# ---- program_memory_responder ----
program_memory_responder, congestion heat map:
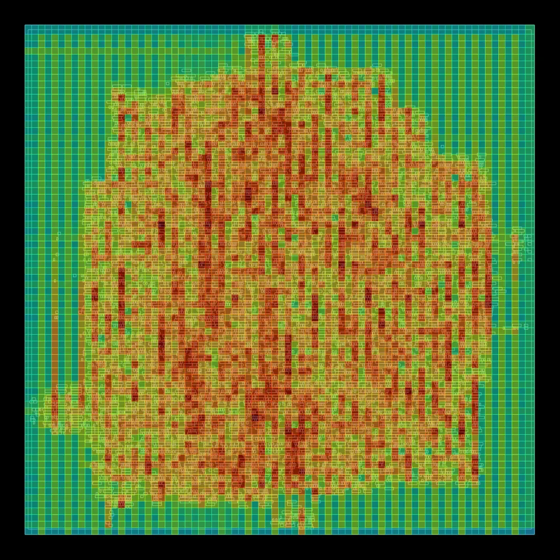

===== src/rtl/pm_pkg.sv =====
// Shared program-memory definitions: read FSM states, NOP encoding and the
// instruction/byte geometry agreed between the fetch manager, loader and responder.
package pm_pkg;

  localparam int PM_INSTRUCTION_WIDTH = 32;
  localparam int PM_BYTE_WIDTH        = 8;
  localparam int PM_BYTES_PER_WORD    = PM_INSTRUCTION_WIDTH / PM_BYTE_WIDTH;

  localparam logic [PM_INSTRUCTION_WIDTH-1:0] INSTR_NOP = '0;

  typedef enum logic {
    PM_RD_IDLE = 1'b0,
    PM_RD_BUSY = 1'b1
  } pm_rd_state_e;

endpackage


===== src/rtl/pm_byte_assembler.sv =====
// Packs loader bytes little-endian into instruction words, raises a one-cycle
// commit pulse per word and walks the write pointer through program memory.
module pm_byte_assembler
  import pm_pkg::*;
#(
  parameter int INSTRUCTION_WIDTH   = PM_INSTRUCTION_WIDTH,
  parameter int PROGRAM_MEMORY_SIZE = 64,
  parameter int ADDR_WIDTH_PM       = $clog2(PROGRAM_MEMORY_SIZE),
  parameter int BYTE_WIDTH          = PM_BYTE_WIDTH
) (
  input  logic                         clk,
  input  logic                         rst,
  input  logic [BYTE_WIDTH-1:0]        byte_data,
  input  logic                         byte_strobe,
  input  logic                         load_clear,
  output logic                         wr_idle,
  output logic                         word_valid,
  output logic [INSTRUCTION_WIDTH-1:0] word,
  output logic [ADDR_WIDTH_PM-1:0]     wr_ptr,
  output logic                         load_full
);

  localparam int BPW   = INSTRUCTION_WIDTH / BYTE_WIDTH;
  localparam int CNT_W = (BPW > 1) ? $clog2(BPW) : 1;
  localparam logic [CNT_W-1:0]         LAST_BYTE = CNT_W'(BPW - 1);
  localparam logic [ADDR_WIDTH_PM-1:0] LAST_ADDR = ADDR_WIDTH_PM'(PROGRAM_MEMORY_SIZE - 1);

  logic [CNT_W-1:0]             byte_cnt;
  logic [INSTRUCTION_WIDTH-1:0] pack;
  logic                         accept;

  // The loader is stalled for exactly the commit cycle.
  assign wr_idle = ~word_valid;
  assign accept  = byte_strobe & wr_idle & ~load_clear;
  assign word    = pack;

  always_ff @(posedge clk or posedge rst) begin
    if (rst) begin
      byte_cnt   <= '0;
      word_valid <= 1'b0;
      wr_ptr     <= '0;
      load_full  <= 1'b0;
    end else begin
      if (word_valid) begin
        word_valid <= 1'b0;
        if (wr_ptr == LAST_ADDR) begin
          wr_ptr    <= '0;
          load_full <= 1'b1;
        end else begin
          wr_ptr <= wr_ptr + 1'b1;
        end
      end
      // Clear wins over both a pending pointer advance and a same-cycle byte.
      if (load_clear) begin
        byte_cnt  <= '0;
        wr_ptr    <= '0;
        load_full <= 1'b0;
      end else if (accept) begin
        if (byte_cnt == LAST_BYTE) begin
          byte_cnt   <= '0;
          word_valid <= 1'b1;
        end else begin
          byte_cnt <= byte_cnt + 1'b1;
        end
      end
    end
  end

  always_ff @(posedge clk) begin
    if (accept) begin
      pack[int'(byte_cnt)*BYTE_WIDTH +: BYTE_WIDTH] <= byte_data;
    end
  end

endmodule


===== src/rtl/program_memory_responder.sv =====
// Program-memory responder: fixed-latency single-word reads for the fetch manager
// and byte-serial loading through pm_byte_assembler.
module program_memory_responder
  import pm_pkg::*;
#(
  parameter int INSTRUCTION_WIDTH   = PM_INSTRUCTION_WIDTH,
  parameter int PROGRAM_MEMORY_SIZE = 64,
  parameter int ADDR_WIDTH_PM       = $clog2(PROGRAM_MEMORY_SIZE),
  parameter int BYTE_WIDTH          = PM_BYTE_WIDTH,
  parameter int READ_LATENCY        = 2
) (
  input  logic                         clk,
  input  logic                         rst,
  input  logic [ADDR_WIDTH_PM-1:0]     addr_rd_pm,
  input  logic                         rd_ins_pm,
  output logic [INSTRUCTION_WIDTH-1:0] data_bus_rd_pm,
  output logic                         rd_idle_pm,
  input  logic [BYTE_WIDTH-1:0]        data_bus_wr_pm,
  input  logic                         wr_byte_pm,
  output logic                         wr_idle_pm,
  input  logic                         load_clear,
  output logic                         load_full
);

  localparam int LAT_W = (READ_LATENCY > 1) ? $clog2(READ_LATENCY) : 1;
  localparam logic [LAT_W-1:0]       LAT_INIT = LAT_W'(READ_LATENCY - 1);
  localparam logic [ADDR_WIDTH_PM:0] SIZE_EXT = (ADDR_WIDTH_PM + 1)'(PROGRAM_MEMORY_SIZE);

  logic [INSTRUCTION_WIDTH-1:0] mem [PROGRAM_MEMORY_SIZE];
  pm_rd_state_e                 state, state_next;
  logic [LAT_W-1:0]             lat_cnt;
  logic [ADDR_WIDTH_PM-1:0]     rd_addr;
  logic                         rd_done;
  logic [INSTRUCTION_WIDTH-1:0] rd_word;

  logic                         commit;
  logic [INSTRUCTION_WIDTH-1:0] commit_word;
  logic [ADDR_WIDTH_PM-1:0]     wr_ptr;

  pm_byte_assembler #(
    .INSTRUCTION_WIDTH  (INSTRUCTION_WIDTH),
    .PROGRAM_MEMORY_SIZE(PROGRAM_MEMORY_SIZE),
    .ADDR_WIDTH_PM      (ADDR_WIDTH_PM),
    .BYTE_WIDTH         (BYTE_WIDTH)
  ) u_asm (
    .clk        (clk),
    .rst        (rst),
    .byte_data  (data_bus_wr_pm),
    .byte_strobe(wr_byte_pm),
    .load_clear (load_clear),
    .wr_idle    (wr_idle_pm),
    .word_valid (commit),
    .word       (commit_word),
    .wr_ptr     (wr_ptr),
    .load_full  (load_full)
  );

  // Memory is sampled at the completion edge, so a commit landing on that same
  // edge is not yet visible while one landing earlier in the read is.
  always_ff @(posedge clk or posedge rst) begin
    if (rst) begin
      for (int i = 0; i < PROGRAM_MEMORY_SIZE; i++) begin
        mem[i] <= '0;
      end
    end else if (commit) begin
      mem[wr_ptr] <= commit_word;
    end
  end

  assign rd_done    = (state == PM_RD_BUSY) && (lat_cnt == '0);
  assign rd_idle_pm = (state == PM_RD_IDLE);

  always_comb begin
    rd_word = INSTRUCTION_WIDTH'(INSTR_NOP);
    if ({1'b0, rd_addr} < SIZE_EXT) begin
      rd_word = mem[rd_addr];
    end
  end

  always_ff @(posedge clk or posedge rst) begin
    if (rst) begin
      state <= PM_RD_IDLE;
    end else begin
      state <= state_next;
    end
  end

  always_comb begin
    state_next = state;
    case (state)
      PM_RD_IDLE: if (rd_ins_pm) state_next = PM_RD_BUSY;
      PM_RD_BUSY: if (rd_done)   state_next = PM_RD_IDLE;
      default:                   state_next = PM_RD_IDLE;
    endcase
  end

  always_ff @(posedge clk or posedge rst) begin
    if (rst) begin
      lat_cnt        <= '0;
      rd_addr        <= '0;
      data_bus_rd_pm <= '0;
    end else if (state == PM_RD_IDLE) begin
      if (rd_ins_pm) begin
        rd_addr <= addr_rd_pm;
        lat_cnt <= LAT_INIT;
      end
    end else if (rd_done) begin
      data_bus_rd_pm <= rd_word;
    end else begin
      lat_cnt <= lat_cnt - 1'b1;
    end
  end

endmodule


===== config.mk =====
export PLATFORM = sky130hd
export DESIGN_NAME = program_memory_responder
export DESIGN_NICKNAME = d
export VERILOG_FILES = /design/src/rtl/pm_pkg.sv /design/src/rtl/pm_byte_assembler.sv /design/src/rtl/program_memory_responder.sv
export SDC_FILE = /design/constraint.sdc
export NUM_CORES = 2
export LEC_CHECK = 0
export ABC_AREA = 1
export CORE_MARGIN = 3
export CORE_UTILIZATION = 35
export CTS_CLUSTER_SIZE = 24
export DETAILED_ROUTE_END_ITERATION = 12
export PLACE_DENSITY_LB_ADDON = 0.3
export SKIP_CTS_REPAIR_TIMING = 1
export SLEW_MARGIN = 5
export SYNTH_ARGS = -nofsm -noshare
export SYNTH_HDL_FRONTEND = slang
export SYNTH_HIERARCHICAL = 1
export SYNTH_SLANG_ARGS = --single-unit

===== constraint.sdc =====
create_clock -name clk -period 217.3 [get_ports clk]
set_input_delay 43.46 -clock clk [delete_from_list [all_inputs] [get_ports clk]]
set_output_delay 43.46 -clock clk [all_outputs]
set_load 0.01 [all_outputs]

# ---- axi_full_vga_if ----
<file path="src/rtl/vga_axi_pkg.sv">
// Shared types and constants for the VGA line-fetch AXI read master.
// The FSM state encoding, fixed AXI burst attributes and line geometry helper.
package vga_axi_pkg;

  typedef enum logic [2:0] {
    IDLE,
    ADDR,
    DATA,
    NEXT,
    DONE
  } state_t;

  localparam logic [1:0] AXI_BURST_INCR = 2'b01;
  localparam logic [2:0] AXI_SIZE_4B    = 3'b010;

  // AXI ARSIZE encoding: log2 of the number of bytes per beat.
  function automatic logic [2:0] axi_size_enc(input int data_width);
    return 3'($clog2(data_width / 8));
  endfunction

  function automatic int words_per_line(input int burst_len, input int n_bursts);
    return burst_len * n_bursts;
  endfunction

endpackage

</file>
<file path="src/rtl/axi_full_vga_if.sv">
// AXI4 read master fetching one video line per VGA request into one of two
// ping-pong line buffers, one registered BRAM write per accepted R beat.
module axi_full_vga_if
  import vga_axi_pkg::*;
#(
  parameter int                            BRAM_ADDR_WIDTH                = 32,
  parameter int                            C_M_AXI_ADDR_WIDTH             = 32,
  parameter int                            C_M_AXI_DATA_WIDTH             = 32,
  parameter logic [C_M_AXI_ADDR_WIDTH-1:0] C_M_TARGET_SLAVE_BASE_ADDR     = 32'h0,
  parameter int                            C_M_AXI_BURST_LEN              = 32,
  parameter int                            C_M_AXI_NUMBER_OF_BURST        = 25,
  parameter int                            C_BITS_WIDTH_FOR_NUMB_OF_BURST = 5,
  parameter int                            C_LINES_PER_FRAME              = 480
) (
  input  logic                          M_AXI_ACLK,
  input  logic                          M_AXI_ARESETN,
  input  logic                          VGA_READY,
  output logic                          AXI_VGA_READY,
  output logic [1:0]                    M_AXI_ARBURST,
  output logic [C_M_AXI_ADDR_WIDTH-1:0] M_AXI_ARADDR,
  output logic [7:0]                    M_AXI_ARLEN,
  output logic [2:0]                    M_AXI_ARSIZE,
  input  logic                          M_AXI_ARREADY,
  output logic                          M_AXI_ARVALID,
  input  logic [C_M_AXI_DATA_WIDTH-1:0] M_AXI_RDATA,
  input  logic [1:0]                    M_AXI_RRESP,
  input  logic                          M_AXI_RLAST,
  output logic                          M_AXI_RREADY,
  input  logic                          M_AXI_RVALID,
  output logic [C_M_AXI_DATA_WIDTH-1:0] DATA_OUT_1,
  output logic                          WE_1,
  output logic [BRAM_ADDR_WIDTH-1:0]    BRAM_WRADDR_1,
  output logic [C_M_AXI_DATA_WIDTH-1:0] DATA_OUT_2,
  output logic                          WE_2,
  output logic [BRAM_ADDR_WIDTH-1:0]    BRAM_WRADDR_2
);

  localparam int LINE_W = (C_LINES_PER_FRAME > 1) ? $clog2(C_LINES_PER_FRAME) : 1;
  localparam int BURST_W = C_BITS_WIDTH_FOR_NUMB_OF_BURST;

  localparam logic [C_M_AXI_ADDR_WIDTH-1:0] BYTES_PER_BURST =
    C_M_AXI_ADDR_WIDTH'(C_M_AXI_BURST_LEN * (C_M_AXI_DATA_WIDTH / 8));
  localparam logic [BRAM_ADDR_WIDTH-1:0] WORDS_PER_BURST = BRAM_ADDR_WIDTH'(C_M_AXI_BURST_LEN);
  localparam logic [BURST_W-1:0]         LAST_BURST      = BURST_W'(C_M_AXI_NUMBER_OF_BURST - 1);
  localparam logic [LINE_W-1:0]          LAST_LINE       = LINE_W'(C_LINES_PER_FRAME - 1);

  state_t                          state;
  logic [BURST_W-1:0]              burst_cnt;
  logic [LINE_W-1:0]               line_cnt;
  logic [BRAM_ADDR_WIDTH-1:0]      beat_cnt;
  logic [BRAM_ADDR_WIDTH-1:0]      word_base;
  logic [C_M_AXI_ADDR_WIDTH-1:0]   next_addr;
  logic                            use_buf2;
  logic [BRAM_ADDR_WIDTH-1:0]      wr_idx;
  logic                            unused_rresp;

  assign M_AXI_ARBURST = AXI_BURST_INCR;
  assign M_AXI_ARLEN   = 8'(C_M_AXI_BURST_LEN - 1);
  assign M_AXI_ARSIZE  = axi_size_enc(C_M_AXI_DATA_WIDTH);
  assign unused_rresp  = ^M_AXI_RRESP;

  // word_base tracks burst_cnt*BURST_LEN so the write index needs no multiplier.
  assign wr_idx = word_base + beat_cnt;

  // next_addr walks the frame burst by burst; since lines are contiguous in
  // memory this equals BASE + (line_cnt*NB + burst_cnt)*bytes_per_burst.
  // NOTE: reset here is synchronous and active-high despite the AXI-style name;
  // every register, including the write-port data, is cleared while it is high.
  always_ff @(posedge M_AXI_ACLK) begin
    if (M_AXI_ARESETN) begin
      state         <= IDLE;
      burst_cnt     <= '0;
      line_cnt      <= '0;
      beat_cnt      <= '0;
      word_base     <= '0;
      next_addr     <= C_M_TARGET_SLAVE_BASE_ADDR;
      use_buf2      <= 1'b0;
      M_AXI_ARADDR  <= '0;
      M_AXI_ARVALID <= 1'b0;
      M_AXI_RREADY  <= 1'b0;
      AXI_VGA_READY <= 1'b0;
      WE_1          <= 1'b0;
      DATA_OUT_1    <= '0;
      BRAM_WRADDR_1 <= '0;
      WE_2          <= 1'b0;
      DATA_OUT_2    <= '0;
      BRAM_WRADDR_2 <= '0;
    end else begin
      WE_1          <= 1'b0;
      WE_2          <= 1'b0;
      AXI_VGA_READY <= 1'b0;
      case (state)
        IDLE: begin
          if (VGA_READY) begin
            M_AXI_ARADDR  <= next_addr;
            M_AXI_ARVALID <= 1'b1;
            burst_cnt     <= '0;
            word_base     <= '0;
            state         <= ADDR;
          end
        end
        ADDR: begin
          if (M_AXI_ARVALID && M_AXI_ARREADY) begin
            M_AXI_ARVALID <= 1'b0;
            M_AXI_RREADY  <= 1'b1;
            beat_cnt      <= '0;
            next_addr     <= next_addr + BYTES_PER_BURST;
            state         <= DATA;
          end
        end
        DATA: begin
          if (M_AXI_RVALID && M_AXI_RREADY) begin
            if (use_buf2) begin
              WE_2          <= 1'b1;
              DATA_OUT_2    <= M_AXI_RDATA;
              BRAM_WRADDR_2 <= wr_idx;
            end else begin
              WE_1          <= 1'b1;
              DATA_OUT_1    <= M_AXI_RDATA;
              BRAM_WRADDR_1 <= wr_idx;
            end
            beat_cnt <= beat_cnt + 1'b1;
            if (M_AXI_RLAST) begin
              M_AXI_RREADY <= 1'b0;
              state        <= NEXT;
            end
          end
        end
        NEXT: begin
          if (burst_cnt == LAST_BURST) begin
            AXI_VGA_READY <= 1'b1;
            state         <= DONE;
          end else begin
            burst_cnt     <= burst_cnt + 1'b1;
            word_base     <= word_base + WORDS_PER_BURST;
            M_AXI_ARADDR  <= next_addr;
            M_AXI_ARVALID <= 1'b1;
            state         <= ADDR;
          end
        end
        DONE: begin
          use_buf2 <= ~use_buf2;
          if (line_cnt == LAST_LINE) begin
            line_cnt  <= '0;
            next_addr <= C_M_TARGET_SLAVE_BASE_ADDR;
          end else begin
            line_cnt <= line_cnt + 1'b1;
          end
          state <= IDLE;
        end
        default: state <= IDLE;
      endcase
    end
  end

endmodule

</file>
<file path="config.mk">
export PLATFORM = sky130hd
export DESIGN_NAME = axi_full_vga_if
export DESIGN_NICKNAME = d
export VERILOG_FILES = /design/src/rtl/vga_axi_pkg.sv /design/src/rtl/axi_full_vga_if.sv
export SDC_FILE = /design/constraint.sdc
export NUM_CORES = 1
export LEC_CHECK = 0
export CAP_MARGIN = 20
export CORE_MARGIN = 2
export CORE_UTILIZATION = 57
export CTS_CLUSTER_SIZE = 24
export DETAILED_ROUTE_END_ITERATION = 7
export DONT_BUFFER_PORTS = 1
export PLACE_DENSITY = 0.75
export SLEW_MARGIN = 20
export SYNTH_ARGS = -nofsm -noshare
export SYNTH_HDL_FRONTEND = slang
export SYNTH_SLANG_ARGS = --single-unit
</file>
<file path="constraint.sdc">
create_clock -name M_AXI_ACLK -period 2.2 [get_ports M_AXI_ACLK]
set_input_delay 0.44 -clock M_AXI_ACLK [delete_from_list [all_inputs] [get_ports M_AXI_ACLK]]
set_output_delay 0.44 -clock M_AXI_ACLK [all_outputs]
set_load 0.03 [all_outputs]
</file>
# ---- core_ras ----
## src/rtl/core_ras_pkg.sv

```systemverilog
`default_nettype none
// ============================================================================
//  Module   : core_ras_pkg
//  Purpose  : Shared types, BTB type encodings and operation select for the
//             return address stack.
//  Revision : 1.0  initial release
// ============================================================================
package core_ras_pkg;

  // BTB entry type encodings
  localparam logic [1:0] c_br_type  = 2'b00;
  localparam logic [1:0] c_j_type   = 2'b01;
  localparam logic [1:0] c_jal_type = 2'b10;
  localparam logic [1:0] c_jr_type  = 2'b11;

  localparam logic [31:0] c_rst_addr = 32'h0;

  typedef enum logic [1:0] {
    OP_HOLD = 2'd0,
    OP_PUSH = 2'd1,
    OP_POP  = 2'd2,
    OP_REPL = 2'd3
  } ras_op_e;

  typedef struct packed {
    ras_op_e     op;
    logic [31:0] addr;
  } ras_req_t;

  // Decode redirect outranks the speculative fetch-side op; at most one op per cycle.
  function automatic ras_req_t sel_op(
    input logic        id_pc_src,
    input logic        id_push,
    input logic        id_pop,
    input logic [31:0] id_addr,
    input logic        pc_go,
    input logic        stall,
    input logic        btb_v,
    input logic [1:0]  btb_type,
    input logic [31:0] pc_plus4,
    input logic        empty
  );
    ras_req_t req;
    req.op   = OP_HOLD;
    req.addr = pc_plus4;
    if (id_pc_src) begin
      req.addr = id_addr;
      if (id_push && id_pop) begin
        // Replacing the top of an empty stack degenerates to a push.
        req.op = empty ? OP_PUSH : OP_REPL;
      end else if (id_push) begin
        req.op = OP_PUSH;
      end else if (id_pop) begin
        req.op = OP_POP;
      end
    end else if (pc_go && !stall && btb_v) begin
      if (btb_type == c_jal_type) begin
        req.op = OP_PUSH;
      end else if (btb_type == c_jr_type) begin
        req.op = OP_POP;
      end
    end
    return req;
  endfunction

endpackage
`default_nettype wire

```

## src/rtl/core_ras.sv

```systemverilog
`default_nettype none
// ============================================================================
//  Module   : core_ras
//  Purpose  : Circular overwrite-oldest return address stack for fetch.
//  Revision : 1.0  initial release
// ============================================================================
module core_ras
  import core_ras_pkg::*;
#(
  parameter int DEPTH = 8,
  parameter int AW    = 3
) (
  input  logic          clk,
  input  logic          rst,
  input  logic          pc_go,
  input  logic          stall,
  input  logic          btb_v,
  input  logic [1:0]    btb_type,
  input  logic [31:0]   pc_plus4,
  input  logic          id_pc_src,
  input  logic          id_ras_push,
  input  logic          id_ras_pop,
  input  logic [31:0]   id_ras_addr,
  output logic [31:0]   ras_target,
  output logic          ras_v,
  output logic [AW:0]   ras_count
);

  localparam logic [AW:0]   c_depth   = (AW+1)'(DEPTH);
  localparam logic [AW:0]   c_cnt_one = (AW+1)'(1);
  localparam logic [AW-1:0] c_tp_one  = AW'(1);

  logic [31:0]   r_mem [DEPTH];
  logic [AW-1:0] r_tp;
  logic [AW:0]   r_count;

  ras_req_t      w_req;
  logic          w_empty;
  logic          w_full;
  logic [AW-1:0] w_tp_inc;
  logic [AW-1:0] w_tp_dec;

  assign w_empty  = (r_count == '0);
  assign w_full   = (r_count == c_depth);
  assign w_tp_inc = r_tp + c_tp_one;
  assign w_tp_dec = r_tp - c_tp_one;

  assign w_req = sel_op(id_pc_src, id_ras_push, id_ras_pop, id_ras_addr,
                        pc_go, stall, btb_v, btb_type, pc_plus4, w_empty);

  always_ff @(posedge clk) begin
    if (rst) begin
      r_tp    <= '0;
      r_count <= '0;
      for (int i = 0; i < DEPTH; i++) begin
        r_mem[i] <= c_rst_addr;
      end
    end else begin
      case (w_req.op)
        OP_PUSH: begin
          // Pointer wraps modulo DEPTH, so a full push lands on the oldest slot.
          r_tp            <= w_tp_inc;
          r_mem[w_tp_inc] <= w_req.addr;
          if (!w_full) begin
            r_count <= r_count + c_cnt_one;
          end
        end
        OP_POP: begin
          if (!w_empty) begin
            r_tp    <= w_tp_dec;
            r_count <= r_count - c_cnt_one;
          end
        end
        OP_REPL: begin
          r_mem[r_tp] <= w_req.addr;
        end
        default: begin
        end
      endcase
    end
  end

  assign ras_v      = !w_empty;
  assign ras_target = w_empty ? c_rst_addr : r_mem[r_tp];
  assign ras_count  = r_count;

endmodule
`default_nettype wire

```

## config.mk

```make
export PLATFORM = sky130hd
export DESIGN_NAME = core_ras
export DESIGN_NICKNAME = d
export VERILOG_FILES = /design/src/rtl/core_ras_pkg.sv /design/src/rtl/core_ras.sv
export SDC_FILE = /design/constraint.sdc
export NUM_CORES = 1
export LEC_CHECK = 0
export CAP_MARGIN = 20
export CORE_MARGIN = 2
export CORE_UTILIZATION = 50
export DETAILED_ROUTE_END_ITERATION = 12
export GPL_TIMING_DRIVEN = 0
export HOLD_SLACK_MARGIN = 0.15
export PLACE_DENSITY = 0.82
export SETUP_SLACK_MARGIN = 0.1
export SLEW_MARGIN = 20
export SYNTH_ARGS = -nofsm -noshare
export SYNTH_HDL_FRONTEND = slang
export SYNTH_SLANG_ARGS = --single-unit
```

## constraint.sdc

```tcl
create_clock -name clk -period 4.1 [get_ports clk]
set_input_delay 0.82 -clock clk [delete_from_list [all_inputs] [get_ports clk]]
set_output_delay 0.82 -clock clk [all_outputs]
set_load 0.02 [all_outputs]
```

# ---- sdram_ctrlmod ----
**src/rtl/sdram_ctrlmod.sv**
```systemverilog
// sdram_ctrlmod
//   Control stage in front of the SDRAM function module. Runs the power-up
//   init call, issues a periodic auto-refresh, and arbitrates user write/read
//   requests onto the one-hot call/done handshake of the function module.
//
//   Optional build macro: SDRAM_CTRL_OVR_EN adds the sticky oRefOvr flag.
//
// Ports
//   CLOCK    in   1  system clock, rising edge
//   RESET    in   1  asynchronous reset, active low
//   iCall    in   2  user requests, [1] write, [0] read; level, held until oDone
//   oDone    out  1  one-clock pulse when the granted user request completes
//   oCall    out  4  one-hot call to function module: [3] wr [2] rd [1] ref [0] init
//   iDone    in   1  one-clock completion pulse from the function module
//   oRefOvr  out  1  (SDRAM_CTRL_OVR_EN only) a refresh interval expired
//                    while the previous refresh was still pending
//
// State | meaning
// INIT  | init call held until the function module reports done
// IDLE  | arbitrate: pending refresh > write > read
// REF   | auto-refresh call held until iDone
// WR    | write call held until iDone
// RD    | read call held until iDone
// DONE  | oDone high for this single clock
// GAP   | one quiet clock so a dropped request is never re-granted
module sdram_ctrlmod #(
    parameter logic [10:0] TREF = 11'd1040
) (
    input  logic       CLOCK,
    input  logic       RESET,
    input  logic [1:0] iCall,
    output logic       oDone,
    output logic [3:0] oCall,
    input  logic       iDone
`ifdef SDRAM_CTRL_OVR_EN
    ,
    output logic       oRefOvr
`endif
);

    typedef enum logic [2:0] {
        INIT = 3'd0,
        IDLE = 3'd1,
        REF  = 3'd2,
        WR   = 3'd3,
        RD   = 3'd4,
        DONE = 3'd5,
        GAP  = 3'd6
    } state_t;

    state_t      state;
    state_t      nextState;
    logic [3:0]  nextCall;
    logic        nextDone;
    logic [10:0] refCount;
    logic        refPend;
    logic        refEn;
    logic        refHit;
    logic        enterRef;

    // The interval timer only runs once init has finished.
    assign refEn    = (state != INIT);
    assign refHit   = refEn && (refCount == (TREF - 11'd1));
    assign enterRef = (state == IDLE) && (nextState == REF);

    always_ff @(posedge CLOCK or negedge RESET) begin
        if (!RESET) begin
            refCount <= 11'd0;
        end else if (!refEn || refHit) begin
            refCount <= 11'd0;
        end else begin
            refCount <= refCount + 11'd1;
        end
    end

    // A new expiry wins over the clear so it is never lost.
    always_ff @(posedge CLOCK or negedge RESET) begin
        if (!RESET) begin
            refPend <= 1'b0;
        end else if (refHit) begin
            refPend <= 1'b1;
        end else if (enterRef) begin
            refPend <= 1'b0;
        end
    end

`ifdef SDRAM_CTRL_OVR_EN
    always_ff @(posedge CLOCK or negedge RESET) begin
        if (!RESET) begin
            oRefOvr <= 1'b0;
        end else if (refHit && refPend) begin
            oRefOvr <= 1'b1;
        end
    end
`endif

    always_ff @(posedge CLOCK or negedge RESET) begin
        if (!RESET) begin
            state <= INIT;
            oCall <= 4'b0000;
            oDone <= 1'b0;
        end else begin
            state <= nextState;
            oCall <= nextCall;
            oDone <= nextDone;
        end
    end

    // The call is dropped on the edge that samples iDone, so the function
    // module sees its call low when it returns to its first step.
    always_comb begin
        nextState = state;
        nextCall  = 4'b0000;
        nextDone  = 1'b0;
        case (state)
            INIT: begin
                nextCall = 4'b0001;
                if (iDone) begin
                    nextCall  = 4'b0000;
                    nextState = IDLE;
                end
            end
            IDLE: begin
                if (refPend) begin
                    nextCall  = 4'b0010;
                    nextState = REF;
                end else if (iCall[1]) begin
                    nextCall  = 4'b1000;
                    nextState = WR;
                end else if (iCall[0]) begin
                    nextCall  = 4'b0100;
                    nextState = RD;
                end
            end
            REF: begin
                nextCall = 4'b0010;
                if (iDone) begin
                    nextCall  = 4'b0000;
                    nextState = GAP;
                end
            end
            WR: begin
                nextCall = 4'b1000;
                if (iDone) begin
                    nextCall  = 4'b0000;
                    nextDone  = 1'b1;
                    nextState = DONE;
                end
            end
            RD: begin
                nextCall = 4'b0100;
                if (iDone) begin
                    nextCall  = 4'b0000;
                    nextDone  = 1'b1;
                    nextState = DONE;
                end
            end
            DONE: begin
                nextState = GAP;
            end
            GAP: begin
                nextState = IDLE;
            end
            default: begin
                nextState = INIT;
            end
        endcase
    end

endmodule

```
**config.mk**
```make
export PLATFORM = sky130hd
export DESIGN_NAME = sdram_ctrlmod
export DESIGN_NICKNAME = d
export VERILOG_FILES = /design/src/rtl/sdram_ctrlmod.sv
export SDC_FILE = /design/constraint.sdc
export NUM_CORES = 1
export LEC_CHECK = 0
export CELL_PAD_IN_SITES_DETAIL_PLACEMENT = 0
export CELL_PAD_IN_SITES_GLOBAL_PLACEMENT = 2
export CORE_MARGIN = 5
export CORE_UTILIZATION = 37
export DETAILED_ROUTE_END_ITERATION = 12
export GPL_TIMING_DRIVEN = 0
export PLACE_DENSITY_LB_ADDON = 0.1
export SYNTH_ARGS = -nofsm -noshare
export SYNTH_HDL_FRONTEND = slang
export SYNTH_SLANG_ARGS = --single-unit
```
**constraint.sdc**
```tcl
create_clock -name CLOCK -period 3.72 [get_ports CLOCK]
set_input_delay 0.744 -clock CLOCK [delete_from_list [all_inputs] [get_ports CLOCK]]
set_output_delay 0.744 -clock CLOCK [all_outputs]
set_load 0.03 [all_outputs]
```
# ---- sat_counter ----
`src/rtl/sat_counter.sv`:
```
// Saturating up-counter with synchronous clear; clear-then-increment when both are set.
// Latency: q updates on the edge that samples inc/clr; no backpressure.
module sat_counter #(
    parameter int W = 16
) (
    input  logic         clk,
    input  logic         rst,
    input  logic         inc,
    input  logic         clr,
    output logic [W-1:0] q
);

    always_ff @(posedge clk or posedge rst) begin
        if (rst) begin
            q <= '0;
        end else if (clr) begin
            q <= inc ? W'(1) : '0;
        end else if (inc && (q != '1)) begin
            q <= q + 1'b1;
        end
    end

endmodule

```
`config.mk`:
```
export PLATFORM = sky130hd
export DESIGN_NAME = sat_counter
export DESIGN_NICKNAME = d
export VERILOG_FILES = /design/src/rtl/sat_counter.sv
export SDC_FILE = /design/constraint.sdc
export NUM_CORES = 1
export LEC_CHECK = 0
export ABC_AREA = 1
export CAP_MARGIN = 20
export CORE_MARGIN = 5
export CORE_UTILIZATION = 55
export DETAILED_ROUTE_END_ITERATION = 10
export PLACE_DENSITY = 0.88
export SLEW_MARGIN = 20
export SYNTH_ARGS = -nofsm -noshare
export SYNTH_HDL_FRONTEND = slang
export SYNTH_SLANG_ARGS = --single-unit
export TNS_END_PERCENT = 5
```
`constraint.sdc`:
```
create_clock -name clk -period 3.6 [get_ports clk]
set_clock_uncertainty 0.05 [all_clocks]
set_input_delay 0.36 -clock clk [delete_from_list [all_inputs] [get_ports clk]]
set_output_delay 0.36 -clock clk [all_outputs]
set_load 0.005 [all_outputs]
```
axi_full_vga_if, M4 wires:
The bar under the picture is 50 um long. Supply wires on this layer in gray.
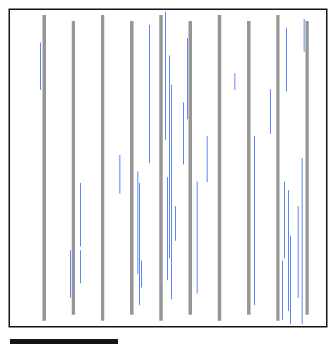
main direction: vertical
share of all routed wire: 3.8%
wire length on this layer: 1,170 um
longest straight run: 99.3 um

==> git commit body, axi_full_vga_if <==
Store results of the implementation flow

- Total negative setup slack: 0 ns
- The number of clock buffers added by TritonCTS is 27.
- Remaining antenna violation count: 0
- The OpenROAD report gives the critical path a required time of around 2.7 ns.
* Depth of the CTS H-tree: 1
* Outcome: finished, final reports clean
- In this run the tool buffered the top-level ports with 0 buffer cells.
* Top cell type's share of synthesized area: 0.4480
- Setup repair after global routing could not meet its margin everywhere.
* Endpoint of the worst hold path: BRAM_WRADDR_1[21]$_SDFFE_PP0P_
* Placement Setup Slack: -0.1335 ns
- Source of the worst register-to-register timing path: beat_cnt[8]$_SDFFE_PP0P_
* Finish-stage setup viols: 0
* Half-perimeter wire length after placement: around 20 mm
- Per STA, the highest per-stage delay on the worst path measures around 0.46 ns.
- The mapped netlist covers between 10,000 and 15,000 um^2.
- Kind of capture point of the worst setup path: flip-flop
* Largest Pwr Group: registers
- Post-Syn Area per Cell: roughly 8 um^2
- Among all cell types in the netlist, the one instantiated most often is sky130_fd_sc_hd__nand2_1.
- Total core area: a little over 20,000 um^2
- Tally of yosys warning messages: 0
- Of the total power, combinational logic draws 0.025.
- Initial standard-cell utilization of the core: 0.5779
* Count of warning messages emitted by the tools: 30
- Most frequent cells after synthesis: sky130_fd_sc_hd__nand2_1, sky130_fd_sc_hd__dfxtp_1, sky130_fd_sc_hd__a21oi_1
* Combinational cell power: 0.232 mW
- Per the STA report, the cell with the highest stage delay on the worst path is sky130_fd_sc_hd__or4_1.
* Finished Layout Cells: between 1,500 and 2,000
* Library cell occupying the most area in the post-synthesis netlist: sky130_fd_sc_hd__dfxtp_1
[axi_full_vga_if: final cells by class]
class | count | area (um^2)
inverters | 21 | 78.83
clock inverters | 15 | 131.4
clock buffers | 34 | 742.0
flip-flops and latches | 260 | 5224
multi-input cells | 1056 | 6326
repair buffers | 138 | 1136
fillers | 1550 | 6128
well taps | 270 | 337.8
[axi_full_vga_if: worst max path at each step]
stage                                     end  slack, ns  depth (start not counted)
6_report       BRAM_WRADDR_1[28]$_SDFFE_PP0P_     0.0003                          8
5_1_grt        BRAM_WRADDR_2[31]$_SDFFE_PP0P_      -0.08                          9
4_1_cts        BRAM_WRADDR_1[31]$_SDFFE_PP0P_      0.001                          8
3_5_place_dp   BRAM_WRADDR_2[27]$_SDFFE_PP0P_      -0.13                         10
3_3_place_gp   BRAM_WRADDR_1[24]$_SDFFE_PP0P_      -0.09                          8
2_1_floorplan  BRAM_WRADDR_1[23]$_SDFFE_PP0P_      0.002                          9
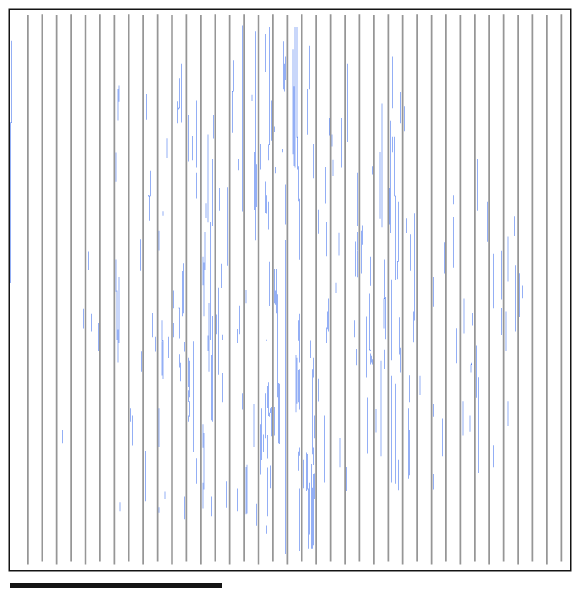
program_memory_responder: M4 wires
The bar under the picture is 200 um long. Supply wires on this layer in gray.
nets with wire on the layer: 140
wire length on this layer: 9,860 um
longest straight run: 295 um

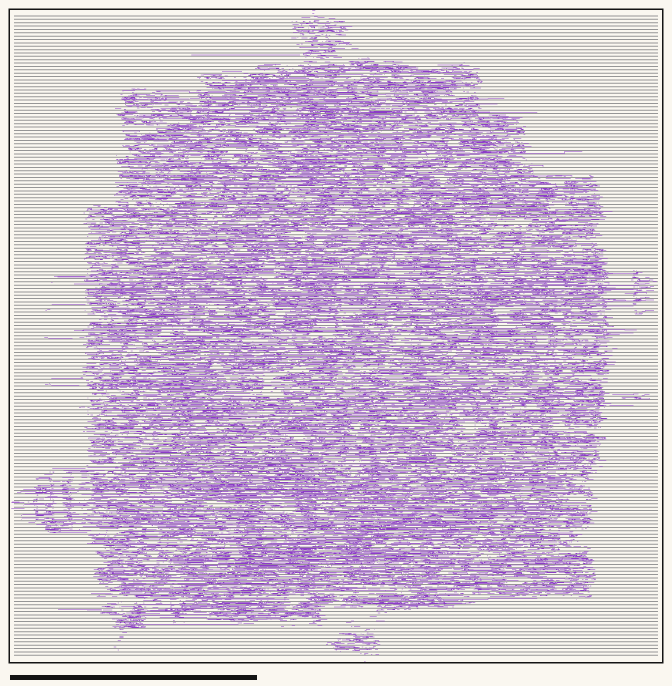
program_memory_responder: M1 wires
The bar under the picture is 200 um long. Supply wires on this layer in gray.
share of all routed wire: 43%
nets with wire on the layer: 10,353
longest straight run: 125 um

Notes on 'congestion heat map' of program_memory_responder above:
met2 Resource Use GR: 0.3683
GR Util met3: 0.03787
Util after Layout: 0.3907

==> git commit body, program_memory_responder <==
Store results of the implementation flow

* Distinct lib cells: 27
* AO/OA Area Share: 0.1088
- Once placement completed, the tool counted placed cells totaling between 10,000 and 15,000.
* Startpoint class of the critical path: input port
- The floorplan report gives the top-level pin count as between 50 and 60.
- For this run, the total global-route usage over all layers was measured as 0.2284.
- Root buf cell: sky130_fd_sc_hd__clkbuf_16
- Between the synthesized netlist and the finished layout, the area growth was recorded as 10.64%.
- Setup WS post-layout: around 170 ns
- The flow reported a cell area power density of ~11 nW/um^2.
* Number of vias per cell after detailed routing: 5.481
- Non-clock buffering overhead: 0.01856
* Mapped Cells: approximately 12,000
- Cell Int Power: 0.7135 mW
- Net switching power: 0.4480 mW
- Of the total power, registers draw 0.358.
- Worst slew margin relative to its limit: 0.1736
- Num CTS Buffers: between 200 and 250
- Deepest clock path buffer count: 3
- The cell-mix breakdown from Yosys lists the XOR/XNOR area share as 0.
* Total met2 wirelength after detailed routing: roughly 150 mm
- Bufs and invs on worst path: 6
- Library cell occupying the most area in the post-synthesis netlist: sky130_fd_sc_hd__dfrtp_1
- The net count of the finished layout is 11,110.
- Final sequential cell count: roughly 2,100
- The congestion estimate from routability-driven global placement came to just over 0.8.
- Looking at the group totals, the largest power group turns out to be registers.
- The area taken by sequential standard cells is reported as roughly 53,000 um^2.
* Outcome: finished, final reports clean
- For the sequential group, total power comes out at between 0.4 and 0.5 mW.
* Count of warning messages emitted by the tools: 58
-- program_memory_responder: through the flow --
step	cell area [um^2]	total power, mW	hold WS [ns]
detailed placement	97460	0.7681	0.4636
CTS	105100	1.163	0.4832
finish	105100	1.162	0.4775
global placement	97460	0.7672	0.4654
global route	105100	1.207	0.4978
floorplan	95030	0.6265	0.4351
-- program_memory_responder: final timing paths --
check / from / to / slack (ns) / cells past startpoint
worst min-delay path: data_bus_rd_pm[1]$_DFFE_PP0P_ / data_bus_rd_pm[1]$_DFFE_PP0P_ / 0.48 / 2
worst max register to register: rd_addr[0]$_DFFE_PP0P_ / data_bus_rd_pm[28]$_DFFE_PP0P_ / 210.97 / 13
worst min register to register: data_bus_rd_pm[1]$_DFFE_PP0P_ / data_bus_rd_pm[1]$_DFFE_PP0P_ / 0.48 / 2
min in group asynchronous: rst / u_asm/wr_ptr[2]$_DFFE_PP0P_ / 43.05 / 2
max in group clk: u_asm/word_valid$_DFF_PP0_ / wr_idle_pm / 171.75 / 2
worst max-delay path: rst / rd_addr[1]$_DFFE_PP0P_ / 169.83 / 6
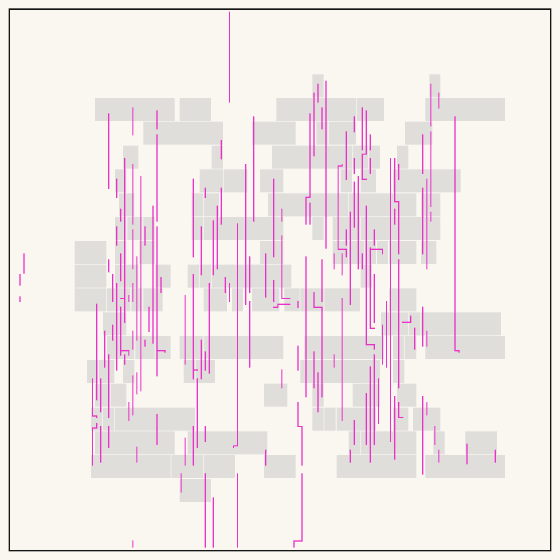
sdram_ctrlmod: the metal 2 layer
Cells faint in the background.
wire length on this layer: 893 um
share of all routed wire: 50%
main direction: vertical
nets with wire on the layer: 95
longest straight run: 32.3 um

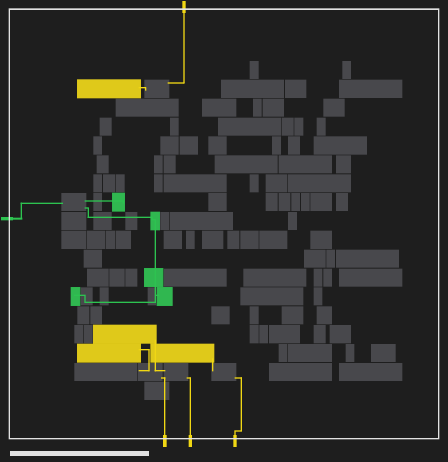
sdram_ctrlmod: wires at chosen ports, followed through buffers
The bar under the picture is 20 um long.
| port | color | direction | edge | end cells | buffers | wire |
|---|---|---|---|---|---|---|
| oCall | yellow | output | 3 bottom, 1 top | 4 | 4 | 54.9 um |
| iDone | green | input | left | 5 | 1 | 52.0 um |

==> git commit body, sdram_ctrlmod <==
Store results of the implementation flow

- Kind of capture point of the worst setup path: primary output
- Clock slew at the register clock pins of the worst setup and hold paths: approximately 0.11 ns
* Die x size: around 60 um
* Sequential fraction of design power: 0.434
- Placement Setup Slack: between 1.5 and 2 ns
- Half-perimeter wire length after placement: approximately 1.3 mm
* Relative contribution of the clock network to total power: 0.167
- Library cell with the highest instance count after synthesis: sky130_fd_sc_hd__nor2_1
* Root buf cell: sky130_fd_sc_hd__clkbuf_4
- Post-Syn Area per Cell: approximately 9.8 um^2
- The flow ran to the end, and the final reports show no timing, DRC or antenna violations.
* Total global routing overflow: 0
- Multi-input logic portion of the cell area: 0.3800
* Source of the worst register-to-register timing path: refCount[0]$_DFF_PN0_
- The routed layout has approximately 730 vias.
- The clock net in this run drives a total of 20 sinks.
* Worst-Margin Slew: between 0.8 and 0.9 ns
- The registers reported with the highest flop counts are refCount x11, oCall x4, state x3.
- The synth_stat.txt file lists the number of cells as slightly above 100.
* Deepest clock path buffer count: 2
* Clock network area share: 0.03149
## sdram_ctrlmod: metrics by stage
| step | power, mW | cell area [um^2] | instances | utilization |
|---|---|---|---|---|
| after floorplan | 0.5381 | 988.4 | 101 | - |
| after global placement | 0.6290 | 1116 | 140 | 0.4425 |
| after detailed placement | 0.6300 | 1116 | 140 | 0.4425 |
| after CTS | 0.7556 | 1152 | 144 | 0.4568 |
| after global routing | 0.8074 | 1152 | 144 | 0.4568 |
| final | 0.7448 | 1152 | 144 | 0.4568 |
## sdram_ctrlmod: layer usage
layer / vias to the layer above / track usage / part of all wire
met5: - / 0 / 0
met3: 2 / 0.01258 / 0.015
met1: 351 / 0.1419 / 0.47
met4: 0 / 0.07273 / 0.015
met2: 6 / 0.1943 / 0.50
li1: 367 / - / -
## sdram_ctrlmod: power groups by stage
| stage | combinational, mW | sequential [mW] | clock (mW) |
|---|---|---|---|
| 3_5_place_dp | 0.302 | 0.328 | 0 |
| 4_1_cts | 0.303 | 0.323 | 0.129 |
| 3_3_place_gp | 0.303 | 0.326 | 0 |
| 2_1_floorplan | 0.188 | 0.350 | 0 |
| 5_1_grt | 0.339 | 0.331 | 0.137 |
| 6_report | 0.297 | 0.323 | 0.124 |
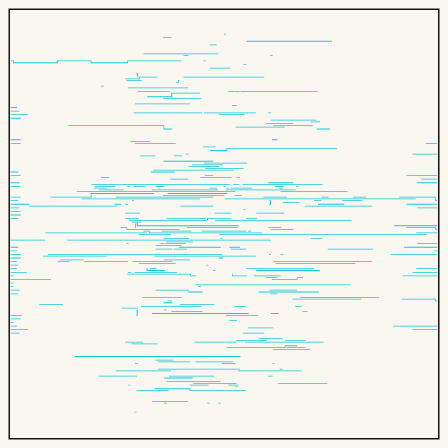
core_ras: metal 3
wire length on this layer: 3,520 um
share of all routed wire: 11%
longest straight run: 78.4 um

==> git commit body, core_ras <==
Store results of the implementation flow

* Number of buffers inserted by hold repair at cts: 0
- Portion of total power attributed to combinational logic: 0.187
- Die footprint: between 20,000 and 30,000 um^2
- Top cell family by delay on the critical path: buffers and inverters
* Kind of capture point of the worst setup path: primary output
* Number of vias per cell after detailed routing: 6.287
* # Post-CTS Setup Buffers: 0
* Num CTS Buffers: 26
* Maximum number of pins on one net before global-route repair: 23
- Post-route design area: 15,240 um^2
* Adder-Cell Fraction of Synth Area: 0.002989
- Per the hold report, the tightest min-delay path originates at ras_count[2]$_SDFFE_PP0P_.
* Sequential fraction of design power: 0.458
- Post-Synth Simple-Gate Area: 0.1283
* Bufs and invs on worst path: 3
* Routed Wire Length: between 30 and 40 mm
- The warning tally printed by Yosys for this design is 0.
* Met1 demand-to-capacity share in global routing: 0.3226
* Count of warning messages emitted by the tools: 30
- Setup repair after global routing could not meet its margin everywhere.
- Data required, critical path: about 3.3 ns
* Worst path slowest cell: sky130_fd_sc_hd__buf_1
- The worst register-to-register path begins at ras_count[3]$_SDFFE_PP0P_.
- Outcome: finished, final reports clean
* Total core area: between 20,000 and 25,000 um^2
* Final layout net count: roughly 1,100
- Per the placement log, port buffering inserted 109 buffers.
- The number of global-route vias before repair was ~8,700.
core_ras: per-stage QoR:
stage / utilization / cells / hold slack [ns] / setup WS (ns) / power [mW]
CTS: 0.6127 / 1354 / 0.6659 / 0.06779 / 6.908
floorplan: - / 861 / 0.5885 / -0.3118 / 3.990
detailed placement: 0.5768 / 1308 / 0.6474 / -0.4845 / 4.501
global route: 0.6123 / 1354 / 0.6998 / 0.07938 / 7.109
finish: 0.6123 / 1354 / 0.6611 / 0.07876 / 6.921
global placement: 0.5654 / 1300 / 0.6353 / -2.051 / 4.431
core_ras: area by class of cell:
cell class	instances	area, um^2	share of cell area
flip-flops and latches	266	7888	0.5175
multi-input cells	502	4260	0.2795
repair buffers	117	1296	0.08505
clock buffers	31	690.7	0.04532
plain buffers	86	493.0	0.03235
well taps	330	412.9	0.02709
clock inverters	17	181.4	0.01190
inverters	5	18.77	0.001231
core_ras: logic make-up (layout without fill, tap and decap cells):
kind of cell / Yosys count / in the layout
simple gates: 317 / 317
flops: 266 / 266
mux: 133 / 133
buf+inv: 93 / 256
compound gates: 47 / 47
fa+ha+maj: 3 / 3
xor+xnor: 2 / 2
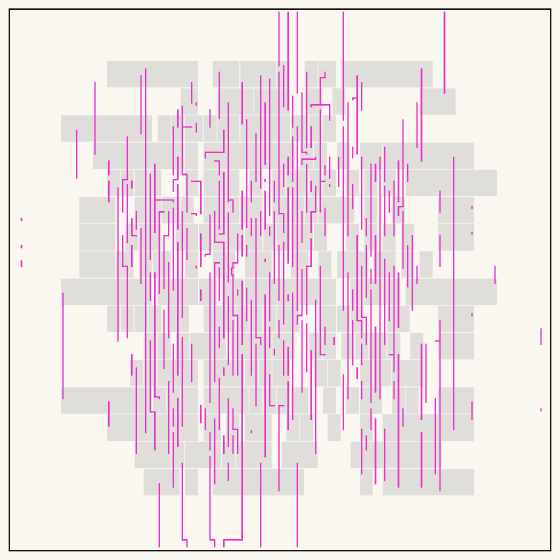
sat_counter: the metal 2 layer
Cells faint in the background.
longest straight run: 36.4 um
nets with wire on the layer: 140
main direction: vertical
wire length on this layer: 1,330 um

==> git commit body, sat_counter <==
Store results of the implementation flow

- The report lists the power per cell area as about 260 nW/um^2.
- Remaining antenna violation count: 0
* EDFF count, synth: 0
- Static timing analysis puts the maximum clock frequency at roughly 520 MHz.
* Outcome: finished, final reports clean
* Final tally of hold violations: 0
- Root buf cell: sky130_fd_sc_hd__clkbuf_4
- Met2 Resource Use GR: 0.3750
* Tally of yosys warning messages: 0
* Data required, critical path: 3.74 ns
- Per the layout report, the design carries 17 non-clock inverters.
* Wire length of the first global-routing pass: approximately 4.6 mm
- For this run the aggregate overflow at the end of global routing stands at 0.
- Fraction of final layout cells with drive strength greater than 1: 0.07303
- The timing report gives the clock slew at the launch and capture registers of the worst setup and hold paths as 0.11 ns.
- Depth of the CTS H-tree: 1
* # Post-CTS Setup Buffers: 0
- Library cell with the highest instance count after synthesis: sky130_fd_sc_hd__nand2_1
- The detailed router reports a met2 wire length of 1.325 mm.
- Library cell occupying the most area in the post-synthesis netlist: sky130_fd_sc_hd__dfrtp_1
- Setup WS post-layout: 1.662 ns
- Total negative setup slack: 0 ns
- The cell-mix breakdown from Yosys lists the XOR/XNOR area share as 0.02465.
- Finished Layout Cells: 205
- Of the total power, registers draw 0.543.
* Switching share of power: 0.2508
- For reference, the most critical setup path is categorized as flip-flop to flip-flop.
- Combinational cell power: 0.0320 mW
- Dominant comb cell: simple AND/OR/NAND/NOR gates
* Max FFs per register: 16
[sat_counter: worst max-delay path: stages, from the launching register on]
cell	delay, ns
sky130_fd_sc_hd__dfrtp_1	0.44
sky130_fd_sc_hd__ha_1	0.23
sky130_fd_sc_hd__nand2_1	0.13
sky130_fd_sc_hd__nor2_4	0.07
sky130_fd_sc_hd__nand2_2	0.10
sky130_fd_sc_hd__nor2_4	0.05
sky130_fd_sc_hd__nor2_2	0.43
sky130_fd_sc_hd__nor2_4	0.16
sky130_fd_sc_hd__nand2_1	0.10
sky130_fd_sc_hd__nand2_1	0.05
[sat_counter: worst paths after layout]
| kind | end | startpoint | slack (ns) |
|---|---|---|---|
| setup / recovery | q[12]$_DFFE_PP0P_ | q[0]$_DFFE_PP0P_ | 1.66 |
| hold / removal | q[1]$_DFFE_PP0P_ | rst | 0.37 |
| setup reg to reg | q[12]$_DFFE_PP0P_ | q[0]$_DFFE_PP0P_ | 1.66 |
| hold reg to reg | q[1]$_DFFE_PP0P_ | q[1]$_DFFE_PP0P_ | 0.50 |
| max in group asynchronous | q[9]$_DFFE_PP0P_ | rst | 2.72 |
| min in group clk | q[1]$_DFFE_PP0P_ | q[1]$_DFFE_PP0P_ | 0.50 |

# ---- hazard_ctrl ----
hazard_ctrl, the metal 2 layer:
Cells faint in the background.
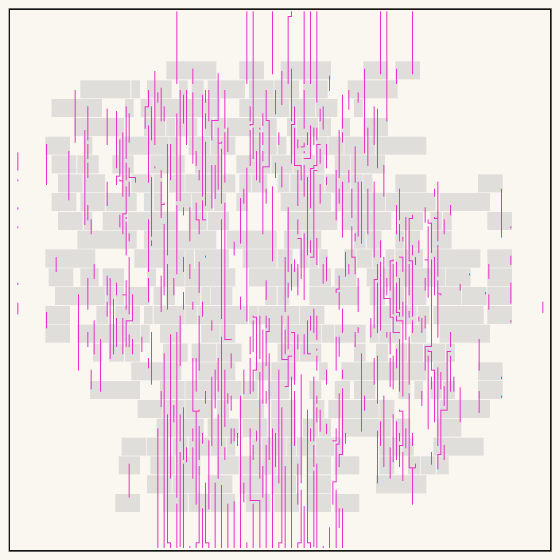

==> src/rtl/hazard_ctrl.sv <==
// Pipeline hazard controller for the 5-stage RV32I core: load-use bubbles,
// branch-redirect flushes and data-memory wait freezes, plus a watchdog and counters.
module hazard_ctrl #(
  parameter int RFIDX_W     = 5,
  parameter int MEM_TIMEOUT = 64,
  parameter int CNT_W       = 16
) (
  input  logic               clk,
  input  logic               rst,
  input  logic [RFIDX_W-1:0] rs1D,
  input  logic [RFIDX_W-1:0] rs2D,
  input  logic               useRs1D,
  input  logic               useRs2D,
  input  logic [RFIDX_W-1:0] rdE,
  input  logic               memReadE,
  input  logic               branchTakenE,
  input  logic               memReqM,
  input  logic               memAckM,
  output logic               stallF,
  output logic               stallD,
  output logic               stallE,
  output logic               stallM,
  output logic               flushD,
  output logic               flushE,
  output logic               flushW,
  output logic               memTimeout,
  output logic [CNT_W-1:0]   stallCnt,
  output logic [CNT_W-1:0]   flushCnt
);

  localparam int WAIT_W = $clog2(MEM_TIMEOUT + 1);
  localparam logic [WAIT_W-1:0] WAIT_MAX  = WAIT_W'(MEM_TIMEOUT);
  localparam logic [WAIT_W-1:0] WAIT_LAST = WAIT_W'(MEM_TIMEOUT - 1);
  localparam logic [WAIT_W-1:0] WAIT_ONE  = WAIT_W'(1);
  localparam logic [CNT_W-1:0]  CNT_MAX   = {CNT_W{1'b1}};
  localparam logic [CNT_W-1:0]  CNT_ONE   = CNT_W'(1);

  typedef enum logic {RUN = 1'b0, MEMWAIT = 1'b1} state_t;

  state_t            state;
  logic [WAIT_W-1:0] waitCnt;
  logic              memStall;
  logic              loadUse;

  // Hazard detection: x0 is never a producer, so rdE==0 never stalls.
  always_comb begin
    memStall = memReqM & ~memAckM;
    loadUse  = memReadE & (rdE != {RFIDX_W{1'b0}}) &
               ((useRs1D & (rdE == rs1D)) | (useRs2D & (rdE == rs2D)));
  end

  // Prioritised stall/flush decode; the release cycle of a wait is kept quiet
  // so that a frozen E instruction re-presents on the following cycle.
  always_comb begin
    stallF = 1'b0;
    stallD = 1'b0;
    stallE = 1'b0;
    stallM = 1'b0;
    flushD = 1'b0;
    flushE = 1'b0;
    flushW = 1'b0;
    if (rst) begin
      stallF = 1'b0;
    end else if (memStall) begin
      stallF = 1'b1;
      stallD = 1'b1;
      stallE = 1'b1;
      stallM = 1'b1;
      flushW = 1'b1;
    end else if (state == MEMWAIT) begin
      stallF = 1'b0;
    end else if (branchTakenE) begin
      flushD = 1'b1;
      flushE = 1'b1;
    end else if (loadUse) begin
      stallF = 1'b1;
      stallD = 1'b1;
      flushE = 1'b1;
    end else begin
      stallF = 1'b0;
    end
  end

  // Memory-wait FSM and watchdog; the flag rises as the count reaches the limit.
  always_ff @(posedge clk) begin
    if (rst) begin
      state      <= RUN;
      waitCnt    <= {WAIT_W{1'b0}};
      memTimeout <= 1'b0;
    end else begin
      case (state)
        RUN: begin
          if (memStall) begin
            state   <= MEMWAIT;
            waitCnt <= WAIT_ONE;
          end else begin
            waitCnt <= {WAIT_W{1'b0}};
          end
        end
        MEMWAIT: begin
          if (memStall) begin
            if (waitCnt < WAIT_MAX) begin
              waitCnt <= waitCnt + WAIT_ONE;
            end else begin
              waitCnt <= WAIT_MAX;
            end
            if (waitCnt >= WAIT_LAST) begin
              memTimeout <= 1'b1;
            end else begin
              memTimeout <= memTimeout;
            end
          end else begin
            state   <= RUN;
            waitCnt <= {WAIT_W{1'b0}};
          end
        end
        default: begin
          state   <= RUN;
          waitCnt <= {WAIT_W{1'b0}};
        end
      endcase
    end
  end

  // Saturating performance counters.
  always_ff @(posedge clk) begin
    if (rst) begin
      stallCnt <= {CNT_W{1'b0}};
      flushCnt <= {CNT_W{1'b0}};
    end else begin
      if (stallF && (stallCnt != CNT_MAX)) begin
        stallCnt <= stallCnt + CNT_ONE;
      end else begin
        stallCnt <= stallCnt;
      end
      if (flushD && (flushCnt != CNT_MAX)) begin
        flushCnt <= flushCnt + CNT_ONE;
      end else begin
        flushCnt <= flushCnt;
      end
    end
  end

endmodule
==> config.mk <==
export PLATFORM = sky130hd
export DESIGN_NAME = hazard_ctrl
export DESIGN_NICKNAME = d
export VERILOG_FILES = /design/src/rtl/hazard_ctrl.sv
export SDC_FILE = /design/constraint.sdc
export NUM_CORES = 1
export LEC_CHECK = 0
export CORE_MARGIN = 5
export CORE_UTILIZATION = 45
export CTS_BUF_LIST = sky130_fd_sc_hd__clkbuf_8
export CTS_CLUSTER_SIZE = 25
export DETAILED_ROUTE_END_ITERATION = 6
export PLACE_DENSITY = 0.84
export SLEW_MARGIN = 30
export SYNTH_ARGS = -nofsm -noshare
export SYNTH_HDL_FRONTEND = slang
export SYNTH_SLANG_ARGS = --single-unit
==> constraint.sdc <==
create_clock -name clk -period 3.2 [get_ports clk]
set_clock_uncertainty 0.2 [all_clocks]
set_input_delay 0.32 -clock clk [delete_from_list [all_inputs] [get_ports clk]]
set_output_delay 0.32 -clock clk [all_outputs]
set_load 0.01 [all_outputs]
# ---- mesi_line_controller ----
**config.mk**
```make
export PLATFORM = sky130hd
export DESIGN_NAME = mesi_line_controller
export DESIGN_NICKNAME = d
export VERILOG_FILES = /design/src/rtl/mesi_line_controller.sv
export SDC_FILE = /design/constraint.sdc
export NUM_CORES = 1
export LEC_CHECK = 0
export ABC_AREA = 1
export CAP_MARGIN = 5
export CORE_MARGIN = 4
export CORE_UTILIZATION = 51
export CTS_CLUSTER_DIAMETER = 200
export DETAILED_ROUTE_END_ITERATION = 6
export GPL_TIMING_DRIVEN = 0
export PLACE_DENSITY = 0.91
export SLEW_MARGIN = 10
export SYNTH_ARGS = -nofsm -noshare
export SYNTH_HDL_FRONTEND = slang
export SYNTH_SLANG_ARGS = --single-unit
```
**constraint.sdc**
```tcl
create_clock -name clk -period 2.2 [get_ports clk]
set_input_delay 0.44 -clock clk [delete_from_list [all_inputs] [get_ports clk]]
set_output_delay 0.44 -clock clk [all_outputs]
set_load 0.02 [all_outputs]
```
**src/rtl/mesi_line_controller.sv**
```systemverilog
// mesi_line_controller
//   Sequences one MESI coherence update for a single cache line. The
//   processor presents the selected way (tag/MESI/LRU) along with a trace
//   op; the controller performs any bus traffic (victim writeback, fill,
//   invalidate, snoop writeback) and returns the updated line with a
//   one-cycle done pulse.
//
//   state  | meaning
//   -------+----------------------------------------------------------
//   IDLE   | ready for a command (cmd_ready=1)
//   WB     | victim writeback WRITE on the bus, waiting for bus_ack
//   BUS    | fill / invalidate / snoop-writeback request, waiting for ack
//   UPDATE | done pulse, returned line valid
//
// Ports
//   clk, rst                        clock, async active-high reset
//   cmd_valid/cmd_ready             command handshake
//   cmd_n, cmd_tag, hit_i           trace op, requested tag, way tag match
//   line_tag_i/mesi_i/lru_i         selected way as currently held
//   line_tag_o/mesi_o/lru_o, done   updated line, valid with done
//   bus_req/bus_op/bus_tag          bus request (0 READ,1 WRITE,2 INV,3 RWIM)
//   bus_ack/snoop_rsp               ack and snoop result (0 HIT,1 HITM,2 NOHIT)
//   err                             abort flag, pulses with done
//
// Build option
//   BUS_TIMEOUT_EN  enables the bus-ack watchdog (TIMEOUT cycles); without
//                   it the controller waits indefinitely and err is 0.

module mesi_line_controller #(
   parameter int TAG_W   = 12,
   parameter int TIMEOUT = 16
) (
   input  logic             clk,
   input  logic             rst,
   input  logic             cmd_valid,
   output logic             cmd_ready,
   input  logic [3:0]       cmd_n,
   input  logic [TAG_W-1:0] cmd_tag,
   input  logic             hit_i,
   input  logic [TAG_W-1:0] line_tag_i,
   input  logic [1:0]       line_mesi_i,
   input  logic [2:0]       line_lru_i,
   output logic [TAG_W-1:0] line_tag_o,
   output logic [1:0]       line_mesi_o,
   output logic [2:0]       line_lru_o,
   output logic             done,
   output logic             bus_req,
   output logic [1:0]       bus_op,
   output logic [TAG_W-1:0] bus_tag,
   input  logic             bus_ack,
   input  logic [1:0]       snoop_rsp,
   output logic             err
);

   if (TIMEOUT < 1) begin : g_timeout_check
      $error("mesi_line_controller: TIMEOUT must be at least 1");
   end

   localparam logic [1:0] MESI_I = 2'd0;
   localparam logic [1:0] MESI_S = 2'd1;
   localparam logic [1:0] MESI_E = 2'd2;
   localparam logic [1:0] MESI_M = 2'd3;

   localparam logic [1:0] BUS_READ  = 2'd0;
   localparam logic [1:0] BUS_WRITE = 2'd1;
   localparam logic [1:0] BUS_INV   = 2'd2;
   localparam logic [1:0] BUS_RWIM  = 2'd3;

   localparam logic [1:0] SNP_NOHIT = 2'd2;

   localparam logic [3:0] OP_RD    = 4'd0;
   localparam logic [3:0] OP_WR    = 4'd1;
   localparam logic [3:0] OP_IF    = 4'd2;
   localparam logic [3:0] OP_L2INV = 4'd3;
   localparam logic [3:0] OP_SNP   = 4'd4;
   localparam logic [3:0] OP_CLR   = 4'd8;

   typedef enum logic [1:0] {
      ST_IDLE   = 2'd0,
      ST_WB     = 2'd1,
      ST_BUS    = 2'd2,
      ST_UPDATE = 2'd3
   } state_t;

   typedef struct packed {
      logic [TAG_W-1:0] tag;
      logic [1:0]       mesi;
      logic [2:0]       lru;
   } line_t;

   state_t           state_q, state_d;
   logic [3:0]       op_q, op_d;
   logic [TAG_W-1:0] tag_q, tag_d;
   logic             hit_q, hit_d;
   line_t            held_q, held_d;
   logic [1:0]       fill_op_q, fill_op_d;
   line_t            line_q, line_d;

   line_t            held_in;
   logic             acc_hit;
   logic             need_wb;
   logic             need_fill;
   logic [1:0]       fill_op;
   logic             timeout;

   // Resulting line for a completed transaction. For op 0/2 the snoop
   // response only matters on a miss (the fill decides S vs E).
   function automatic line_t line_result(input logic [3:0]       op,
                                         input logic             hit,
                                         input logic [TAG_W-1:0] req_tag,
                                         input line_t            held,
                                         input logic [1:0]       snoop);
      line_t r;
      r = held;
      case (op)
         OP_RD, OP_IF: begin
            r.tag = req_tag;
            r.lru = 3'd0;
            if (!hit) r.mesi = (snoop == SNP_NOHIT) ? MESI_E : MESI_S;
         end
         OP_WR: begin
            r.tag  = req_tag;
            r.lru  = 3'd0;
            r.mesi = MESI_M;
         end
         OP_L2INV: begin
            if (held.mesi == MESI_S) r.mesi = MESI_I;
         end
         OP_SNP: begin
            if (held.mesi == MESI_M || held.mesi == MESI_E) r.mesi = MESI_S;
         end
         OP_CLR: begin
            r.tag  = '0;
            r.mesi = MESI_I;
         end
         default: ;
      endcase
      return r;
   endfunction

   assign cmd_ready = (state_q == ST_IDLE) && !rst;

   always_comb begin
      held_in.tag  = line_tag_i;
      held_in.mesi = line_mesi_i;
      held_in.lru  = line_lru_i;
   end

   // Bus work implied by an incoming command.
   always_comb begin
      acc_hit   = hit_i && (line_mesi_i != MESI_I);
      need_wb   = 1'b0;
      need_fill = 1'b0;
      fill_op   = BUS_READ;
      case (cmd_n)
         OP_RD, OP_IF: begin
            if (!acc_hit) begin
               need_fill = 1'b1;
               fill_op   = BUS_READ;
               need_wb   = (line_mesi_i == MESI_M);
            end
         end
         OP_WR: begin
            if (acc_hit) begin
               if (line_mesi_i == MESI_S) begin
                  need_fill = 1'b1;
                  fill_op   = BUS_INV;
               end
            end else begin
               need_fill = 1'b1;
               fill_op   = BUS_RWIM;
               need_wb   = (line_mesi_i == MESI_M);
            end
         end
         OP_SNP: begin
            if (line_mesi_i == MESI_M) begin
               need_fill = 1'b1;
               fill_op   = BUS_WRITE;
            end
         end
         default: ;
      endcase
   end

   always_comb begin
      state_d   = state_q;
      op_d      = op_q;
      tag_d     = tag_q;
      hit_d     = hit_q;
      held_d    = held_q;
      fill_op_d = fill_op_q;
      line_d    = line_q;
      case (state_q)
         ST_IDLE: begin
            if (cmd_valid) begin
               op_d      = cmd_n;
               tag_d     = cmd_tag;
               hit_d     = acc_hit;
               held_d    = held_in;
               fill_op_d = fill_op;
               if (need_wb) begin
                  state_d = ST_WB;
               end else if (need_fill) begin
                  state_d = ST_BUS;
               end else begin
                  state_d = ST_UPDATE;
                  line_d  = line_result(cmd_n, acc_hit, cmd_tag, held_in, SNP_NOHIT);
               end
            end
         end
         ST_WB: begin
            if (bus_ack) begin
               state_d = ST_BUS;
            end else if (timeout) begin
               state_d = ST_UPDATE;
               line_d  = held_q;
            end
         end
         ST_BUS: begin
            if (bus_ack) begin
               state_d = ST_UPDATE;
               line_d  = line_result(op_q, hit_q, tag_q, held_q, snoop_rsp);
            end else if (timeout) begin
               state_d = ST_UPDATE;
               line_d  = held_q;
            end
         end
         ST_UPDATE: begin
            state_d = ST_IDLE;
         end
         default: begin
            state_d = ST_IDLE;
         end
      endcase
   end

   always_ff @(posedge clk or posedge rst) begin
      if (rst) begin
         state_q   <= ST_IDLE;
         op_q      <= '0;
         tag_q     <= '0;
         hit_q     <= 1'b0;
         held_q    <= '0;
         fill_op_q <= '0;
         line_q    <= '0;
      end else begin
         state_q   <= state_d;
         op_q      <= op_d;
         tag_q     <= tag_d;
         hit_q     <= hit_d;
         held_q    <= held_d;
         fill_op_q <= fill_op_d;
         line_q    <= line_d;
      end
   end

   // Bus outputs come straight from state so they drop the cycle after ack
   // and read as zero whenever no request is open (including under reset).
   always_comb begin
      bus_req = 1'b0;
      bus_op  = BUS_READ;
      bus_tag = '0;
      if (state_q == ST_WB) begin
         bus_req = 1'b1;
         bus_op  = BUS_WRITE;
         bus_tag = held_q.tag;
      end else if (state_q == ST_BUS) begin
         bus_req = 1'b1;
         bus_op  = fill_op_q;
         bus_tag = tag_q;
      end
   end

   assign done        = (state_q == ST_UPDATE);
   assign line_tag_o  = line_q.tag;
   assign line_mesi_o = line_q.mesi;
   assign line_lru_o  = line_q.lru;

`ifdef BUS_TIMEOUT_EN
   localparam int WD_W = (TIMEOUT > 1) ? $clog2(TIMEOUT) : 1;
   localparam logic [WD_W-1:0] WD_LOAD = WD_W'(TIMEOUT - 1);

   logic [WD_W-1:0] wd_q, wd_d;
   logic            err_q, err_d;

   // Down-counter reloads whenever no request is waiting (idle or on ack),
   // so each request gets a fresh TIMEOUT-cycle window; terminal count 0
   // on an unacked request cycle is the timeout.
   assign timeout = bus_req && !bus_ack && (wd_q == '0);

   always_comb begin
      wd_d = wd_q;
      if (!bus_req || bus_ack) begin
         wd_d = WD_LOAD;
      end else if (wd_q != '0) begin
         wd_d = wd_q - 1'b1;
      end
      err_d = timeout;
   end

   always_ff @(posedge clk or posedge rst) begin
      if (rst) begin
         wd_q  <= '0;
         err_q <= 1'b0;
      end else begin
         wd_q  <= wd_d;
         err_q <= err_d;
      end
   end

   assign err = err_q;
`else
   assign timeout = 1'b0;
   assign err     = 1'b0;
`endif

endmodule

```
# ---- rv_muldiv ----
$ cat config.mk
export PLATFORM = sky130hd
export DESIGN_NAME = rv_muldiv
export DESIGN_NICKNAME = d
export VERILOG_FILES = /design/src/rtl/rv_defs.sv /design/src/rtl/rv_divider.sv /design/src/rtl/rv_muldiv.sv
export SDC_FILE = /design/constraint.sdc
export NUM_CORES = 2
export LEC_CHECK = 0
export ABC_AREA = 0
export CORE_MARGIN = 10
export CORE_UTILIZATION = 27
export CTS_BUF_LIST = sky130_fd_sc_hd__clkbuf_4
export DETAILED_ROUTE_END_ITERATION = 12
export SYNTH_ARGS = -nofsm -noshare
export SYNTH_HDL_FRONTEND = slang
export SYNTH_HIERARCHICAL = 1
export SYNTH_SLANG_ARGS = --single-unit
$ cat constraint.sdc
create_clock -name clk_i -period 9.92 [get_ports clk_i]
set_input_delay 2.48 -clock clk_i [delete_from_list [all_inputs] [get_ports clk_i]]
set_output_delay 2.48 -clock clk_i [all_outputs]
set_load 0.02 [all_outputs]
$ cat src/rtl/rv_defs.sv
// Shared definitions for the uRV multiply/divide unit: M-extension function
// codes, controller state encodings and small decode helpers.
package rv_defs;

  typedef enum logic [2:0] {
    MD_MUL    = 3'b000,
    MD_MULH   = 3'b001,
    MD_MULHSU = 3'b010,
    MD_MULHU  = 3'b011,
    MD_DIV    = 3'b100,
    MD_DIVU   = 3'b101,
    MD_REM    = 3'b110,
    MD_REMU   = 3'b111
  } md_fun_e;

  typedef enum logic [2:0] {
    ST_IDLE,
    ST_MUL,
    ST_DIV,
    ST_FIX,
    ST_DONE
  } md_state_e;

  function automatic logic fun_is_div(md_fun_e f);
    return f[2];
  endfunction

  function automatic logic fun_div_signed(md_fun_e f);
    return !f[0];
  endfunction

endpackage

$ cat src/rtl/rv_divider.sv
// Restoring radix-2 divider core: operand magnitudes, iteration counter and
// the sign/special-case fix-up applied to the final quotient or remainder.
module rv_divider #(
  parameter int g_width = 32
) (
  input  logic               clk_i,
  input  logic               rst_n_i,
  input  logic               load_i,
  input  logic               step_i,
  input  logic               signed_i,
  input  logic               rem_i,
  input  logic [g_width-1:0] a_i,
  input  logic [g_width-1:0] b_i,
  output logic               last_o,
  output logic               special_o,
  output logic [g_width-1:0] result_o
);

  localparam int CntW = $clog2(g_width + 1);
  localparam logic [g_width-1:0] MinVal = {1'b1, {(g_width-1){1'b0}}};
  localparam logic [g_width-1:0] Ones   = '1;

  logic               sign_a, sign_b;
  logic [g_width-1:0] a_q, quo_q, dvs_q, rem_q;
  logic [CntW-1:0]    cnt_q;
  logic               neg_quo_q, neg_rem_q, rem_sel_q, bzero_q, ovf_q;
  logic [g_width:0]   shifted, diff;
  logic [g_width-1:0] quo_d, rem_d, quo_res, rem_res;

  assign sign_a = signed_i & a_i[g_width-1];
  assign sign_b = signed_i & b_i[g_width-1];

  // The partial remainder needs one extra bit so the trial subtraction's
  // borrow shows up as the sign of diff.
  assign shifted = {rem_q, quo_q[g_width-1]};
  assign diff    = shifted - {1'b0, dvs_q};
  assign rem_d   = diff[g_width] ? shifted[g_width-1:0] : diff[g_width-1:0];
  assign quo_d   = {quo_q[g_width-2:0], ~diff[g_width]};

  assign last_o    = (cnt_q == CntW'(1));
  assign special_o = bzero_q | ovf_q;

  // NOTE: sequential state uses non-blocking assignments so every register
  // samples the values present before the clock edge.
  always_ff @(posedge clk_i or negedge rst_n_i) begin
    if (!rst_n_i) begin
      a_q       <= '0;
      quo_q     <= '0;
      dvs_q     <= '0;
      rem_q     <= '0;
      cnt_q     <= '0;
      neg_quo_q <= 1'b0;
      neg_rem_q <= 1'b0;
      rem_sel_q <= 1'b0;
      bzero_q   <= 1'b0;
      ovf_q     <= 1'b0;
    end else if (load_i) begin
      a_q       <= a_i;
      quo_q     <= sign_a ? -a_i : a_i;
      dvs_q     <= sign_b ? -b_i : b_i;
      rem_q     <= '0;
      cnt_q     <= CntW'(g_width);
      neg_quo_q <= sign_a ^ sign_b;
      neg_rem_q <= sign_a;
      rem_sel_q <= rem_i;
      bzero_q   <= (b_i == '0);
      ovf_q     <= signed_i && (a_i == MinVal) && (b_i == Ones);
    end else if (step_i && (cnt_q != '0)) begin
      rem_q <= rem_d;
      quo_q <= quo_d;
      cnt_q <= cnt_q - CntW'(1);
    end
  end

  // NOTE: every always_comb output gets a default first, so no path can
  // leave it unassigned and infer a latch.
  always_comb begin
    quo_res = neg_quo_q ? -quo_q : quo_q;
    rem_res = neg_rem_q ? -rem_q : rem_q;
    if (bzero_q) begin
      quo_res = Ones;
      rem_res = a_q;
    end else if (ovf_q) begin
      quo_res = a_q;
      rem_res = '0;
    end
    result_o = rem_sel_q ? rem_res : quo_res;
  end

endmodule

$ cat src/rtl/rv_muldiv.sv
// Multi-cycle M-extension unit for the uRV execute stage: pipelined multiplier,
// iterative divider and the controller that stalls the pipeline until done.
module rv_muldiv
  import rv_defs::*;
#(
  parameter int g_width         = 32,
  parameter int g_mul_stages    = 2,
  parameter int g_div_early_out = 1
) (
  input  logic               clk_i,
  input  logic               rst_n_i,
  input  logic               x_stall_i,
  input  logic               x_kill_i,
  input  logic               d_valid_i,
  input  logic               d_is_muldiv_i,
  input  logic [2:0]         d_fun_i,
  input  logic [g_width-1:0] d_rs1_i,
  input  logic [g_width-1:0] d_rs2_i,
  output logic               x_stall_req_o,
  output logic [g_width-1:0] x_rd_o,
  output logic               x_done_o
);

  localparam logic [1:0] MulLast  = 2'(g_mul_stages - 1);
  localparam logic       EarlyOut = (g_div_early_out != 0);

  md_state_e            state_q, state_d;
  md_fun_e              fun_q;
  logic [g_width-1:0]   a_q, b_q, rd_q, rd_d;
  logic [1:0]           mul_cnt_q, mul_cnt_d;
  logic                 start;
  logic                 div_last, div_special;
  logic [g_width-1:0]   div_res, mul_res;
  logic                 a_sgn, b_sgn;
  logic [2*g_width-1:0] a_ext, b_ext, prod_c, prod_r;

  assign start = rst_n_i & d_valid_i & d_is_muldiv_i & ~x_kill_i & (state_q == ST_IDLE);

  // Sign-extending both operands to 2*g_width makes a single modulo-2^(2w)
  // multiply correct for all four signedness combinations.
  assign a_sgn  = ((fun_q == MD_MULH) || (fun_q == MD_MULHSU)) & a_q[g_width-1];
  assign b_sgn  = (fun_q == MD_MULH) & b_q[g_width-1];
  assign a_ext  = {{g_width{a_sgn}}, a_q};
  assign b_ext  = {{g_width{b_sgn}}, b_q};
  assign prod_c = a_ext * b_ext;

  generate
    if (g_mul_stages > 1) begin : g_pipe
      logic [2*g_width-1:0] pipe_q [g_mul_stages-1];
      // NOTE: the retiming stages are few and feed a datapath whose reset
      // value is architecturally visible, so each entry is cleared explicitly.
      always_ff @(posedge clk_i or negedge rst_n_i) begin
        if (!rst_n_i) begin
          for (int i = 0; i < g_mul_stages - 1; i++) pipe_q[i] <= '0;
        end else begin
          pipe_q[0] <= prod_c;
          for (int i = 1; i < g_mul_stages - 1; i++) pipe_q[i] <= pipe_q[i-1];
        end
      end
      assign prod_r = pipe_q[g_mul_stages-2];
    end else begin : g_comb
      assign prod_r = prod_c;
    end
  endgenerate

  assign mul_res = (fun_q == MD_MUL) ? prod_r[g_width-1:0] : prod_r[2*g_width-1:g_width];

  rv_divider #(.g_width(g_width)) u_divider (
    .clk_i     (clk_i),
    .rst_n_i   (rst_n_i),
    .load_i    (start),
    .step_i    (state_q == ST_DIV),
    .signed_i  (fun_div_signed(md_fun_e'(d_fun_i))),
    .rem_i     (d_fun_i[1]),
    .a_i       (d_rs1_i),
    .b_i       (d_rs2_i),
    .last_o    (div_last),
    .special_o (div_special),
    .result_o  (div_res)
  );

  always_comb begin
    state_d       = state_q;
    rd_d          = rd_q;
    mul_cnt_d     = mul_cnt_q;
    x_stall_req_o = 1'b0;
    x_done_o      = 1'b0;
    case (state_q)
      ST_IDLE: begin
        if (start) begin
          x_stall_req_o = 1'b1;
          mul_cnt_d     = '0;
          state_d       = fun_is_div(md_fun_e'(d_fun_i)) ? ST_DIV : ST_MUL;
        end
      end
      ST_MUL: begin
        x_stall_req_o = 1'b1;
        mul_cnt_d     = mul_cnt_q + 2'd1;
        if (mul_cnt_q == MulLast) begin
          state_d = ST_DONE;
          rd_d    = mul_res;
        end
      end
      ST_DIV: begin
        x_stall_req_o = 1'b1;
        if (EarlyOut && div_special) begin
          state_d = ST_DONE;
          rd_d    = div_res;
        end else if (div_last) begin
          state_d = ST_FIX;
        end
      end
      ST_FIX: begin
        x_stall_req_o = 1'b1;
        state_d       = ST_DONE;
        rd_d          = div_res;
      end
      ST_DONE: begin
        x_done_o = 1'b1;
        if (!x_stall_i) state_d = ST_IDLE;
      end
      default: state_d = ST_IDLE;
    endcase
    // A kill abandons whatever is in flight, including a finished result.
    if (x_kill_i) begin
      state_d       = ST_IDLE;
      rd_d          = rd_q;
      x_stall_req_o = 1'b0;
      x_done_o      = 1'b0;
    end
  end

  always_ff @(posedge clk_i or negedge rst_n_i) begin
    if (!rst_n_i) begin
      state_q   <= ST_IDLE;
      fun_q     <= MD_MUL;
      a_q       <= '0;
      b_q       <= '0;
      rd_q      <= '0;
      mul_cnt_q <= '0;
    end else begin
      state_q   <= state_d;
      rd_q      <= rd_d;
      mul_cnt_q <= mul_cnt_d;
      if (start) begin
        fun_q <= md_fun_e'(d_fun_i);
        a_q   <= d_rs1_i;
        b_q   <= d_rs2_i;
      end
    end
  end

  assign x_rd_o = rd_q;

endmodule


==> gallery <==
M1 wires.
(a)
The bar under the picture is 20 um long. Supply wires on this layer in gray.
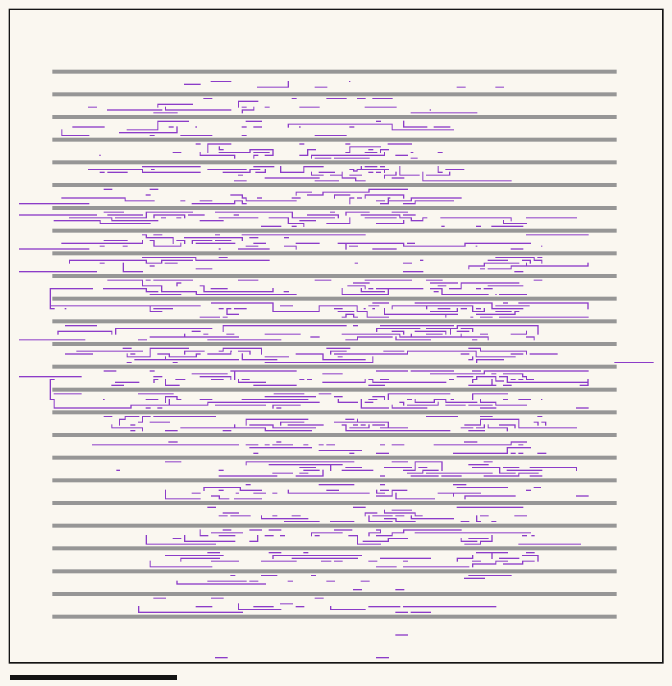
(b)
The bar under the picture is 20 um long. Supply wires on this layer in gray.
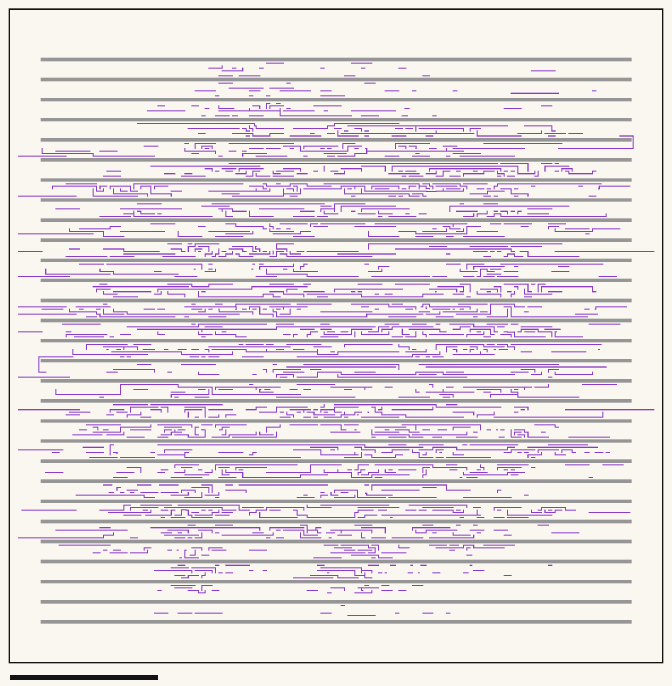
(c)
The bar under the picture is 100 um long. Supply wires on this layer in gray.
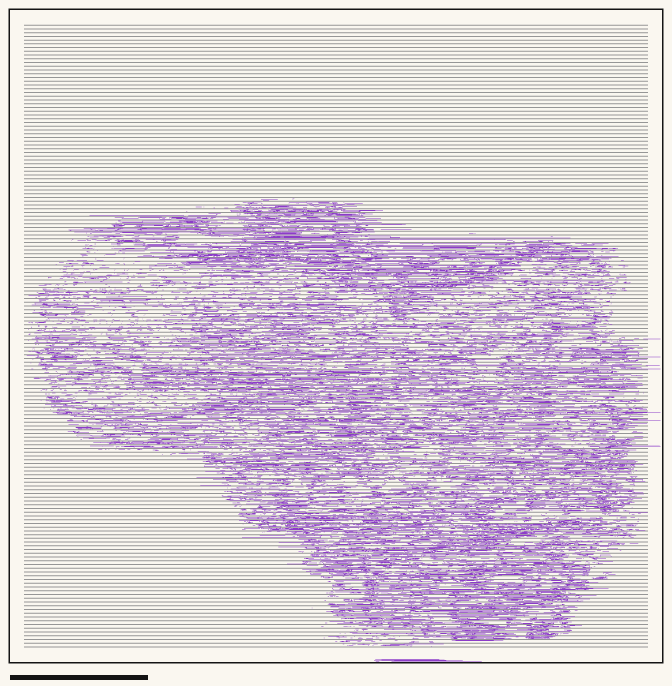
(c) comes from rv_muldiv.
(b) comes from mesi_line_controller.
(a) comes from hazard_ctrl.
- largest die: (c)
- smallest die: (a)

Key to (b):
share of all routed wire: 39%
nets with wire on the layer: 520
longest straight run: 36.3 um
main direction: horizontal

mesi_line_controller, congestion heat map:
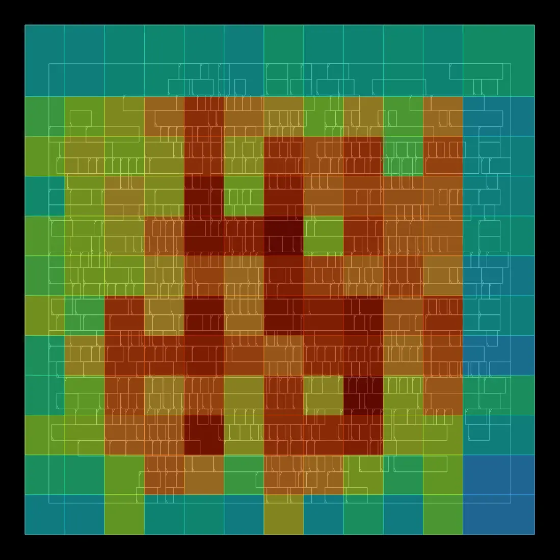
Routed WL per cell: 16.18 um
busiest metal layer after global routing: met2
global-route total usage across every layer: 0.2685
GR Util met3: 0.05959
met2 Resource Use GR: 0.4473

==> git commit body, mesi_line_controller <==
Store results of the implementation flow

* Outcome: finished, final reports clean
* Die x size: roughly 88 um
* Kind of capture point of the worst setup path: primary output
- Num CTS Buffers: 5
- Ordered list of cells on the worst path: inv_1 -> ha_4 -> buf_4 -> nand2_1 -> nand2_1 -> clkdlybuf4s15_2
* Post-Synth Simple-Gate Area: 0.3779
- After layout, the setup clock skew is reported as 0.009706 ns.
- Register cell area after layout: 1376 um^2
* Number of logic stages on the critical path including buffering: 6
- According to the CTS report, the clock sink count is roughly 55.
- Total global routing overflow: 0
- Multi-input combinational cell count: around 340
- The layout stage reports a final design area of between 4000 and 5000 um^2.
* Top cell type's share of synthesized area: 0.4186
- The DRC violation total left in the routed layout is recorded as 0.
- CTS tree: built
- RD Place Congestion: approximately 0.92
- Post-Syn Area per Cell: 7.071 um^2
- Share of the synthesized netlist area taken by xor and xnor gates: 0
- Die footprint: ~8000 um^2
- Worst slew margin relative to its limit: 0.6124
-- mesi_line_controller: worst reg2reg max path, cell delays in order, from the launching register on --
cell and delay (ns):
sky130_fd_sc_hd__dfrtp_1 0.39, sky130_fd_sc_hd__inv_1 0.11, sky130_fd_sc_hd__ha_2 0.22, sky130_fd_sc_hd__nand2_1 0.24, sky130_fd_sc_hd__clkbuf_1 0.50, sky130_fd_sc_hd__nand2_1 0.14
sky130_fd_sc_hd__o21ai_0 0.13
-- mesi_line_controller: layer usage --
| layer | routed length, um | GRT usage | vias up |
|---|---|---|---|
| met5 | 0 | 0 | - |
| li1 | - | - | 1645 |
| met3 | 997 | 0.05959 | 33 |
| met2 | 4918 | 0.4473 | 245 |
| met4 | 274 | 0.1195 | 0 |
| met1 | 3909 | 0.3345 | 1671 |
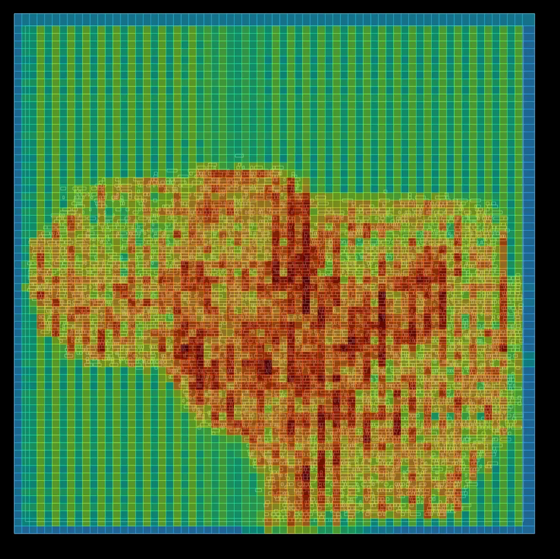
rv_muldiv: congestion heat map
Routed WL per cell: 20.68 um
Util after Layout: 0.2967
met2 Resource Use GR: 0.2696

==> git commit body, rv_muldiv <==
Store results of the implementation flow

- Detailed Route Iter0 Violations: roughly 4,100
* Most used cell, CP: sky130_fd_sc_hd__fa_1
* Highest-count logic cell in the final layout: sky130_fd_sc_hd__inv_1
- In the final report, the number of pins over their slew limit comes to 0.
- Maximum Capacitance Violations: 0
* Main flop type after synthesis: sky130_fd_sc_hd__dfrtp_1
* Number of resized instances in the post-cts repair step: 0
- Busiest metal layer after global routing: met2
- Total core area: between 200,000 and 250,000 um^2
* Worst-skew pair later-pin latency: roughly 1.1 ns
- The critical path crosses 25 cells after its start point.
- Count of pins on the block boundary: between 100 and 150
* Kind of capture point of the worst setup path: flip-flop
- Of all cell types, the one taking the most synthesized area is sky130_fd_sc_hd__fa_1.
* Achievable clock frequency: ~110 MHz
* Outcome: finished, final reports clean
- In this run the tightest slew margin relative to its limit is 0.1491.
- Wire length of the first global-routing pass: approximately 290 mm
* Bufs and invs on worst path: 6
* Setup repair after global routing missed its margin: no
* Worst path slowest cell: sky130_fd_sc_hd__fa_1
- Global-route total usage across every layer: 0.1662
- The layout has approximately 22,000 filler cells.
- FFs w/ async S/R, synth: 1.000
* Clock network area share: 0.02030
- Startpoint class of the critical path: flip-flop
* Multi-input logic portion of the cell area: 0.6879
- In the final run the clock tree shows a worst skew of 0.1254 ns.
- Non-clock buffering overhead: 0.03170
- The sequential cells in the finished layout cover a total of about 7700 um^2.
* Post-route design area: about 61,000 um^2
- Dominant comb cell: adder cells
- Top cell family by delay on the critical path: adder cells
* Adder-Cell Fraction of Synth Area: 0.4629
- According to the dpl log, the detail-placed design has an HPWL of roughly 140 mm.
==> rv_muldiv: through the flow <==
stage,utilization,instances,worst slack [ns]
global placement,0.2906,8808,1.086
floorplan,-,6260,1.828
global route,0.2967,8982,0.4624
finish,0.2967,8984,1.013
CTS,0.2966,8976,0.9925
detailed placement,0.2906,8808,0.9346
==> rv_muldiv: kinds of logic (layout without fill, tap and decap cells) <==
logic type      count (synthesis)  count (layout)
compound gates                706             706
mux                            72              72
simple gates                 1955            1955
flops                         307             307
xor+xnor                      232             232
fa+ha+maj                    1378            1378
other cells                     0               8
buf+inv                      1610            1638
==> rv_muldiv: state kept, by name (all words and copies together) (netlist names) <==
name                 cells
u_divider/a_q           32
u_divider/ovf_q          1
state_q                  3
x_rd_o                  32
mul_cnt_q                2
a_q                     32
b_q                     32
u_divider/dvs_q         32
g_pipe.pipe_q           64
u_divider/rem_q         32
fun_q                    3
u_divider/quo_q         32
u_divider/rem_sel_q      1
u_divider/bzero_q        1
u_divider/cnt_q          6
u_divider/neg_quo_q      1
u_divider/neg_rem_q      1
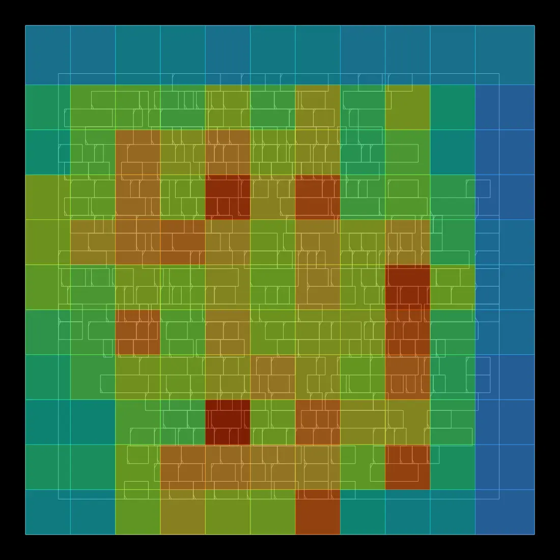
hazard_ctrl: congestion heat map
met1 demand-to-capacity share in global routing: 0.2083
Util after Layout: 0.6397
GR Util met3: 0.04348

## Picture notes: 'the metal 2 layer' of hazard_ctrl
longest straight run: 28.1 um
wire length on this layer: 2,380 um
nets with wire on the layer: 286
share of all routed wire: 49%

==> git commit body, hazard_ctrl <==
Store results of the implementation flow

- The flow ran to the end, and the final reports show no timing, DRC or antenna violations.
- The first detailed-routing pass took 4 iterations.
- The timing report shows the most common cell along the critical path to be sky130_fd_sc_hd__clkdlybuf4s50_1.
- For the worst min-delay path, the startpoint reported by OpenROAD is memTimeout$_SDFFE_PP0P_.
* Count of warning messages emitted by the tools: 26
- Num CTS Buffers: 5
- Row generation in the floorplan step produced 24 rows.
* Flop-to-flop setup slack: between 0.9 and 1 ns
- In the hold report, the worst path ends at memTimeout$_SDFFE_PP0P_.
- In this run, the synthesized area fraction spent on AND-OR/OR-AND gates is recorded as 0.1511.
- Bufs and invs on worst path: 3
- Source of the worst register-to-register timing path: stallCnt[4]$_SDFFE_PP0P_
* Highest-count logic cell in the final layout: sky130_fd_sc_hd__clkdlybuf4s50_1
* Area of the mapped netlist: about 2100 um^2
- The flow reports an fmax of 339.5 MHz.
* Routed Wire Length: 4.895 mm
* Placement Setup Slack: ~0.24 ns
* Clock network area share: 0.03412
* Count of placed standard cells including taps: about 350
- Half-perimeter wire length after placement: 3.729 mm
* Hold slack: ~0.26 ns
- After floorplanning, the core was sized to cover 4414 um^2.
- Layout fillers: ~370
- The cell-mix breakdown from Yosys lists the simple-gate area share as 0.2752.
==> hazard_ctrl: routing by layer <==
| metal | GRT usage | wire length, um | vias up |
|---|---|---|---|
| met4 | 0.04054 | 53 | 0 |
| met3 | 0.04348 | 253 | 6 |
| met5 | 0 | 0 | - |
| met1 | 0.2083 | 2208 | 904 |
| met2 | 0.2591 | 2379 | 43 |
| li1 | - | - | 991 |
==> hazard_ctrl: worst max-delay path by stage <==
stage / start / endpoint / slack (ns) / cells past startpoint
2_1_floorplan: stallCnt[3]$_SDFFE_PP0P_ / stallCnt[1]$_SDFFE_PP0P_ / 1.16 / 7
6_report: rdE[1] / stallF / 0.25 / 7
5_1_grt: rdE[1] / stallF / 0.13 / 7
3_5_place_dp: rdE[1] / stallF / 0.24 / 7
3_3_place_gp: rdE[1] / stallF / 0.32 / 7
4_1_cts: rdE[1] / stallF / 0.24 / 7
==> hazard_ctrl: flip-flops by register name, summed over array words and instances (netlist names) <==
| name | cells |
|---|---|
| flushCnt | 16 |
| stallCnt | 16 |
| waitCnt | 7 |
| memTimeout | 1 |
| state | 1 |

# ---- alu_display_driver ----
$ cat src/rtl/alu_display_driver_pkg.sv
// Shared definitions for the ALU result display driver: scan states,
// active-low seven-segment codes and anode patterns.
package alu_display_driver_pkg;

    typedef enum logic [1:0] {
        DIG0 = 2'd0,
        DIG1 = 2'd1,
        DIG2 = 2'd2,
        DIG3 = 2'd3
    } scan_state_e;

    // Segment order {g,f,e,d,c,b,a}, active low; index 15 is leftmost.
    localparam logic [15:0][6:0] HEX_SEG_TABLE = '{
        7'b0001110,  // F
        7'b0000110,  // E
        7'b0100001,  // d
        7'b1000110,  // C
        7'b0000011,  // b
        7'b0001000,  // A
        7'b0010000,  // 9
        7'b0000000,  // 8
        7'b1111000,  // 7
        7'b0000010,  // 6
        7'b0010010,  // 5
        7'b0011001,  // 4
        7'b0110000,  // 3
        7'b0100100,  // 2
        7'b1111001,  // 1
        7'b1000000   // 0
    };

    localparam logic [6:0] SEG_BLANK = 7'b1111111;
    localparam logic [6:0] SEG_MINUS = 7'b0111111;
    localparam logic [3:0] AN_OFF    = 4'b1111;

    function automatic logic [3:0] an_for_state(input scan_state_e st);
        logic [3:0] an_v;
        an_v = AN_OFF;
        an_v[st] = 1'b0;
        return an_v;
    endfunction

endpackage

$ cat src/rtl/alu_display_driver_hex_seg_decoder.sv
// Nibble to active-low seven-segment decode, shared table from the package.
module hex_seg_decoder
    import alu_display_driver_pkg::*;
(
    input  logic [3:0] nibble_i,
    output logic [6:0] seg_o
);

    assign seg_o = HEX_SEG_TABLE[nibble_i];

endmodule

$ cat src/rtl/alu_display_driver.sv
// Four-digit multiplexed display of an ALU result (Y, op code) with frame-synchronous update.
// Optional SIGNED_DISP_EN shows Y as two's-complement with a leading minus on digit 2.
//
// state | meaning
// DIG0  | low nibble of displayed Y (magnitude when signed)
// DIG1  | high nibble of displayed Y (magnitude when signed)
// DIG2  | blank, or minus sign for negative Y when signed
// DIG3  | displayed op code; its last cycle is the frame boundary
module alu_display_driver
    import alu_display_driver_pkg::*;
#(
    parameter int unsigned REFRESH_DIV = 100000
) (
    input  logic       clk,
    input  logic       reset,
    input  logic [7:0] y_in,
    input  logic [3:0] op_in,
    input  logic       load,
    input  logic       blank,
    output logic [6:0] seg,
    output logic [3:0] an,
    output logic       pending,
    output logic       frame_done
);

    localparam int unsigned        CNT_W   = (REFRESH_DIV > 2) ? $clog2(REFRESH_DIV) : 1;
    localparam logic [CNT_W-1:0]   CNT_MAX = CNT_W'(REFRESH_DIV - 1);

    logic [CNT_W-1:0] cnt_q, cnt_d;
    scan_state_e      state_q, state_d;
    logic             run_q;
    logic [7:0]       shadow_y_q, shadow_y_d;
    logic [3:0]       shadow_op_q, shadow_op_d;
    logic [7:0]       disp_y_q, disp_y_d;
    logic [3:0]       disp_op_q, disp_op_d;
    logic             pending_q, pending_d;

    logic             cnt_wrap;
    logic             boundary;
    logic [7:0]       y_show;
    logic             y_neg;
    logic [3:0]       nibble;
    logic [6:0]       dec_seg;
    logic [6:0]       digit_seg;

    assign cnt_wrap = (cnt_q == CNT_MAX);
    assign boundary = run_q && cnt_wrap && (state_q == DIG3);

    always_comb begin
        cnt_d       = cnt_q;
        state_d     = state_q;
        shadow_y_d  = shadow_y_q;
        shadow_op_d = shadow_op_q;
        disp_y_d    = disp_y_q;
        disp_op_d   = disp_op_q;
        pending_d   = pending_q;

        if (run_q) begin
            if (cnt_wrap) begin
                cnt_d   = '0;
                state_d = scan_state_e'(state_q + 2'd1);
            end else begin
                cnt_d = cnt_q + CNT_W'(1);
            end
        end

        // A load landing on the boundary bypasses the shadow so it is not lost for a frame.
        if (boundary) begin
            disp_y_d  = load ? y_in  : shadow_y_q;
            disp_op_d = load ? op_in : shadow_op_q;
            pending_d = 1'b0;
            if (load) begin
                shadow_y_d  = y_in;
                shadow_op_d = op_in;
            end
        end else if (load) begin
            shadow_y_d  = y_in;
            shadow_op_d = op_in;
            pending_d   = 1'b1;
        end
    end

    always_ff @(posedge clk) begin
        if (!reset) begin
            cnt_q       <= '0;
            state_q     <= DIG0;
            run_q       <= 1'b0;
            shadow_y_q  <= '0;
            shadow_op_q <= '0;
            disp_y_q    <= '0;
            disp_op_q   <= '0;
            pending_q   <= 1'b0;
        end else begin
            cnt_q       <= cnt_d;
            state_q     <= state_d;
            run_q       <= 1'b1;
            shadow_y_q  <= shadow_y_d;
            shadow_op_q <= shadow_op_d;
            disp_y_q    <= disp_y_d;
            disp_op_q   <= disp_op_d;
            pending_q   <= pending_d;
        end
    end

`ifdef SIGNED_DISP_EN
    // 0x80 negates to itself, which reads correctly as magnitude 80.
    assign y_neg  = disp_y_q[7];
    assign y_show = y_neg ? (~disp_y_q + 8'd1) : disp_y_q;
`else
    assign y_neg  = 1'b0;
    assign y_show = disp_y_q;
`endif

    always_comb begin
        nibble = 4'h0;
        case (state_q)
            DIG0:    nibble = y_show[3:0];
            DIG1:    nibble = y_show[7:4];
            DIG3:    nibble = disp_op_q;
            default: nibble = 4'h0;
        endcase
    end

    hex_seg_decoder u_hex_seg_decoder (
        .nibble_i (nibble),
        .seg_o    (dec_seg)
    );

    always_comb begin
        digit_seg = dec_seg;
        if (state_q == DIG2) begin
            digit_seg = y_neg ? SEG_MINUS : SEG_BLANK;
        end
    end

    // run_q keeps the display dark through reset and lights DIG0 the cycle after release.
    assign seg        = (blank || !run_q) ? SEG_BLANK : digit_seg;
    assign an         = (blank || !run_q) ? AN_OFF    : an_for_state(state_q);
    assign pending    = pending_q;
    assign frame_done = boundary;

endmodule

$ cat config.mk
export PLATFORM = sky130hd
export DESIGN_NAME = alu_display_driver
export DESIGN_NICKNAME = d
export VERILOG_FILES = /design/src/rtl/alu_display_driver_pkg.sv /design/src/rtl/alu_display_driver_hex_seg_decoder.sv /design/src/rtl/alu_display_driver.sv
export SDC_FILE = /design/constraint.sdc
export NUM_CORES = 1
export LEC_CHECK = 0
export CAP_MARGIN = 20
export CORE_MARGIN = 2
export CORE_UTILIZATION = 38
export DETAILED_ROUTE_END_ITERATION = 8
export PLACE_DENSITY = 0.7
export SLEW_MARGIN = 20
export SYNTH_ARGS = -nofsm -noshare
export SYNTH_HDL_FRONTEND = slang
export SYNTH_SLANG_ARGS = --single-unit
$ cat constraint.sdc
create_clock -name clk -period 2.7 [get_ports clk]
set_clock_uncertainty 0.15 [all_clocks]
set_input_delay 0.54 -clock clk [delete_from_list [all_inputs] [get_ports clk]]
set_output_delay 0.54 -clock clk [all_outputs]
set_load 0.02 [all_outputs]
# ---- hex_char_rotator ----
[config.mk]
export PLATFORM = sky130hd
export DESIGN_NAME = hex_char_rotator
export DESIGN_NICKNAME = d
export VERILOG_FILES = /design/src/rtl/hex_char_rotator.sv
export SDC_FILE = /design/constraint.sdc
export NUM_CORES = 1
export LEC_CHECK = 0
export CAP_MARGIN = 20
export CORE_ASPECT_RATIO = 0.7
export CORE_MARGIN = 8
export CORE_UTILIZATION = 59
export DETAILED_ROUTE_END_ITERATION = 16
export PLACE_DENSITY_LB_ADDON = 0.2
export SLEW_MARGIN = 5
export SYNTH_ARGS = -nofsm -noshare
export SYNTH_HDL_FRONTEND = slang
export SYNTH_SLANG_ARGS = --single-unit
[constraint.sdc]
create_clock -name CLOCK_50 -period 4.3 [get_ports CLOCK_50]
set_input_delay 0.86 -clock CLOCK_50 [delete_from_list [all_inputs] [get_ports CLOCK_50]]
set_output_delay 0.86 -clock CLOCK_50 [all_outputs]
set_load 0.05 [all_outputs]
[src/rtl/hex_char_rotator.sv]
// rtl/hex_char_rotator.sv - four 2-bit display char codes rotated across HEX0..HEX3 at a fixed step rate
module hex_char_rotator #(
  parameter int TICK_DIV = 50_000_000
) (
  input  logic       CLOCK_50,
  input  logic       reset,
  input  logic [7:0] SW,
  input  logic       load,
  input  logic       run,
  input  logic       dir,
  output logic [7:0] codes,
  output logic       step,
  output logic [1:0] pos
);

  localparam int CW = $clog2(TICK_DIV);

  typedef enum logic [1:0] {IDLE, RUN, PAUSE} state_t;

  state_t        state, state_next;
  logic [CW-1:0] cnt;
  logic          tick;
  logic          cnt_en;
  logic          do_rotate;

  assign tick = (cnt == CW'(TICK_DIV - 1));

  always_ff @(posedge CLOCK_50) begin
    if (reset) state <= IDLE;
    else       state <= state_next;
  end

  always_comb begin
    state_next = state;
    if (load) begin
      state_next = run ? RUN : PAUSE;
    end else begin
      case (state)
        RUN:     if (!run) state_next = PAUSE;
        PAUSE:   if (run)  state_next = RUN;
        default: state_next = state;
      endcase
    end
  end

  // Load outranks rotate, so both controls are gated off by load.
  always_comb begin
    cnt_en    = (state == RUN) && run && !load;
    do_rotate = cnt_en && tick;
  end

  always_ff @(posedge CLOCK_50) begin
    if (reset) begin
      codes <= 8'hFF;
      pos   <= 2'd0;
      step  <= 1'b0;
      cnt   <= '0;
    end else if (load) begin
      codes <= SW;
      pos   <= 2'd0;
      step  <= 1'b0;
      cnt   <= '0;
    end else begin
      step <= 1'b0;
      if (do_rotate) begin
        cnt  <= '0;
        step <= 1'b1;
        if (dir) begin
          codes <= {codes[1:0], codes[7:2]};
          pos   <= pos - 2'd1;
        end else begin
          codes <= {codes[5:0], codes[7:6]};
          pos   <= pos + 2'd1;
        end
      end else if (cnt_en) begin
        cnt <= cnt + CW'(1);
      end
    end
  end

endmodule

# ---- lc3_mem_arbiter_flat ----
==> config.mk <==
export PLATFORM = sky130hd
export DESIGN_NAME = lc3_mem_arbiter_flat
export DESIGN_NICKNAME = d
export VERILOG_FILES = /design/src/rtl/lc3_mem_pkg.sv /design/src/rtl/lc3_mem_arbiter_if.sv /design/src/rtl/lc3_rr_arbiter.sv /design/src/rtl/lc3_mem_arbiter.sv /design/src/flat_wrapper.sv
export SDC_FILE = /design/constraint.sdc
export NUM_CORES = 1
export LEC_CHECK = 0
export CAP_MARGIN = 20
export CORE_ASPECT_RATIO = 0.5
export CORE_MARGIN = 4
export CORE_UTILIZATION = 35
export CTS_CLUSTER_SIZE = 25
export DETAILED_ROUTE_END_ITERATION = 6
export PLACE_DENSITY_LB_ADDON = 0.05
export SYNTH_ARGS = -nofsm -noshare
export SYNTH_HDL_FRONTEND = slang
export SYNTH_SLANG_ARGS = --single-unit
==> constraint.sdc <==
create_clock -name clk -period 1.9 [get_ports clk]
set_input_delay 0.285 -clock clk [delete_from_list [all_inputs] [get_ports clk]]
set_output_delay 0.285 -clock clk [all_outputs]
set_load 0.01 [all_outputs]
==> src/rtl/lc3_mem_pkg.sv <==
// lc3_mem_pkg
//   Shared definitions for the LC-3 memory arbiter slice:
//   - default bus widths and timeout limit
//   - FSM state encoding (plain localparam constants)
//   - grant-index type used by the round-robin arbiter and the FSM
package lc3_mem_pkg;

  localparam int DATA_WIDTH_DEF = 16;
  localparam int ADDR_WIDTH_DEF = 16;
  localparam int TIMEOUT_DEF    = 15;

  // Width of the WAIT-state timeout counter.
  localparam int TMO_W = 4;

  typedef logic [1:0] state_t;

  localparam state_t ST_IDLE  = 2'd0;
  localparam state_t ST_ISSUE = 2'd1;
  localparam state_t ST_WAIT  = 2'd2;
  localparam state_t ST_DONE  = 2'd3;

  // 0 = requester 0 (CPU), 1 = requester 1 (loader/DMA).
  typedef logic gnt_idx_t;

endpackage

==> src/rtl/lc3_mem_arbiter_if.sv <==
// lc3_mem_arbiter_if
//   Bundles every non-clock signal of the arbiter.
//   Requester 0 : p0_req, p0_we, p0_addr, p0_wdata -> p0_ack, p0_err
//   Requester 1 : p1_req, p1_we, p1_addr, p1_wdata -> p1_ack, p1_err
//   Shared      : rdata (valid while either ack is high), busy
//   RAM side    : mem_cs, mem_r_w, mem_addr, mem_wdata <- mem_ready, mem_rdata
//   Modports:
//     slave  - the arbiter's view
//     master - the environment's view (requesters plus RAM)
interface lc3_mem_arbiter_if
  import lc3_mem_pkg::*;
#(
  parameter int DATA_WIDTH = DATA_WIDTH_DEF,
  parameter int ADDR_WIDTH = ADDR_WIDTH_DEF
) ();

  logic                  p0_req;
  logic                  p0_we;
  logic [ADDR_WIDTH-1:0] p0_addr;
  logic [DATA_WIDTH-1:0] p0_wdata;
  logic                  p0_ack;
  logic                  p0_err;

  logic                  p1_req;
  logic                  p1_we;
  logic [ADDR_WIDTH-1:0] p1_addr;
  logic [DATA_WIDTH-1:0] p1_wdata;
  logic                  p1_ack;
  logic                  p1_err;

  logic [DATA_WIDTH-1:0] rdata;
  logic                  busy;

  logic                  mem_cs;
  logic                  mem_r_w;
  logic [ADDR_WIDTH-1:0] mem_addr;
  logic [DATA_WIDTH-1:0] mem_wdata;
  logic                  mem_ready;
  logic [DATA_WIDTH-1:0] mem_rdata;

  modport slave (
    input  p0_req, p0_we, p0_addr, p0_wdata,
    output p0_ack, p0_err,
    input  p1_req, p1_we, p1_addr, p1_wdata,
    output p1_ack, p1_err,
    output rdata, busy,
    output mem_cs, mem_r_w, mem_addr, mem_wdata,
    input  mem_ready, mem_rdata
  );

  modport master (
    output p0_req, p0_we, p0_addr, p0_wdata,
    input  p0_ack, p0_err,
    output p1_req, p1_we, p1_addr, p1_wdata,
    input  p1_ack, p1_err,
    input  rdata, busy,
    input  mem_cs, mem_r_w, mem_addr, mem_wdata,
    output mem_ready, mem_rdata
  );

endinterface

==> src/rtl/lc3_rr_arbiter.sv <==
// lc3_rr_arbiter
//   Two-way round-robin grant logic, purely combinational.
//   Ports:
//     req[1:0]   - request vector, bit i = requester i
//     last_grant - index granted most recently
//     grant      - winning index (meaningful only when valid)
//     valid      - at least one request present
//   A lone requester always wins; under contention the requester
//   that was not granted last wins.
module lc3_rr_arbiter
  import lc3_mem_pkg::*;
(
  input  logic [1:0] req,
  input  gnt_idx_t   last_grant,
  output gnt_idx_t   grant,
  output logic       valid
);

  always_comb begin
    // NOTE: default assignment first so no path leaves grant unassigned (no latch).
    grant = 1'b0;
    case (req)
      2'b01:   grant = 1'b0;
      2'b10:   grant = 1'b1;
      2'b11:   grant = ~last_grant;
      default: grant = 1'b0;
    endcase
  end

  assign valid = |req;

endmodule

==> src/rtl/lc3_mem_arbiter.sv <==
// lc3_mem_arbiter
//   Arbitrates two requesters (CPU and loader/DMA) onto a single RAM port.
//   Each access walks IDLE -> ISSUE -> WAIT -> DONE -> IDLE:
//     IDLE  : sample requests, latch the winner's command
//     ISSUE : one-cycle chip-select pulse with the latched command
//     WAIT  : wait for mem_ready, or give up after TIMEOUT cycles
//     DONE  : one-cycle ack to the granted requester, with its err
//   Ports:
//     clk   - single clock, all state on posedge
//     reset - synchronous, active-high
//     bus   - lc3_mem_arbiter_if.slave (requesters, shared return, RAM side)
module lc3_mem_arbiter
  import lc3_mem_pkg::*;
#(
  parameter int DATA_WIDTH = DATA_WIDTH_DEF,
  parameter int ADDR_WIDTH = ADDR_WIDTH_DEF,
  parameter int TIMEOUT    = TIMEOUT_DEF
) (
  input  logic              clk,
  input  logic              reset,
  lc3_mem_arbiter_if.slave  bus
);

  localparam logic [TMO_W-1:0] TMO_LIMIT = TMO_W'(TIMEOUT);

  state_t                state_q;
  gnt_idx_t              gnt_q;
  gnt_idx_t              last_grant_q;
  logic                  we_q;
  logic [ADDR_WIDTH-1:0] addr_q;
  logic [DATA_WIDTH-1:0] wdata_q;
  logic [DATA_WIDTH-1:0] rdata_q;
  logic                  err_q;
  logic [TMO_W-1:0]      tmo_q;

  gnt_idx_t              rr_grant;
  logic                  rr_valid;
  logic [TMO_W-1:0]      tmo_inc;

  lc3_rr_arbiter u_rr (
    .req        ({bus.p1_req, bus.p0_req}),
    .last_grant (last_grant_q),
    .grant      (rr_grant),
    .valid      (rr_valid)
  );

  assign tmo_inc = tmo_q + 1'b1;

  always_ff @(posedge clk) begin
    // NOTE: sequential state uses non-blocking assignments only, so every
    // register here sees the pre-edge value of every other register.
    if (reset) begin
      state_q      <= ST_IDLE;
      gnt_q        <= 1'b0;
      last_grant_q <= 1'b1;   // p0 wins the first contention after reset
      we_q         <= 1'b0;
      addr_q       <= '0;
      wdata_q      <= '0;
      rdata_q      <= '0;
      err_q        <= 1'b0;
      tmo_q        <= '0;
    end else begin
      case (state_q)
        ST_IDLE: begin
          if (rr_valid) begin
            gnt_q        <= rr_grant;
            last_grant_q <= rr_grant;
            we_q         <= rr_grant ? bus.p1_we    : bus.p0_we;
            addr_q       <= rr_grant ? bus.p1_addr  : bus.p0_addr;
            wdata_q      <= rr_grant ? bus.p1_wdata : bus.p0_wdata;
            state_q      <= ST_ISSUE;
          end
        end

        ST_ISSUE: begin
          tmo_q   <= '0;
          state_q <= ST_WAIT;
        end

        // The counter holds the number of completed WAIT cycles without
        // mem_ready; the access is abandoned when that count hits TIMEOUT.
        // A ready in the same cycle still wins over the timeout.
        ST_WAIT: begin
          if (bus.mem_ready) begin
            rdata_q <= we_q ? '0 : bus.mem_rdata;
            err_q   <= 1'b0;
            state_q <= ST_DONE;
          end else if (tmo_inc == TMO_LIMIT) begin
            tmo_q   <= tmo_inc;
            rdata_q <= '0;
            err_q   <= 1'b1;
            state_q <= ST_DONE;
          end else begin
            tmo_q <= tmo_inc;
          end
        end

        ST_DONE: state_q <= ST_IDLE;

        default: state_q <= ST_IDLE;
      endcase
    end
  end

  // Outputs are decoded from registered state, so the RAM command is
  // only visible during ISSUE and only one ack can ever be high.
  logic in_issue;
  logic in_done;

  assign in_issue = (state_q == ST_ISSUE);
  assign in_done  = (state_q == ST_DONE);

  assign bus.mem_cs    = in_issue;
  assign bus.mem_r_w   = in_issue & we_q;
  assign bus.mem_addr  = in_issue ? addr_q  : '0;
  assign bus.mem_wdata = in_issue ? wdata_q : '0;

  assign bus.p0_ack = in_done & (gnt_q == 1'b0);
  assign bus.p1_ack = in_done & (gnt_q == 1'b1);
  assign bus.p0_err = bus.p0_ack & err_q;
  assign bus.p1_err = bus.p1_ack & err_q;

  assign bus.rdata = rdata_q;
  assign bus.busy  = (state_q != ST_IDLE);

endmodule

==> src/flat_wrapper.sv <==
// flat-port wrapper written by rule: the top's interface ports become plain ports
module lc3_mem_arbiter_flat import lc3_mem_pkg::*;
#(
  parameter int DATA_WIDTH = DATA_WIDTH_DEF,
  parameter int ADDR_WIDTH = ADDR_WIDTH_DEF,
  parameter int TIMEOUT    = TIMEOUT_DEF
)
  (clk, reset, bus_p0_req, bus_p0_we, bus_p0_addr, bus_p0_wdata, bus_p0_ack, bus_p0_err, bus_p1_req, bus_p1_we, bus_p1_addr, bus_p1_wdata, bus_p1_ack, bus_p1_err, bus_rdata, bus_busy, bus_mem_cs, bus_mem_r_w, bus_mem_addr, bus_mem_wdata, bus_mem_ready, bus_mem_rdata);
  lc3_mem_arbiter_if #(.DATA_WIDTH(DATA_WIDTH), .ADDR_WIDTH(ADDR_WIDTH)) bus_i ();
  input  logic clk;
  input  logic reset;
  input wire logic [$bits(bus_i.p0_req)-1:0] bus_p0_req;
  input wire logic [$bits(bus_i.p0_we)-1:0] bus_p0_we;
  input wire logic [$bits(bus_i.p0_addr)-1:0] bus_p0_addr;
  input wire logic [$bits(bus_i.p0_wdata)-1:0] bus_p0_wdata;
  output wire logic [$bits(bus_i.p0_ack)-1:0] bus_p0_ack;
  output wire logic [$bits(bus_i.p0_err)-1:0] bus_p0_err;
  input wire logic [$bits(bus_i.p1_req)-1:0] bus_p1_req;
  input wire logic [$bits(bus_i.p1_we)-1:0] bus_p1_we;
  input wire logic [$bits(bus_i.p1_addr)-1:0] bus_p1_addr;
  input wire logic [$bits(bus_i.p1_wdata)-1:0] bus_p1_wdata;
  output wire logic [$bits(bus_i.p1_ack)-1:0] bus_p1_ack;
  output wire logic [$bits(bus_i.p1_err)-1:0] bus_p1_err;
  output wire logic [$bits(bus_i.rdata)-1:0] bus_rdata;
  output wire logic [$bits(bus_i.busy)-1:0] bus_busy;
  output wire logic [$bits(bus_i.mem_cs)-1:0] bus_mem_cs;
  output wire logic [$bits(bus_i.mem_r_w)-1:0] bus_mem_r_w;
  output wire logic [$bits(bus_i.mem_addr)-1:0] bus_mem_addr;
  output wire logic [$bits(bus_i.mem_wdata)-1:0] bus_mem_wdata;
  input wire logic [$bits(bus_i.mem_ready)-1:0] bus_mem_ready;
  input wire logic [$bits(bus_i.mem_rdata)-1:0] bus_mem_rdata;
  assign bus_i.p0_req = bus_p0_req;
  assign bus_i.p0_we = bus_p0_we;
  assign bus_i.p0_addr = bus_p0_addr;
  assign bus_i.p0_wdata = bus_p0_wdata;
  assign bus_p0_ack = bus_i.p0_ack;
  assign bus_p0_err = bus_i.p0_err;
  assign bus_i.p1_req = bus_p1_req;
  assign bus_i.p1_we = bus_p1_we;
  assign bus_i.p1_addr = bus_p1_addr;
  assign bus_i.p1_wdata = bus_p1_wdata;
  assign bus_p1_ack = bus_i.p1_ack;
  assign bus_p1_err = bus_i.p1_err;
  assign bus_rdata = bus_i.rdata;
  assign bus_busy = bus_i.busy;
  assign bus_mem_cs = bus_i.mem_cs;
  assign bus_mem_r_w = bus_i.mem_r_w;
  assign bus_mem_addr = bus_i.mem_addr;
  assign bus_mem_wdata = bus_i.mem_wdata;
  assign bus_i.mem_ready = bus_mem_ready;
  assign bus_i.mem_rdata = bus_mem_rdata;
  lc3_mem_arbiter #(.DATA_WIDTH(DATA_WIDTH), .ADDR_WIDTH(ADDR_WIDTH), .TIMEOUT(TIMEOUT)) u_core (.clk(clk), .reset(reset), .bus(bus_i));
endmodule

## Gallery

Metal 3.
shot_01.png
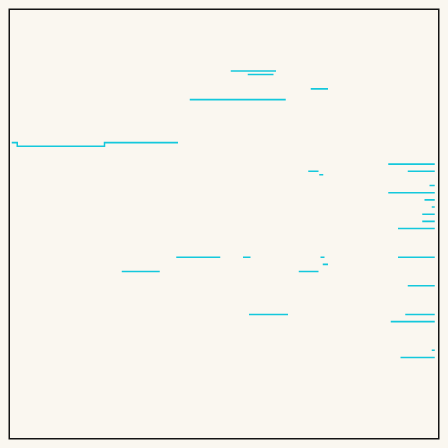
shot_02.png
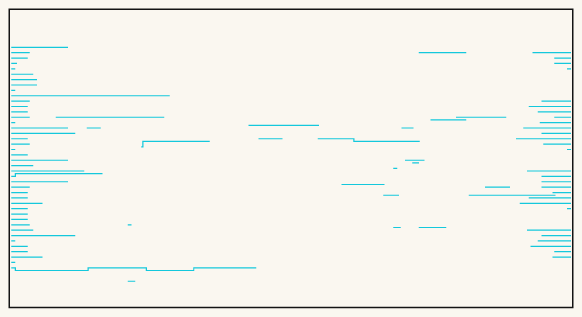
shot_03.png
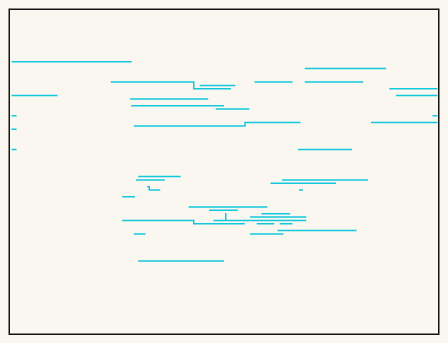
For lc3_mem_arbiter_flat, see shot_02.png.
For alu_display_driver, see shot_01.png.
For hex_char_rotator, see shot_03.png.

hex_char_rotator, M1 wires:
The bar under the picture is 20 um long. Supply wires on this layer in gray.
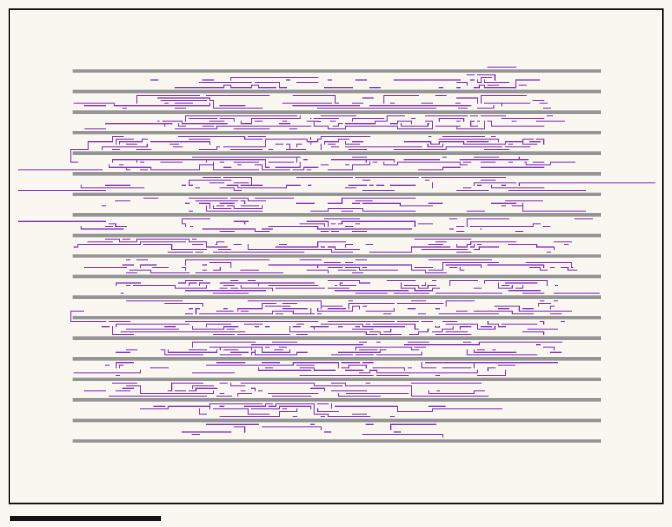
share of all routed wire: 49%
wire length on this layer: 2,530 um
nets with wire on the layer: 258
longest straight run: 20.2 um
main direction: horizontal

==> git commit body, hex_char_rotator <==
Store results of the implementation flow

- The share of total power dissipated in the clock network is 0.417.
* Count of pins on the block boundary: 24
* Number of vias per cell after detailed routing: 6.214
- Per the post-CTS timing run, clock transition at the registers of the reported paths is approximately 0.08 ns.
- Power density relative to cell area: between 300 and 400 nW/um^2
- In the final run the clock tree shows a worst skew of 0.01055 ns.
- On the critical path the largest part of the delay comes from simple AND/OR/NAND/NOR gates.
- The OpenROAD report gives the critical path a required time of 4.50 ns.
- Via count: 1,945
- Per the final timing report, the hold violations number 0.
- Leaving out buffers and inverters, the combinational logic in the layout accounts for around 1100 um^2.
- Tmin final: approximately 2.7 ns
- On the final layout, the worst hold slack is 0.4760 ns.
* Fraction of final layout cells with drive strength greater than 1: 0.06464
- The cell-mix breakdown from Yosys lists the compound-gate area share as 0.2055.
* Total core area: roughly 3400 um^2
* Maximum number of pins on one net before global-route repair: 25
* Outcome: finished, final reports clean
* Cell Int Power: 0.5839 mW
- Routed Wire Length: a little over 5 mm
- Input and output buffers added on the ports amount to 23.
* Number of nets at floorplan: ~260
- In the final report, the number of endpoints failing setup comes to 0.
- Depth of the CTS H-tree: 2
* Vert. Die Dim: roughly 65 um
* Number of antenna violations at the first check in global routing: 0
* Detailed-router iteration count before antenna repair: 5
## hex_char_rotator: sequential cells by signal, indices dropped and copies added (netlist names)
name   count
step       1
pos        2
codes      8
cnt       26
state      2
## hex_char_rotator: cells in the mapped netlist, drive strengths merged (3+ instances only)
master / count / share of area
nor4: 4 / 0.012
nor2: 14 / 0.026
xnor2: 6 / 0.026
inv: 13 / 0.024
or3: 3 / 0.0092
o311ai: 9 / 0.039
a21oi: 25 / 0.061
nand3: 15 / 0.037
o31ai: 8 / 0.029
clkbuf: 9 / 0.017
o21ai: 17 / 0.042
or4: 8 / 0.029
xor2: 5 / 0.021
nor3: 3 / 0.0074
dfxtp: 39 / 0.38
buf: 8 / 0.025
nand2: 19 / 0.035
and4: 6 / 0.026
nand4: 12 / 0.047
## hex_char_rotator: layout make-up
class / instances / area share
Clock inverter: 2 / 0.01468
Clock buffer: 6 / 0.03459
Timing Repair Buffer: 26 / 0.1059
Inverter: 13 / 0.02044
Sequential cell: 39 / 0.3270
Multi-Input combinational cell: 177 / 0.4712
Tap cell: 50 / 0.02621
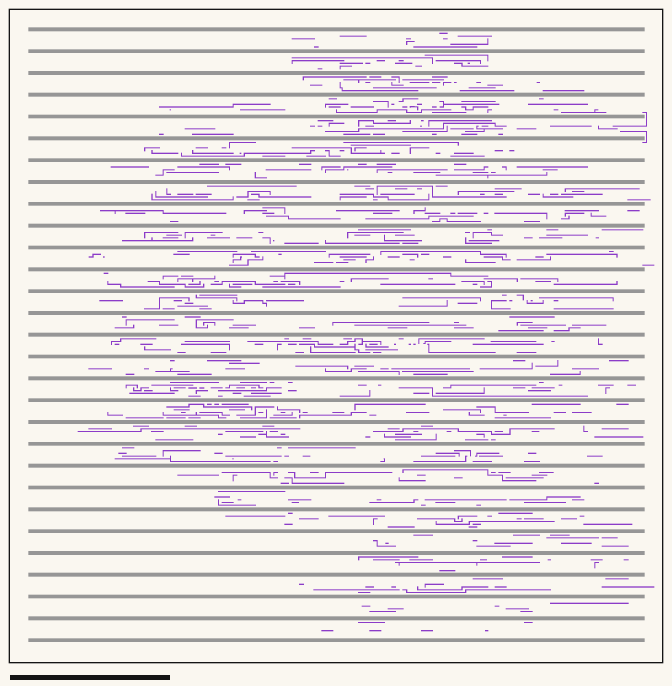
alu_display_driver: M1 wires
The bar under the picture is 20 um long. Supply wires on this layer in gray.
share of all routed wire: 44%
main direction: horizontal

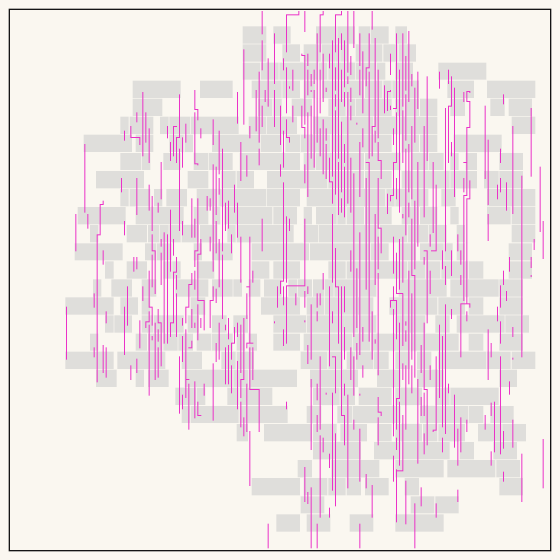
alu_display_driver: the metal 2 layer
Cells faint in the background.
main direction: vertical
longest straight run: 27.2 um
wire length on this layer: 2,530 um

==> git commit body, alu_display_driver <==
Store results of the implementation flow

* Tmin final: just over 3 ns
* Failing checks: setup timing
- # DRC: 0
- Setup slack on the critical path of the routed design comes to -0.3523 ns.
- Largest registers: cnt_q x17, disp_y_q x8, shadow_y_q x8
- Power consumed by sequential cells: 0.683 mW
- The power report attributes to the clock group a share of 0.359.
* Main flop type after synthesis: sky130_fd_sc_hd__dfxtp_1
- CTS tree: built
- Endpoints with negative setup slack in the final report add up to 7.
- Looking at area per cell type in the netlist, the leader is sky130_fd_sc_hd__dfxtp_1.
- Source of the worst register-to-register timing path: cnt_q[0]$_SDFFE_PN0P_
- Worst vdd ir: approximately 0.00025 V
- Met2 Resource Use GR: 0.2852
- With fillers left out, the area of the finished cells amounts to roughly 3200 um^2.
* Root buf cell: sky130_fd_sc_hd__clkbuf_8
* Outcome: complete, but fails checks
- The endpoint identified for the worst register-to-register timing path is disp_y_q[4]$_SDFFE_PN0P_.
-- alu_display_driver: stage by stage --
stage / instances / total power, mW / TNS [ns]
4_1_cts: 383 / 1.248 / -1.395
6_report: 385 / 1.231 / -1.725
2_1_floorplan: 242 / 0.7555 / -0.1226
3_3_place_gp: 368 / 0.8072 / -2.650
3_5_place_dp: 368 / 0.8093 / -3.248
5_1_grt: 385 / 1.287 / -2.545
-- alu_display_driver: cell type report --
| cell class | instances | area share |
|---|---|---|
| clock buffers | 5 | 0.02158 |
| clock inverters | 3 | 0.007846 |
| inverters | 9 | 0.01295 |
| multi-input cells | 176 | 0.4465 |
| flip-flops and latches | 45 | 0.2840 |
| well taps | 75 | 0.02942 |
| repair buffers | 72 | 0.1977 |
-- alu_display_driver: cells by family (layout without fill, tap and decap cells) --
| group | after synthesis | in the layout | synth area share |
|---|---|---|---|
| flops | 45 | 45 | 0.3969 |
| buf+inv | 21 | 89 | 0.04244 |
| xor+xnor | 16 | 16 | 0.06174 |
| mux | 29 | 29 | 0.1345 |
| simple gates | 97 | 97 | 0.2315 |
| compound gates | 23 | 23 | 0.07222 |
| fa+ha+maj | 11 | 11 | 0.06064 |
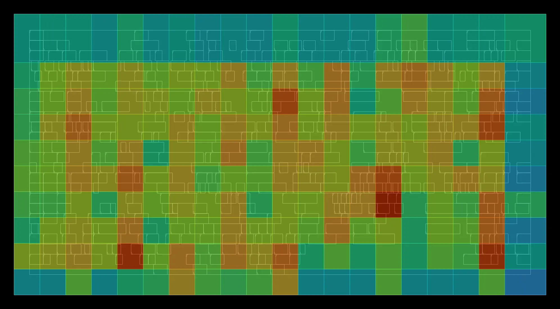
lc3_mem_arbiter_flat: congestion heat map
GR Util met3: 0.06282
Routed WL per cell: 14.31 um
met1 demand-to-capacity share in global routing: 0.1956
busiest metal layer after global routing: met2

==> git commit body, lc3_mem_arbiter_flat <==
Store results of the implementation flow

- The horizontal die dimension reported for this design is roughly 140 um.
- Maximum number of pins on one net before global-route repair: around 40
* Register cell area after layout: 1166 um^2
* Met2 Resource Use GR: 0.2830
* Outcome: finished, final reports clean
* TritonCTS sink count: about 58
- Ant. Diodes: 0
- The area growth from synthesis to layout is 57.95%.
- The share of the Yosys chip area taken by registers is 0.3688.
- Tally of yosys warning messages: 0
* Global-route total usage across every layer: 0.1658
- Headroom to the max-slew limit came out at 0.7035.
- CTS tree: built
- Finished Layout Cells: 607
* Port Buffers: roughly 140
* Via count: roughly 3,000
* Area of the mapped netlist: roughly 3100 um^2
- Per the timing report, the biggest fanout along the worst path comes to 3.
- Combinational gate area: roughly 1700 um^2
* Sequential fraction of design power: 0.321
- After clock tree synthesis, the setup repair step added 0 buffers.
- Initial standard-cell utilization of the core: 0.3603
* Post-route design area: a little under 5000 um^2
- Top cell type's share of synthesized area: 0.3688
-- lc3_mem_arbiter_flat: state kept, by name (all words and copies together), names as in the netlist --
signal / cells
u_core.we_q: 1
u_core.bus.rdata: 16
u_core.addr_q: 16
u_core.err_q: 1
u_core.tmo_q: 4
u_core.last_grant_q: 1
u_core.wdata_q: 16
u_core.gnt_q: 1
u_core.state_q: 2
-- lc3_mem_arbiter_flat: through the flow --
stage          worst slack, ns  power [mW]
4_1_cts               0.008291       5.736
5_1_grt                0.01004       5.991
2_1_floorplan           0.3113       2.982
3_3_place_gp            0.1143       3.884
6_report               0.07647       5.632
3_5_place_dp           0.08450       3.942
-- lc3_mem_arbiter_flat: critical path, cell delays in order, from the launching register on --
cell and delay, ns:
sky130_fd_sc_hd__dfxtp_2 0.37, sky130_fd_sc_hd__ha_2 0.20, sky130_fd_sc_hd__and2_1 0.12, sky130_fd_sc_hd__clkdlybuf4s50_1 0.53
-- lc3_mem_arbiter_flat: area by class of cell --
cell class	instances	area share
Clock buffer	11	0.04882
Clock inverter	5	0.01560
Inverter	23	0.01736
Multi-Input combinational cell	239	0.3518
Sequential cell	58	0.2345
Tap cell	117	0.02944
Timing Repair Buffer	154	0.3025


==> notes/layouts.md <==
Pictures saved along the way, in no particular order.

Metal 3.
Plate I
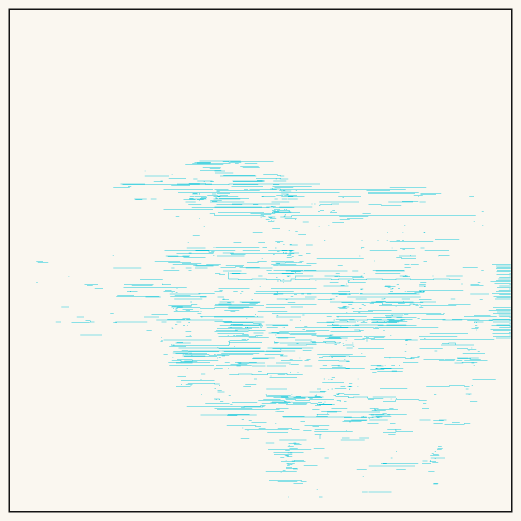
Plate II
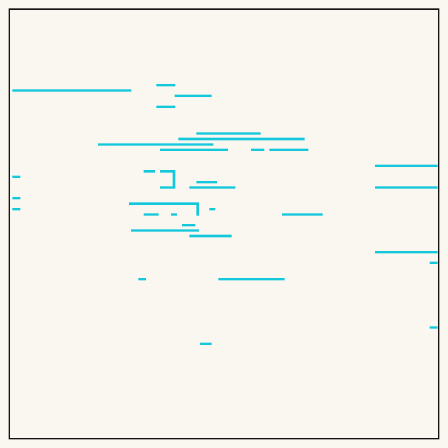
Plate III
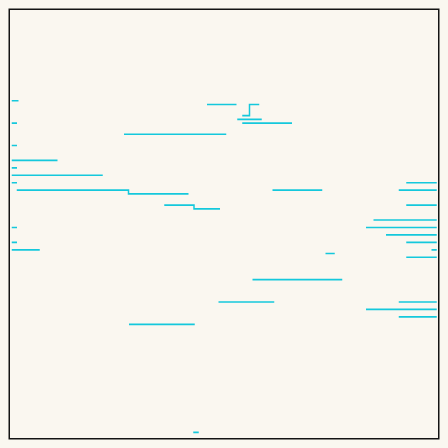
Plate IV
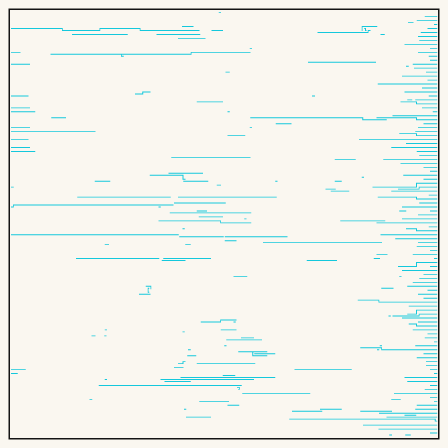
Plate V
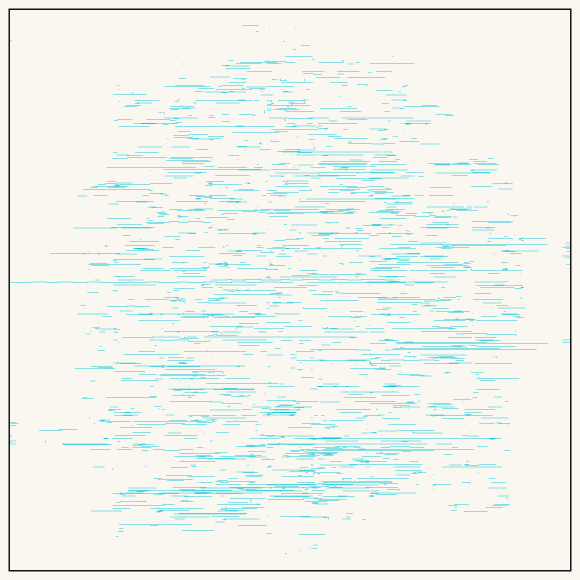
Plate VI
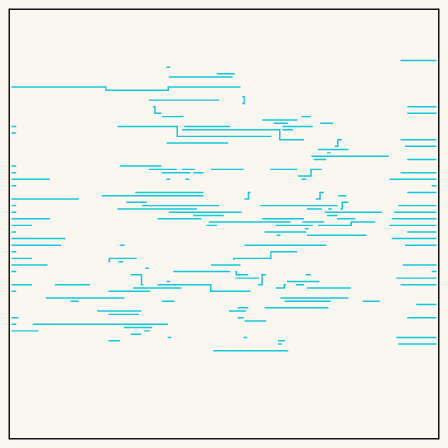
For rv_muldiv, see Plate I.
For mesi_line_controller, see Plate VI.
For axi_full_vga_if, see Plate IV.
For program_memory_responder, see Plate V.
For sat_counter, see Plate II.
For hazard_ctrl, see Plate III.


==> screenshots <==
The metal 2 layer.
Cells faint in the background.
image #1
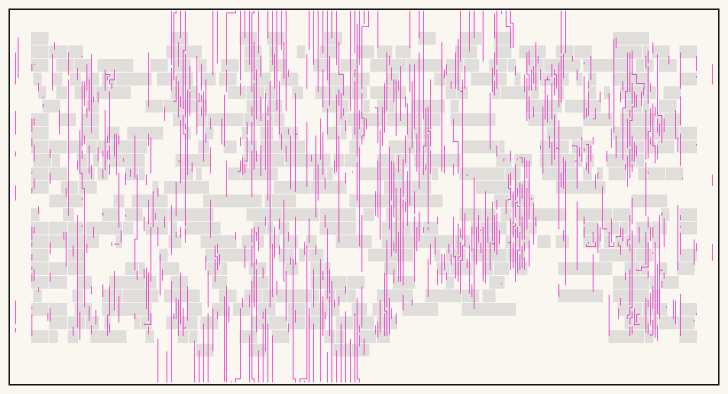
image #2
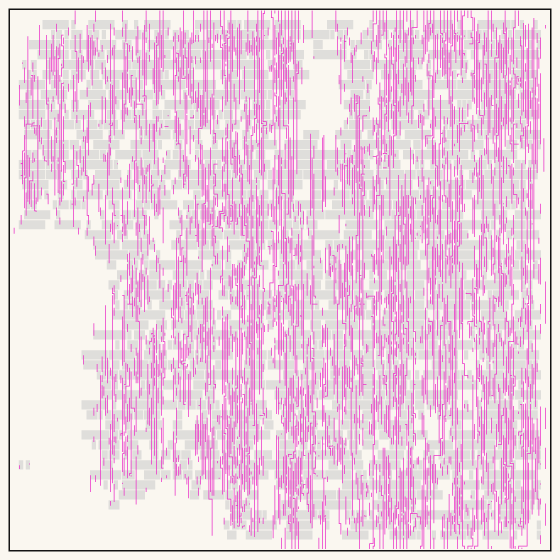
image #3
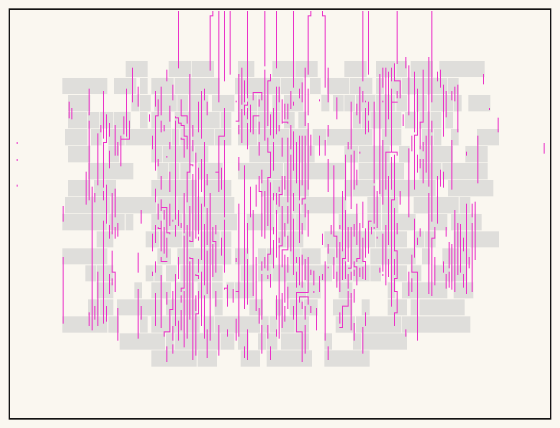
image #4
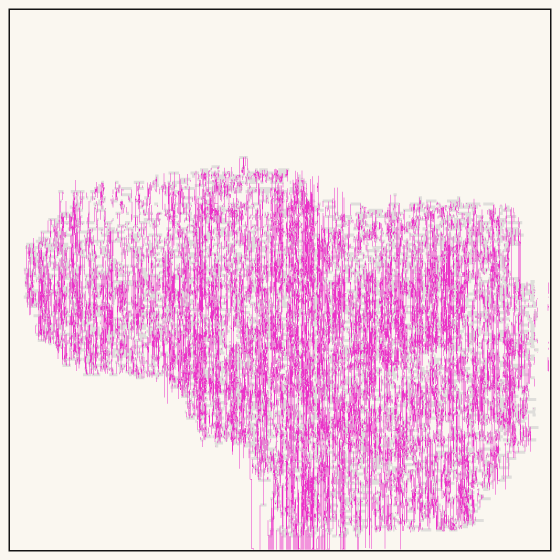
image #5
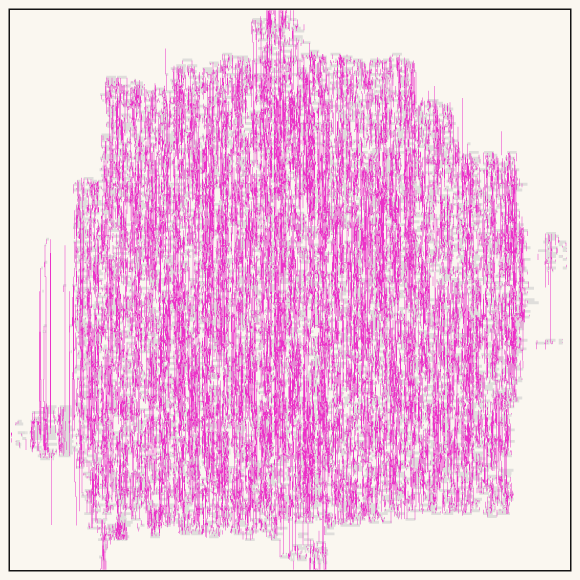
image #6
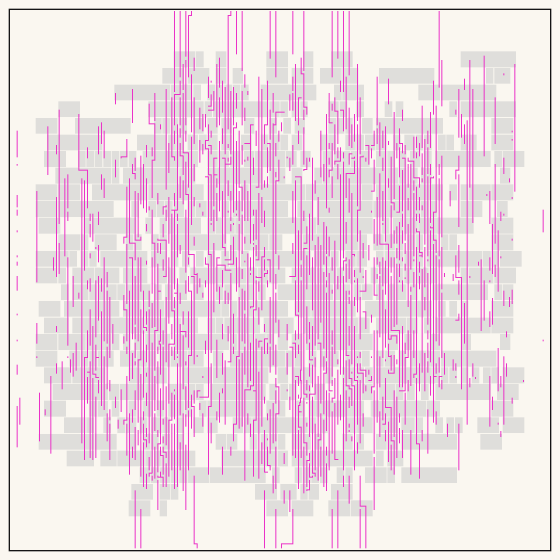
lc3_mem_arbiter_flat: image #1
hex_char_rotator: image #3
mesi_line_controller: image #6
rv_muldiv: image #4
program_memory_responder: image #5
axi_full_vga_if: image #2

Power and IR drop assume default switching activity.
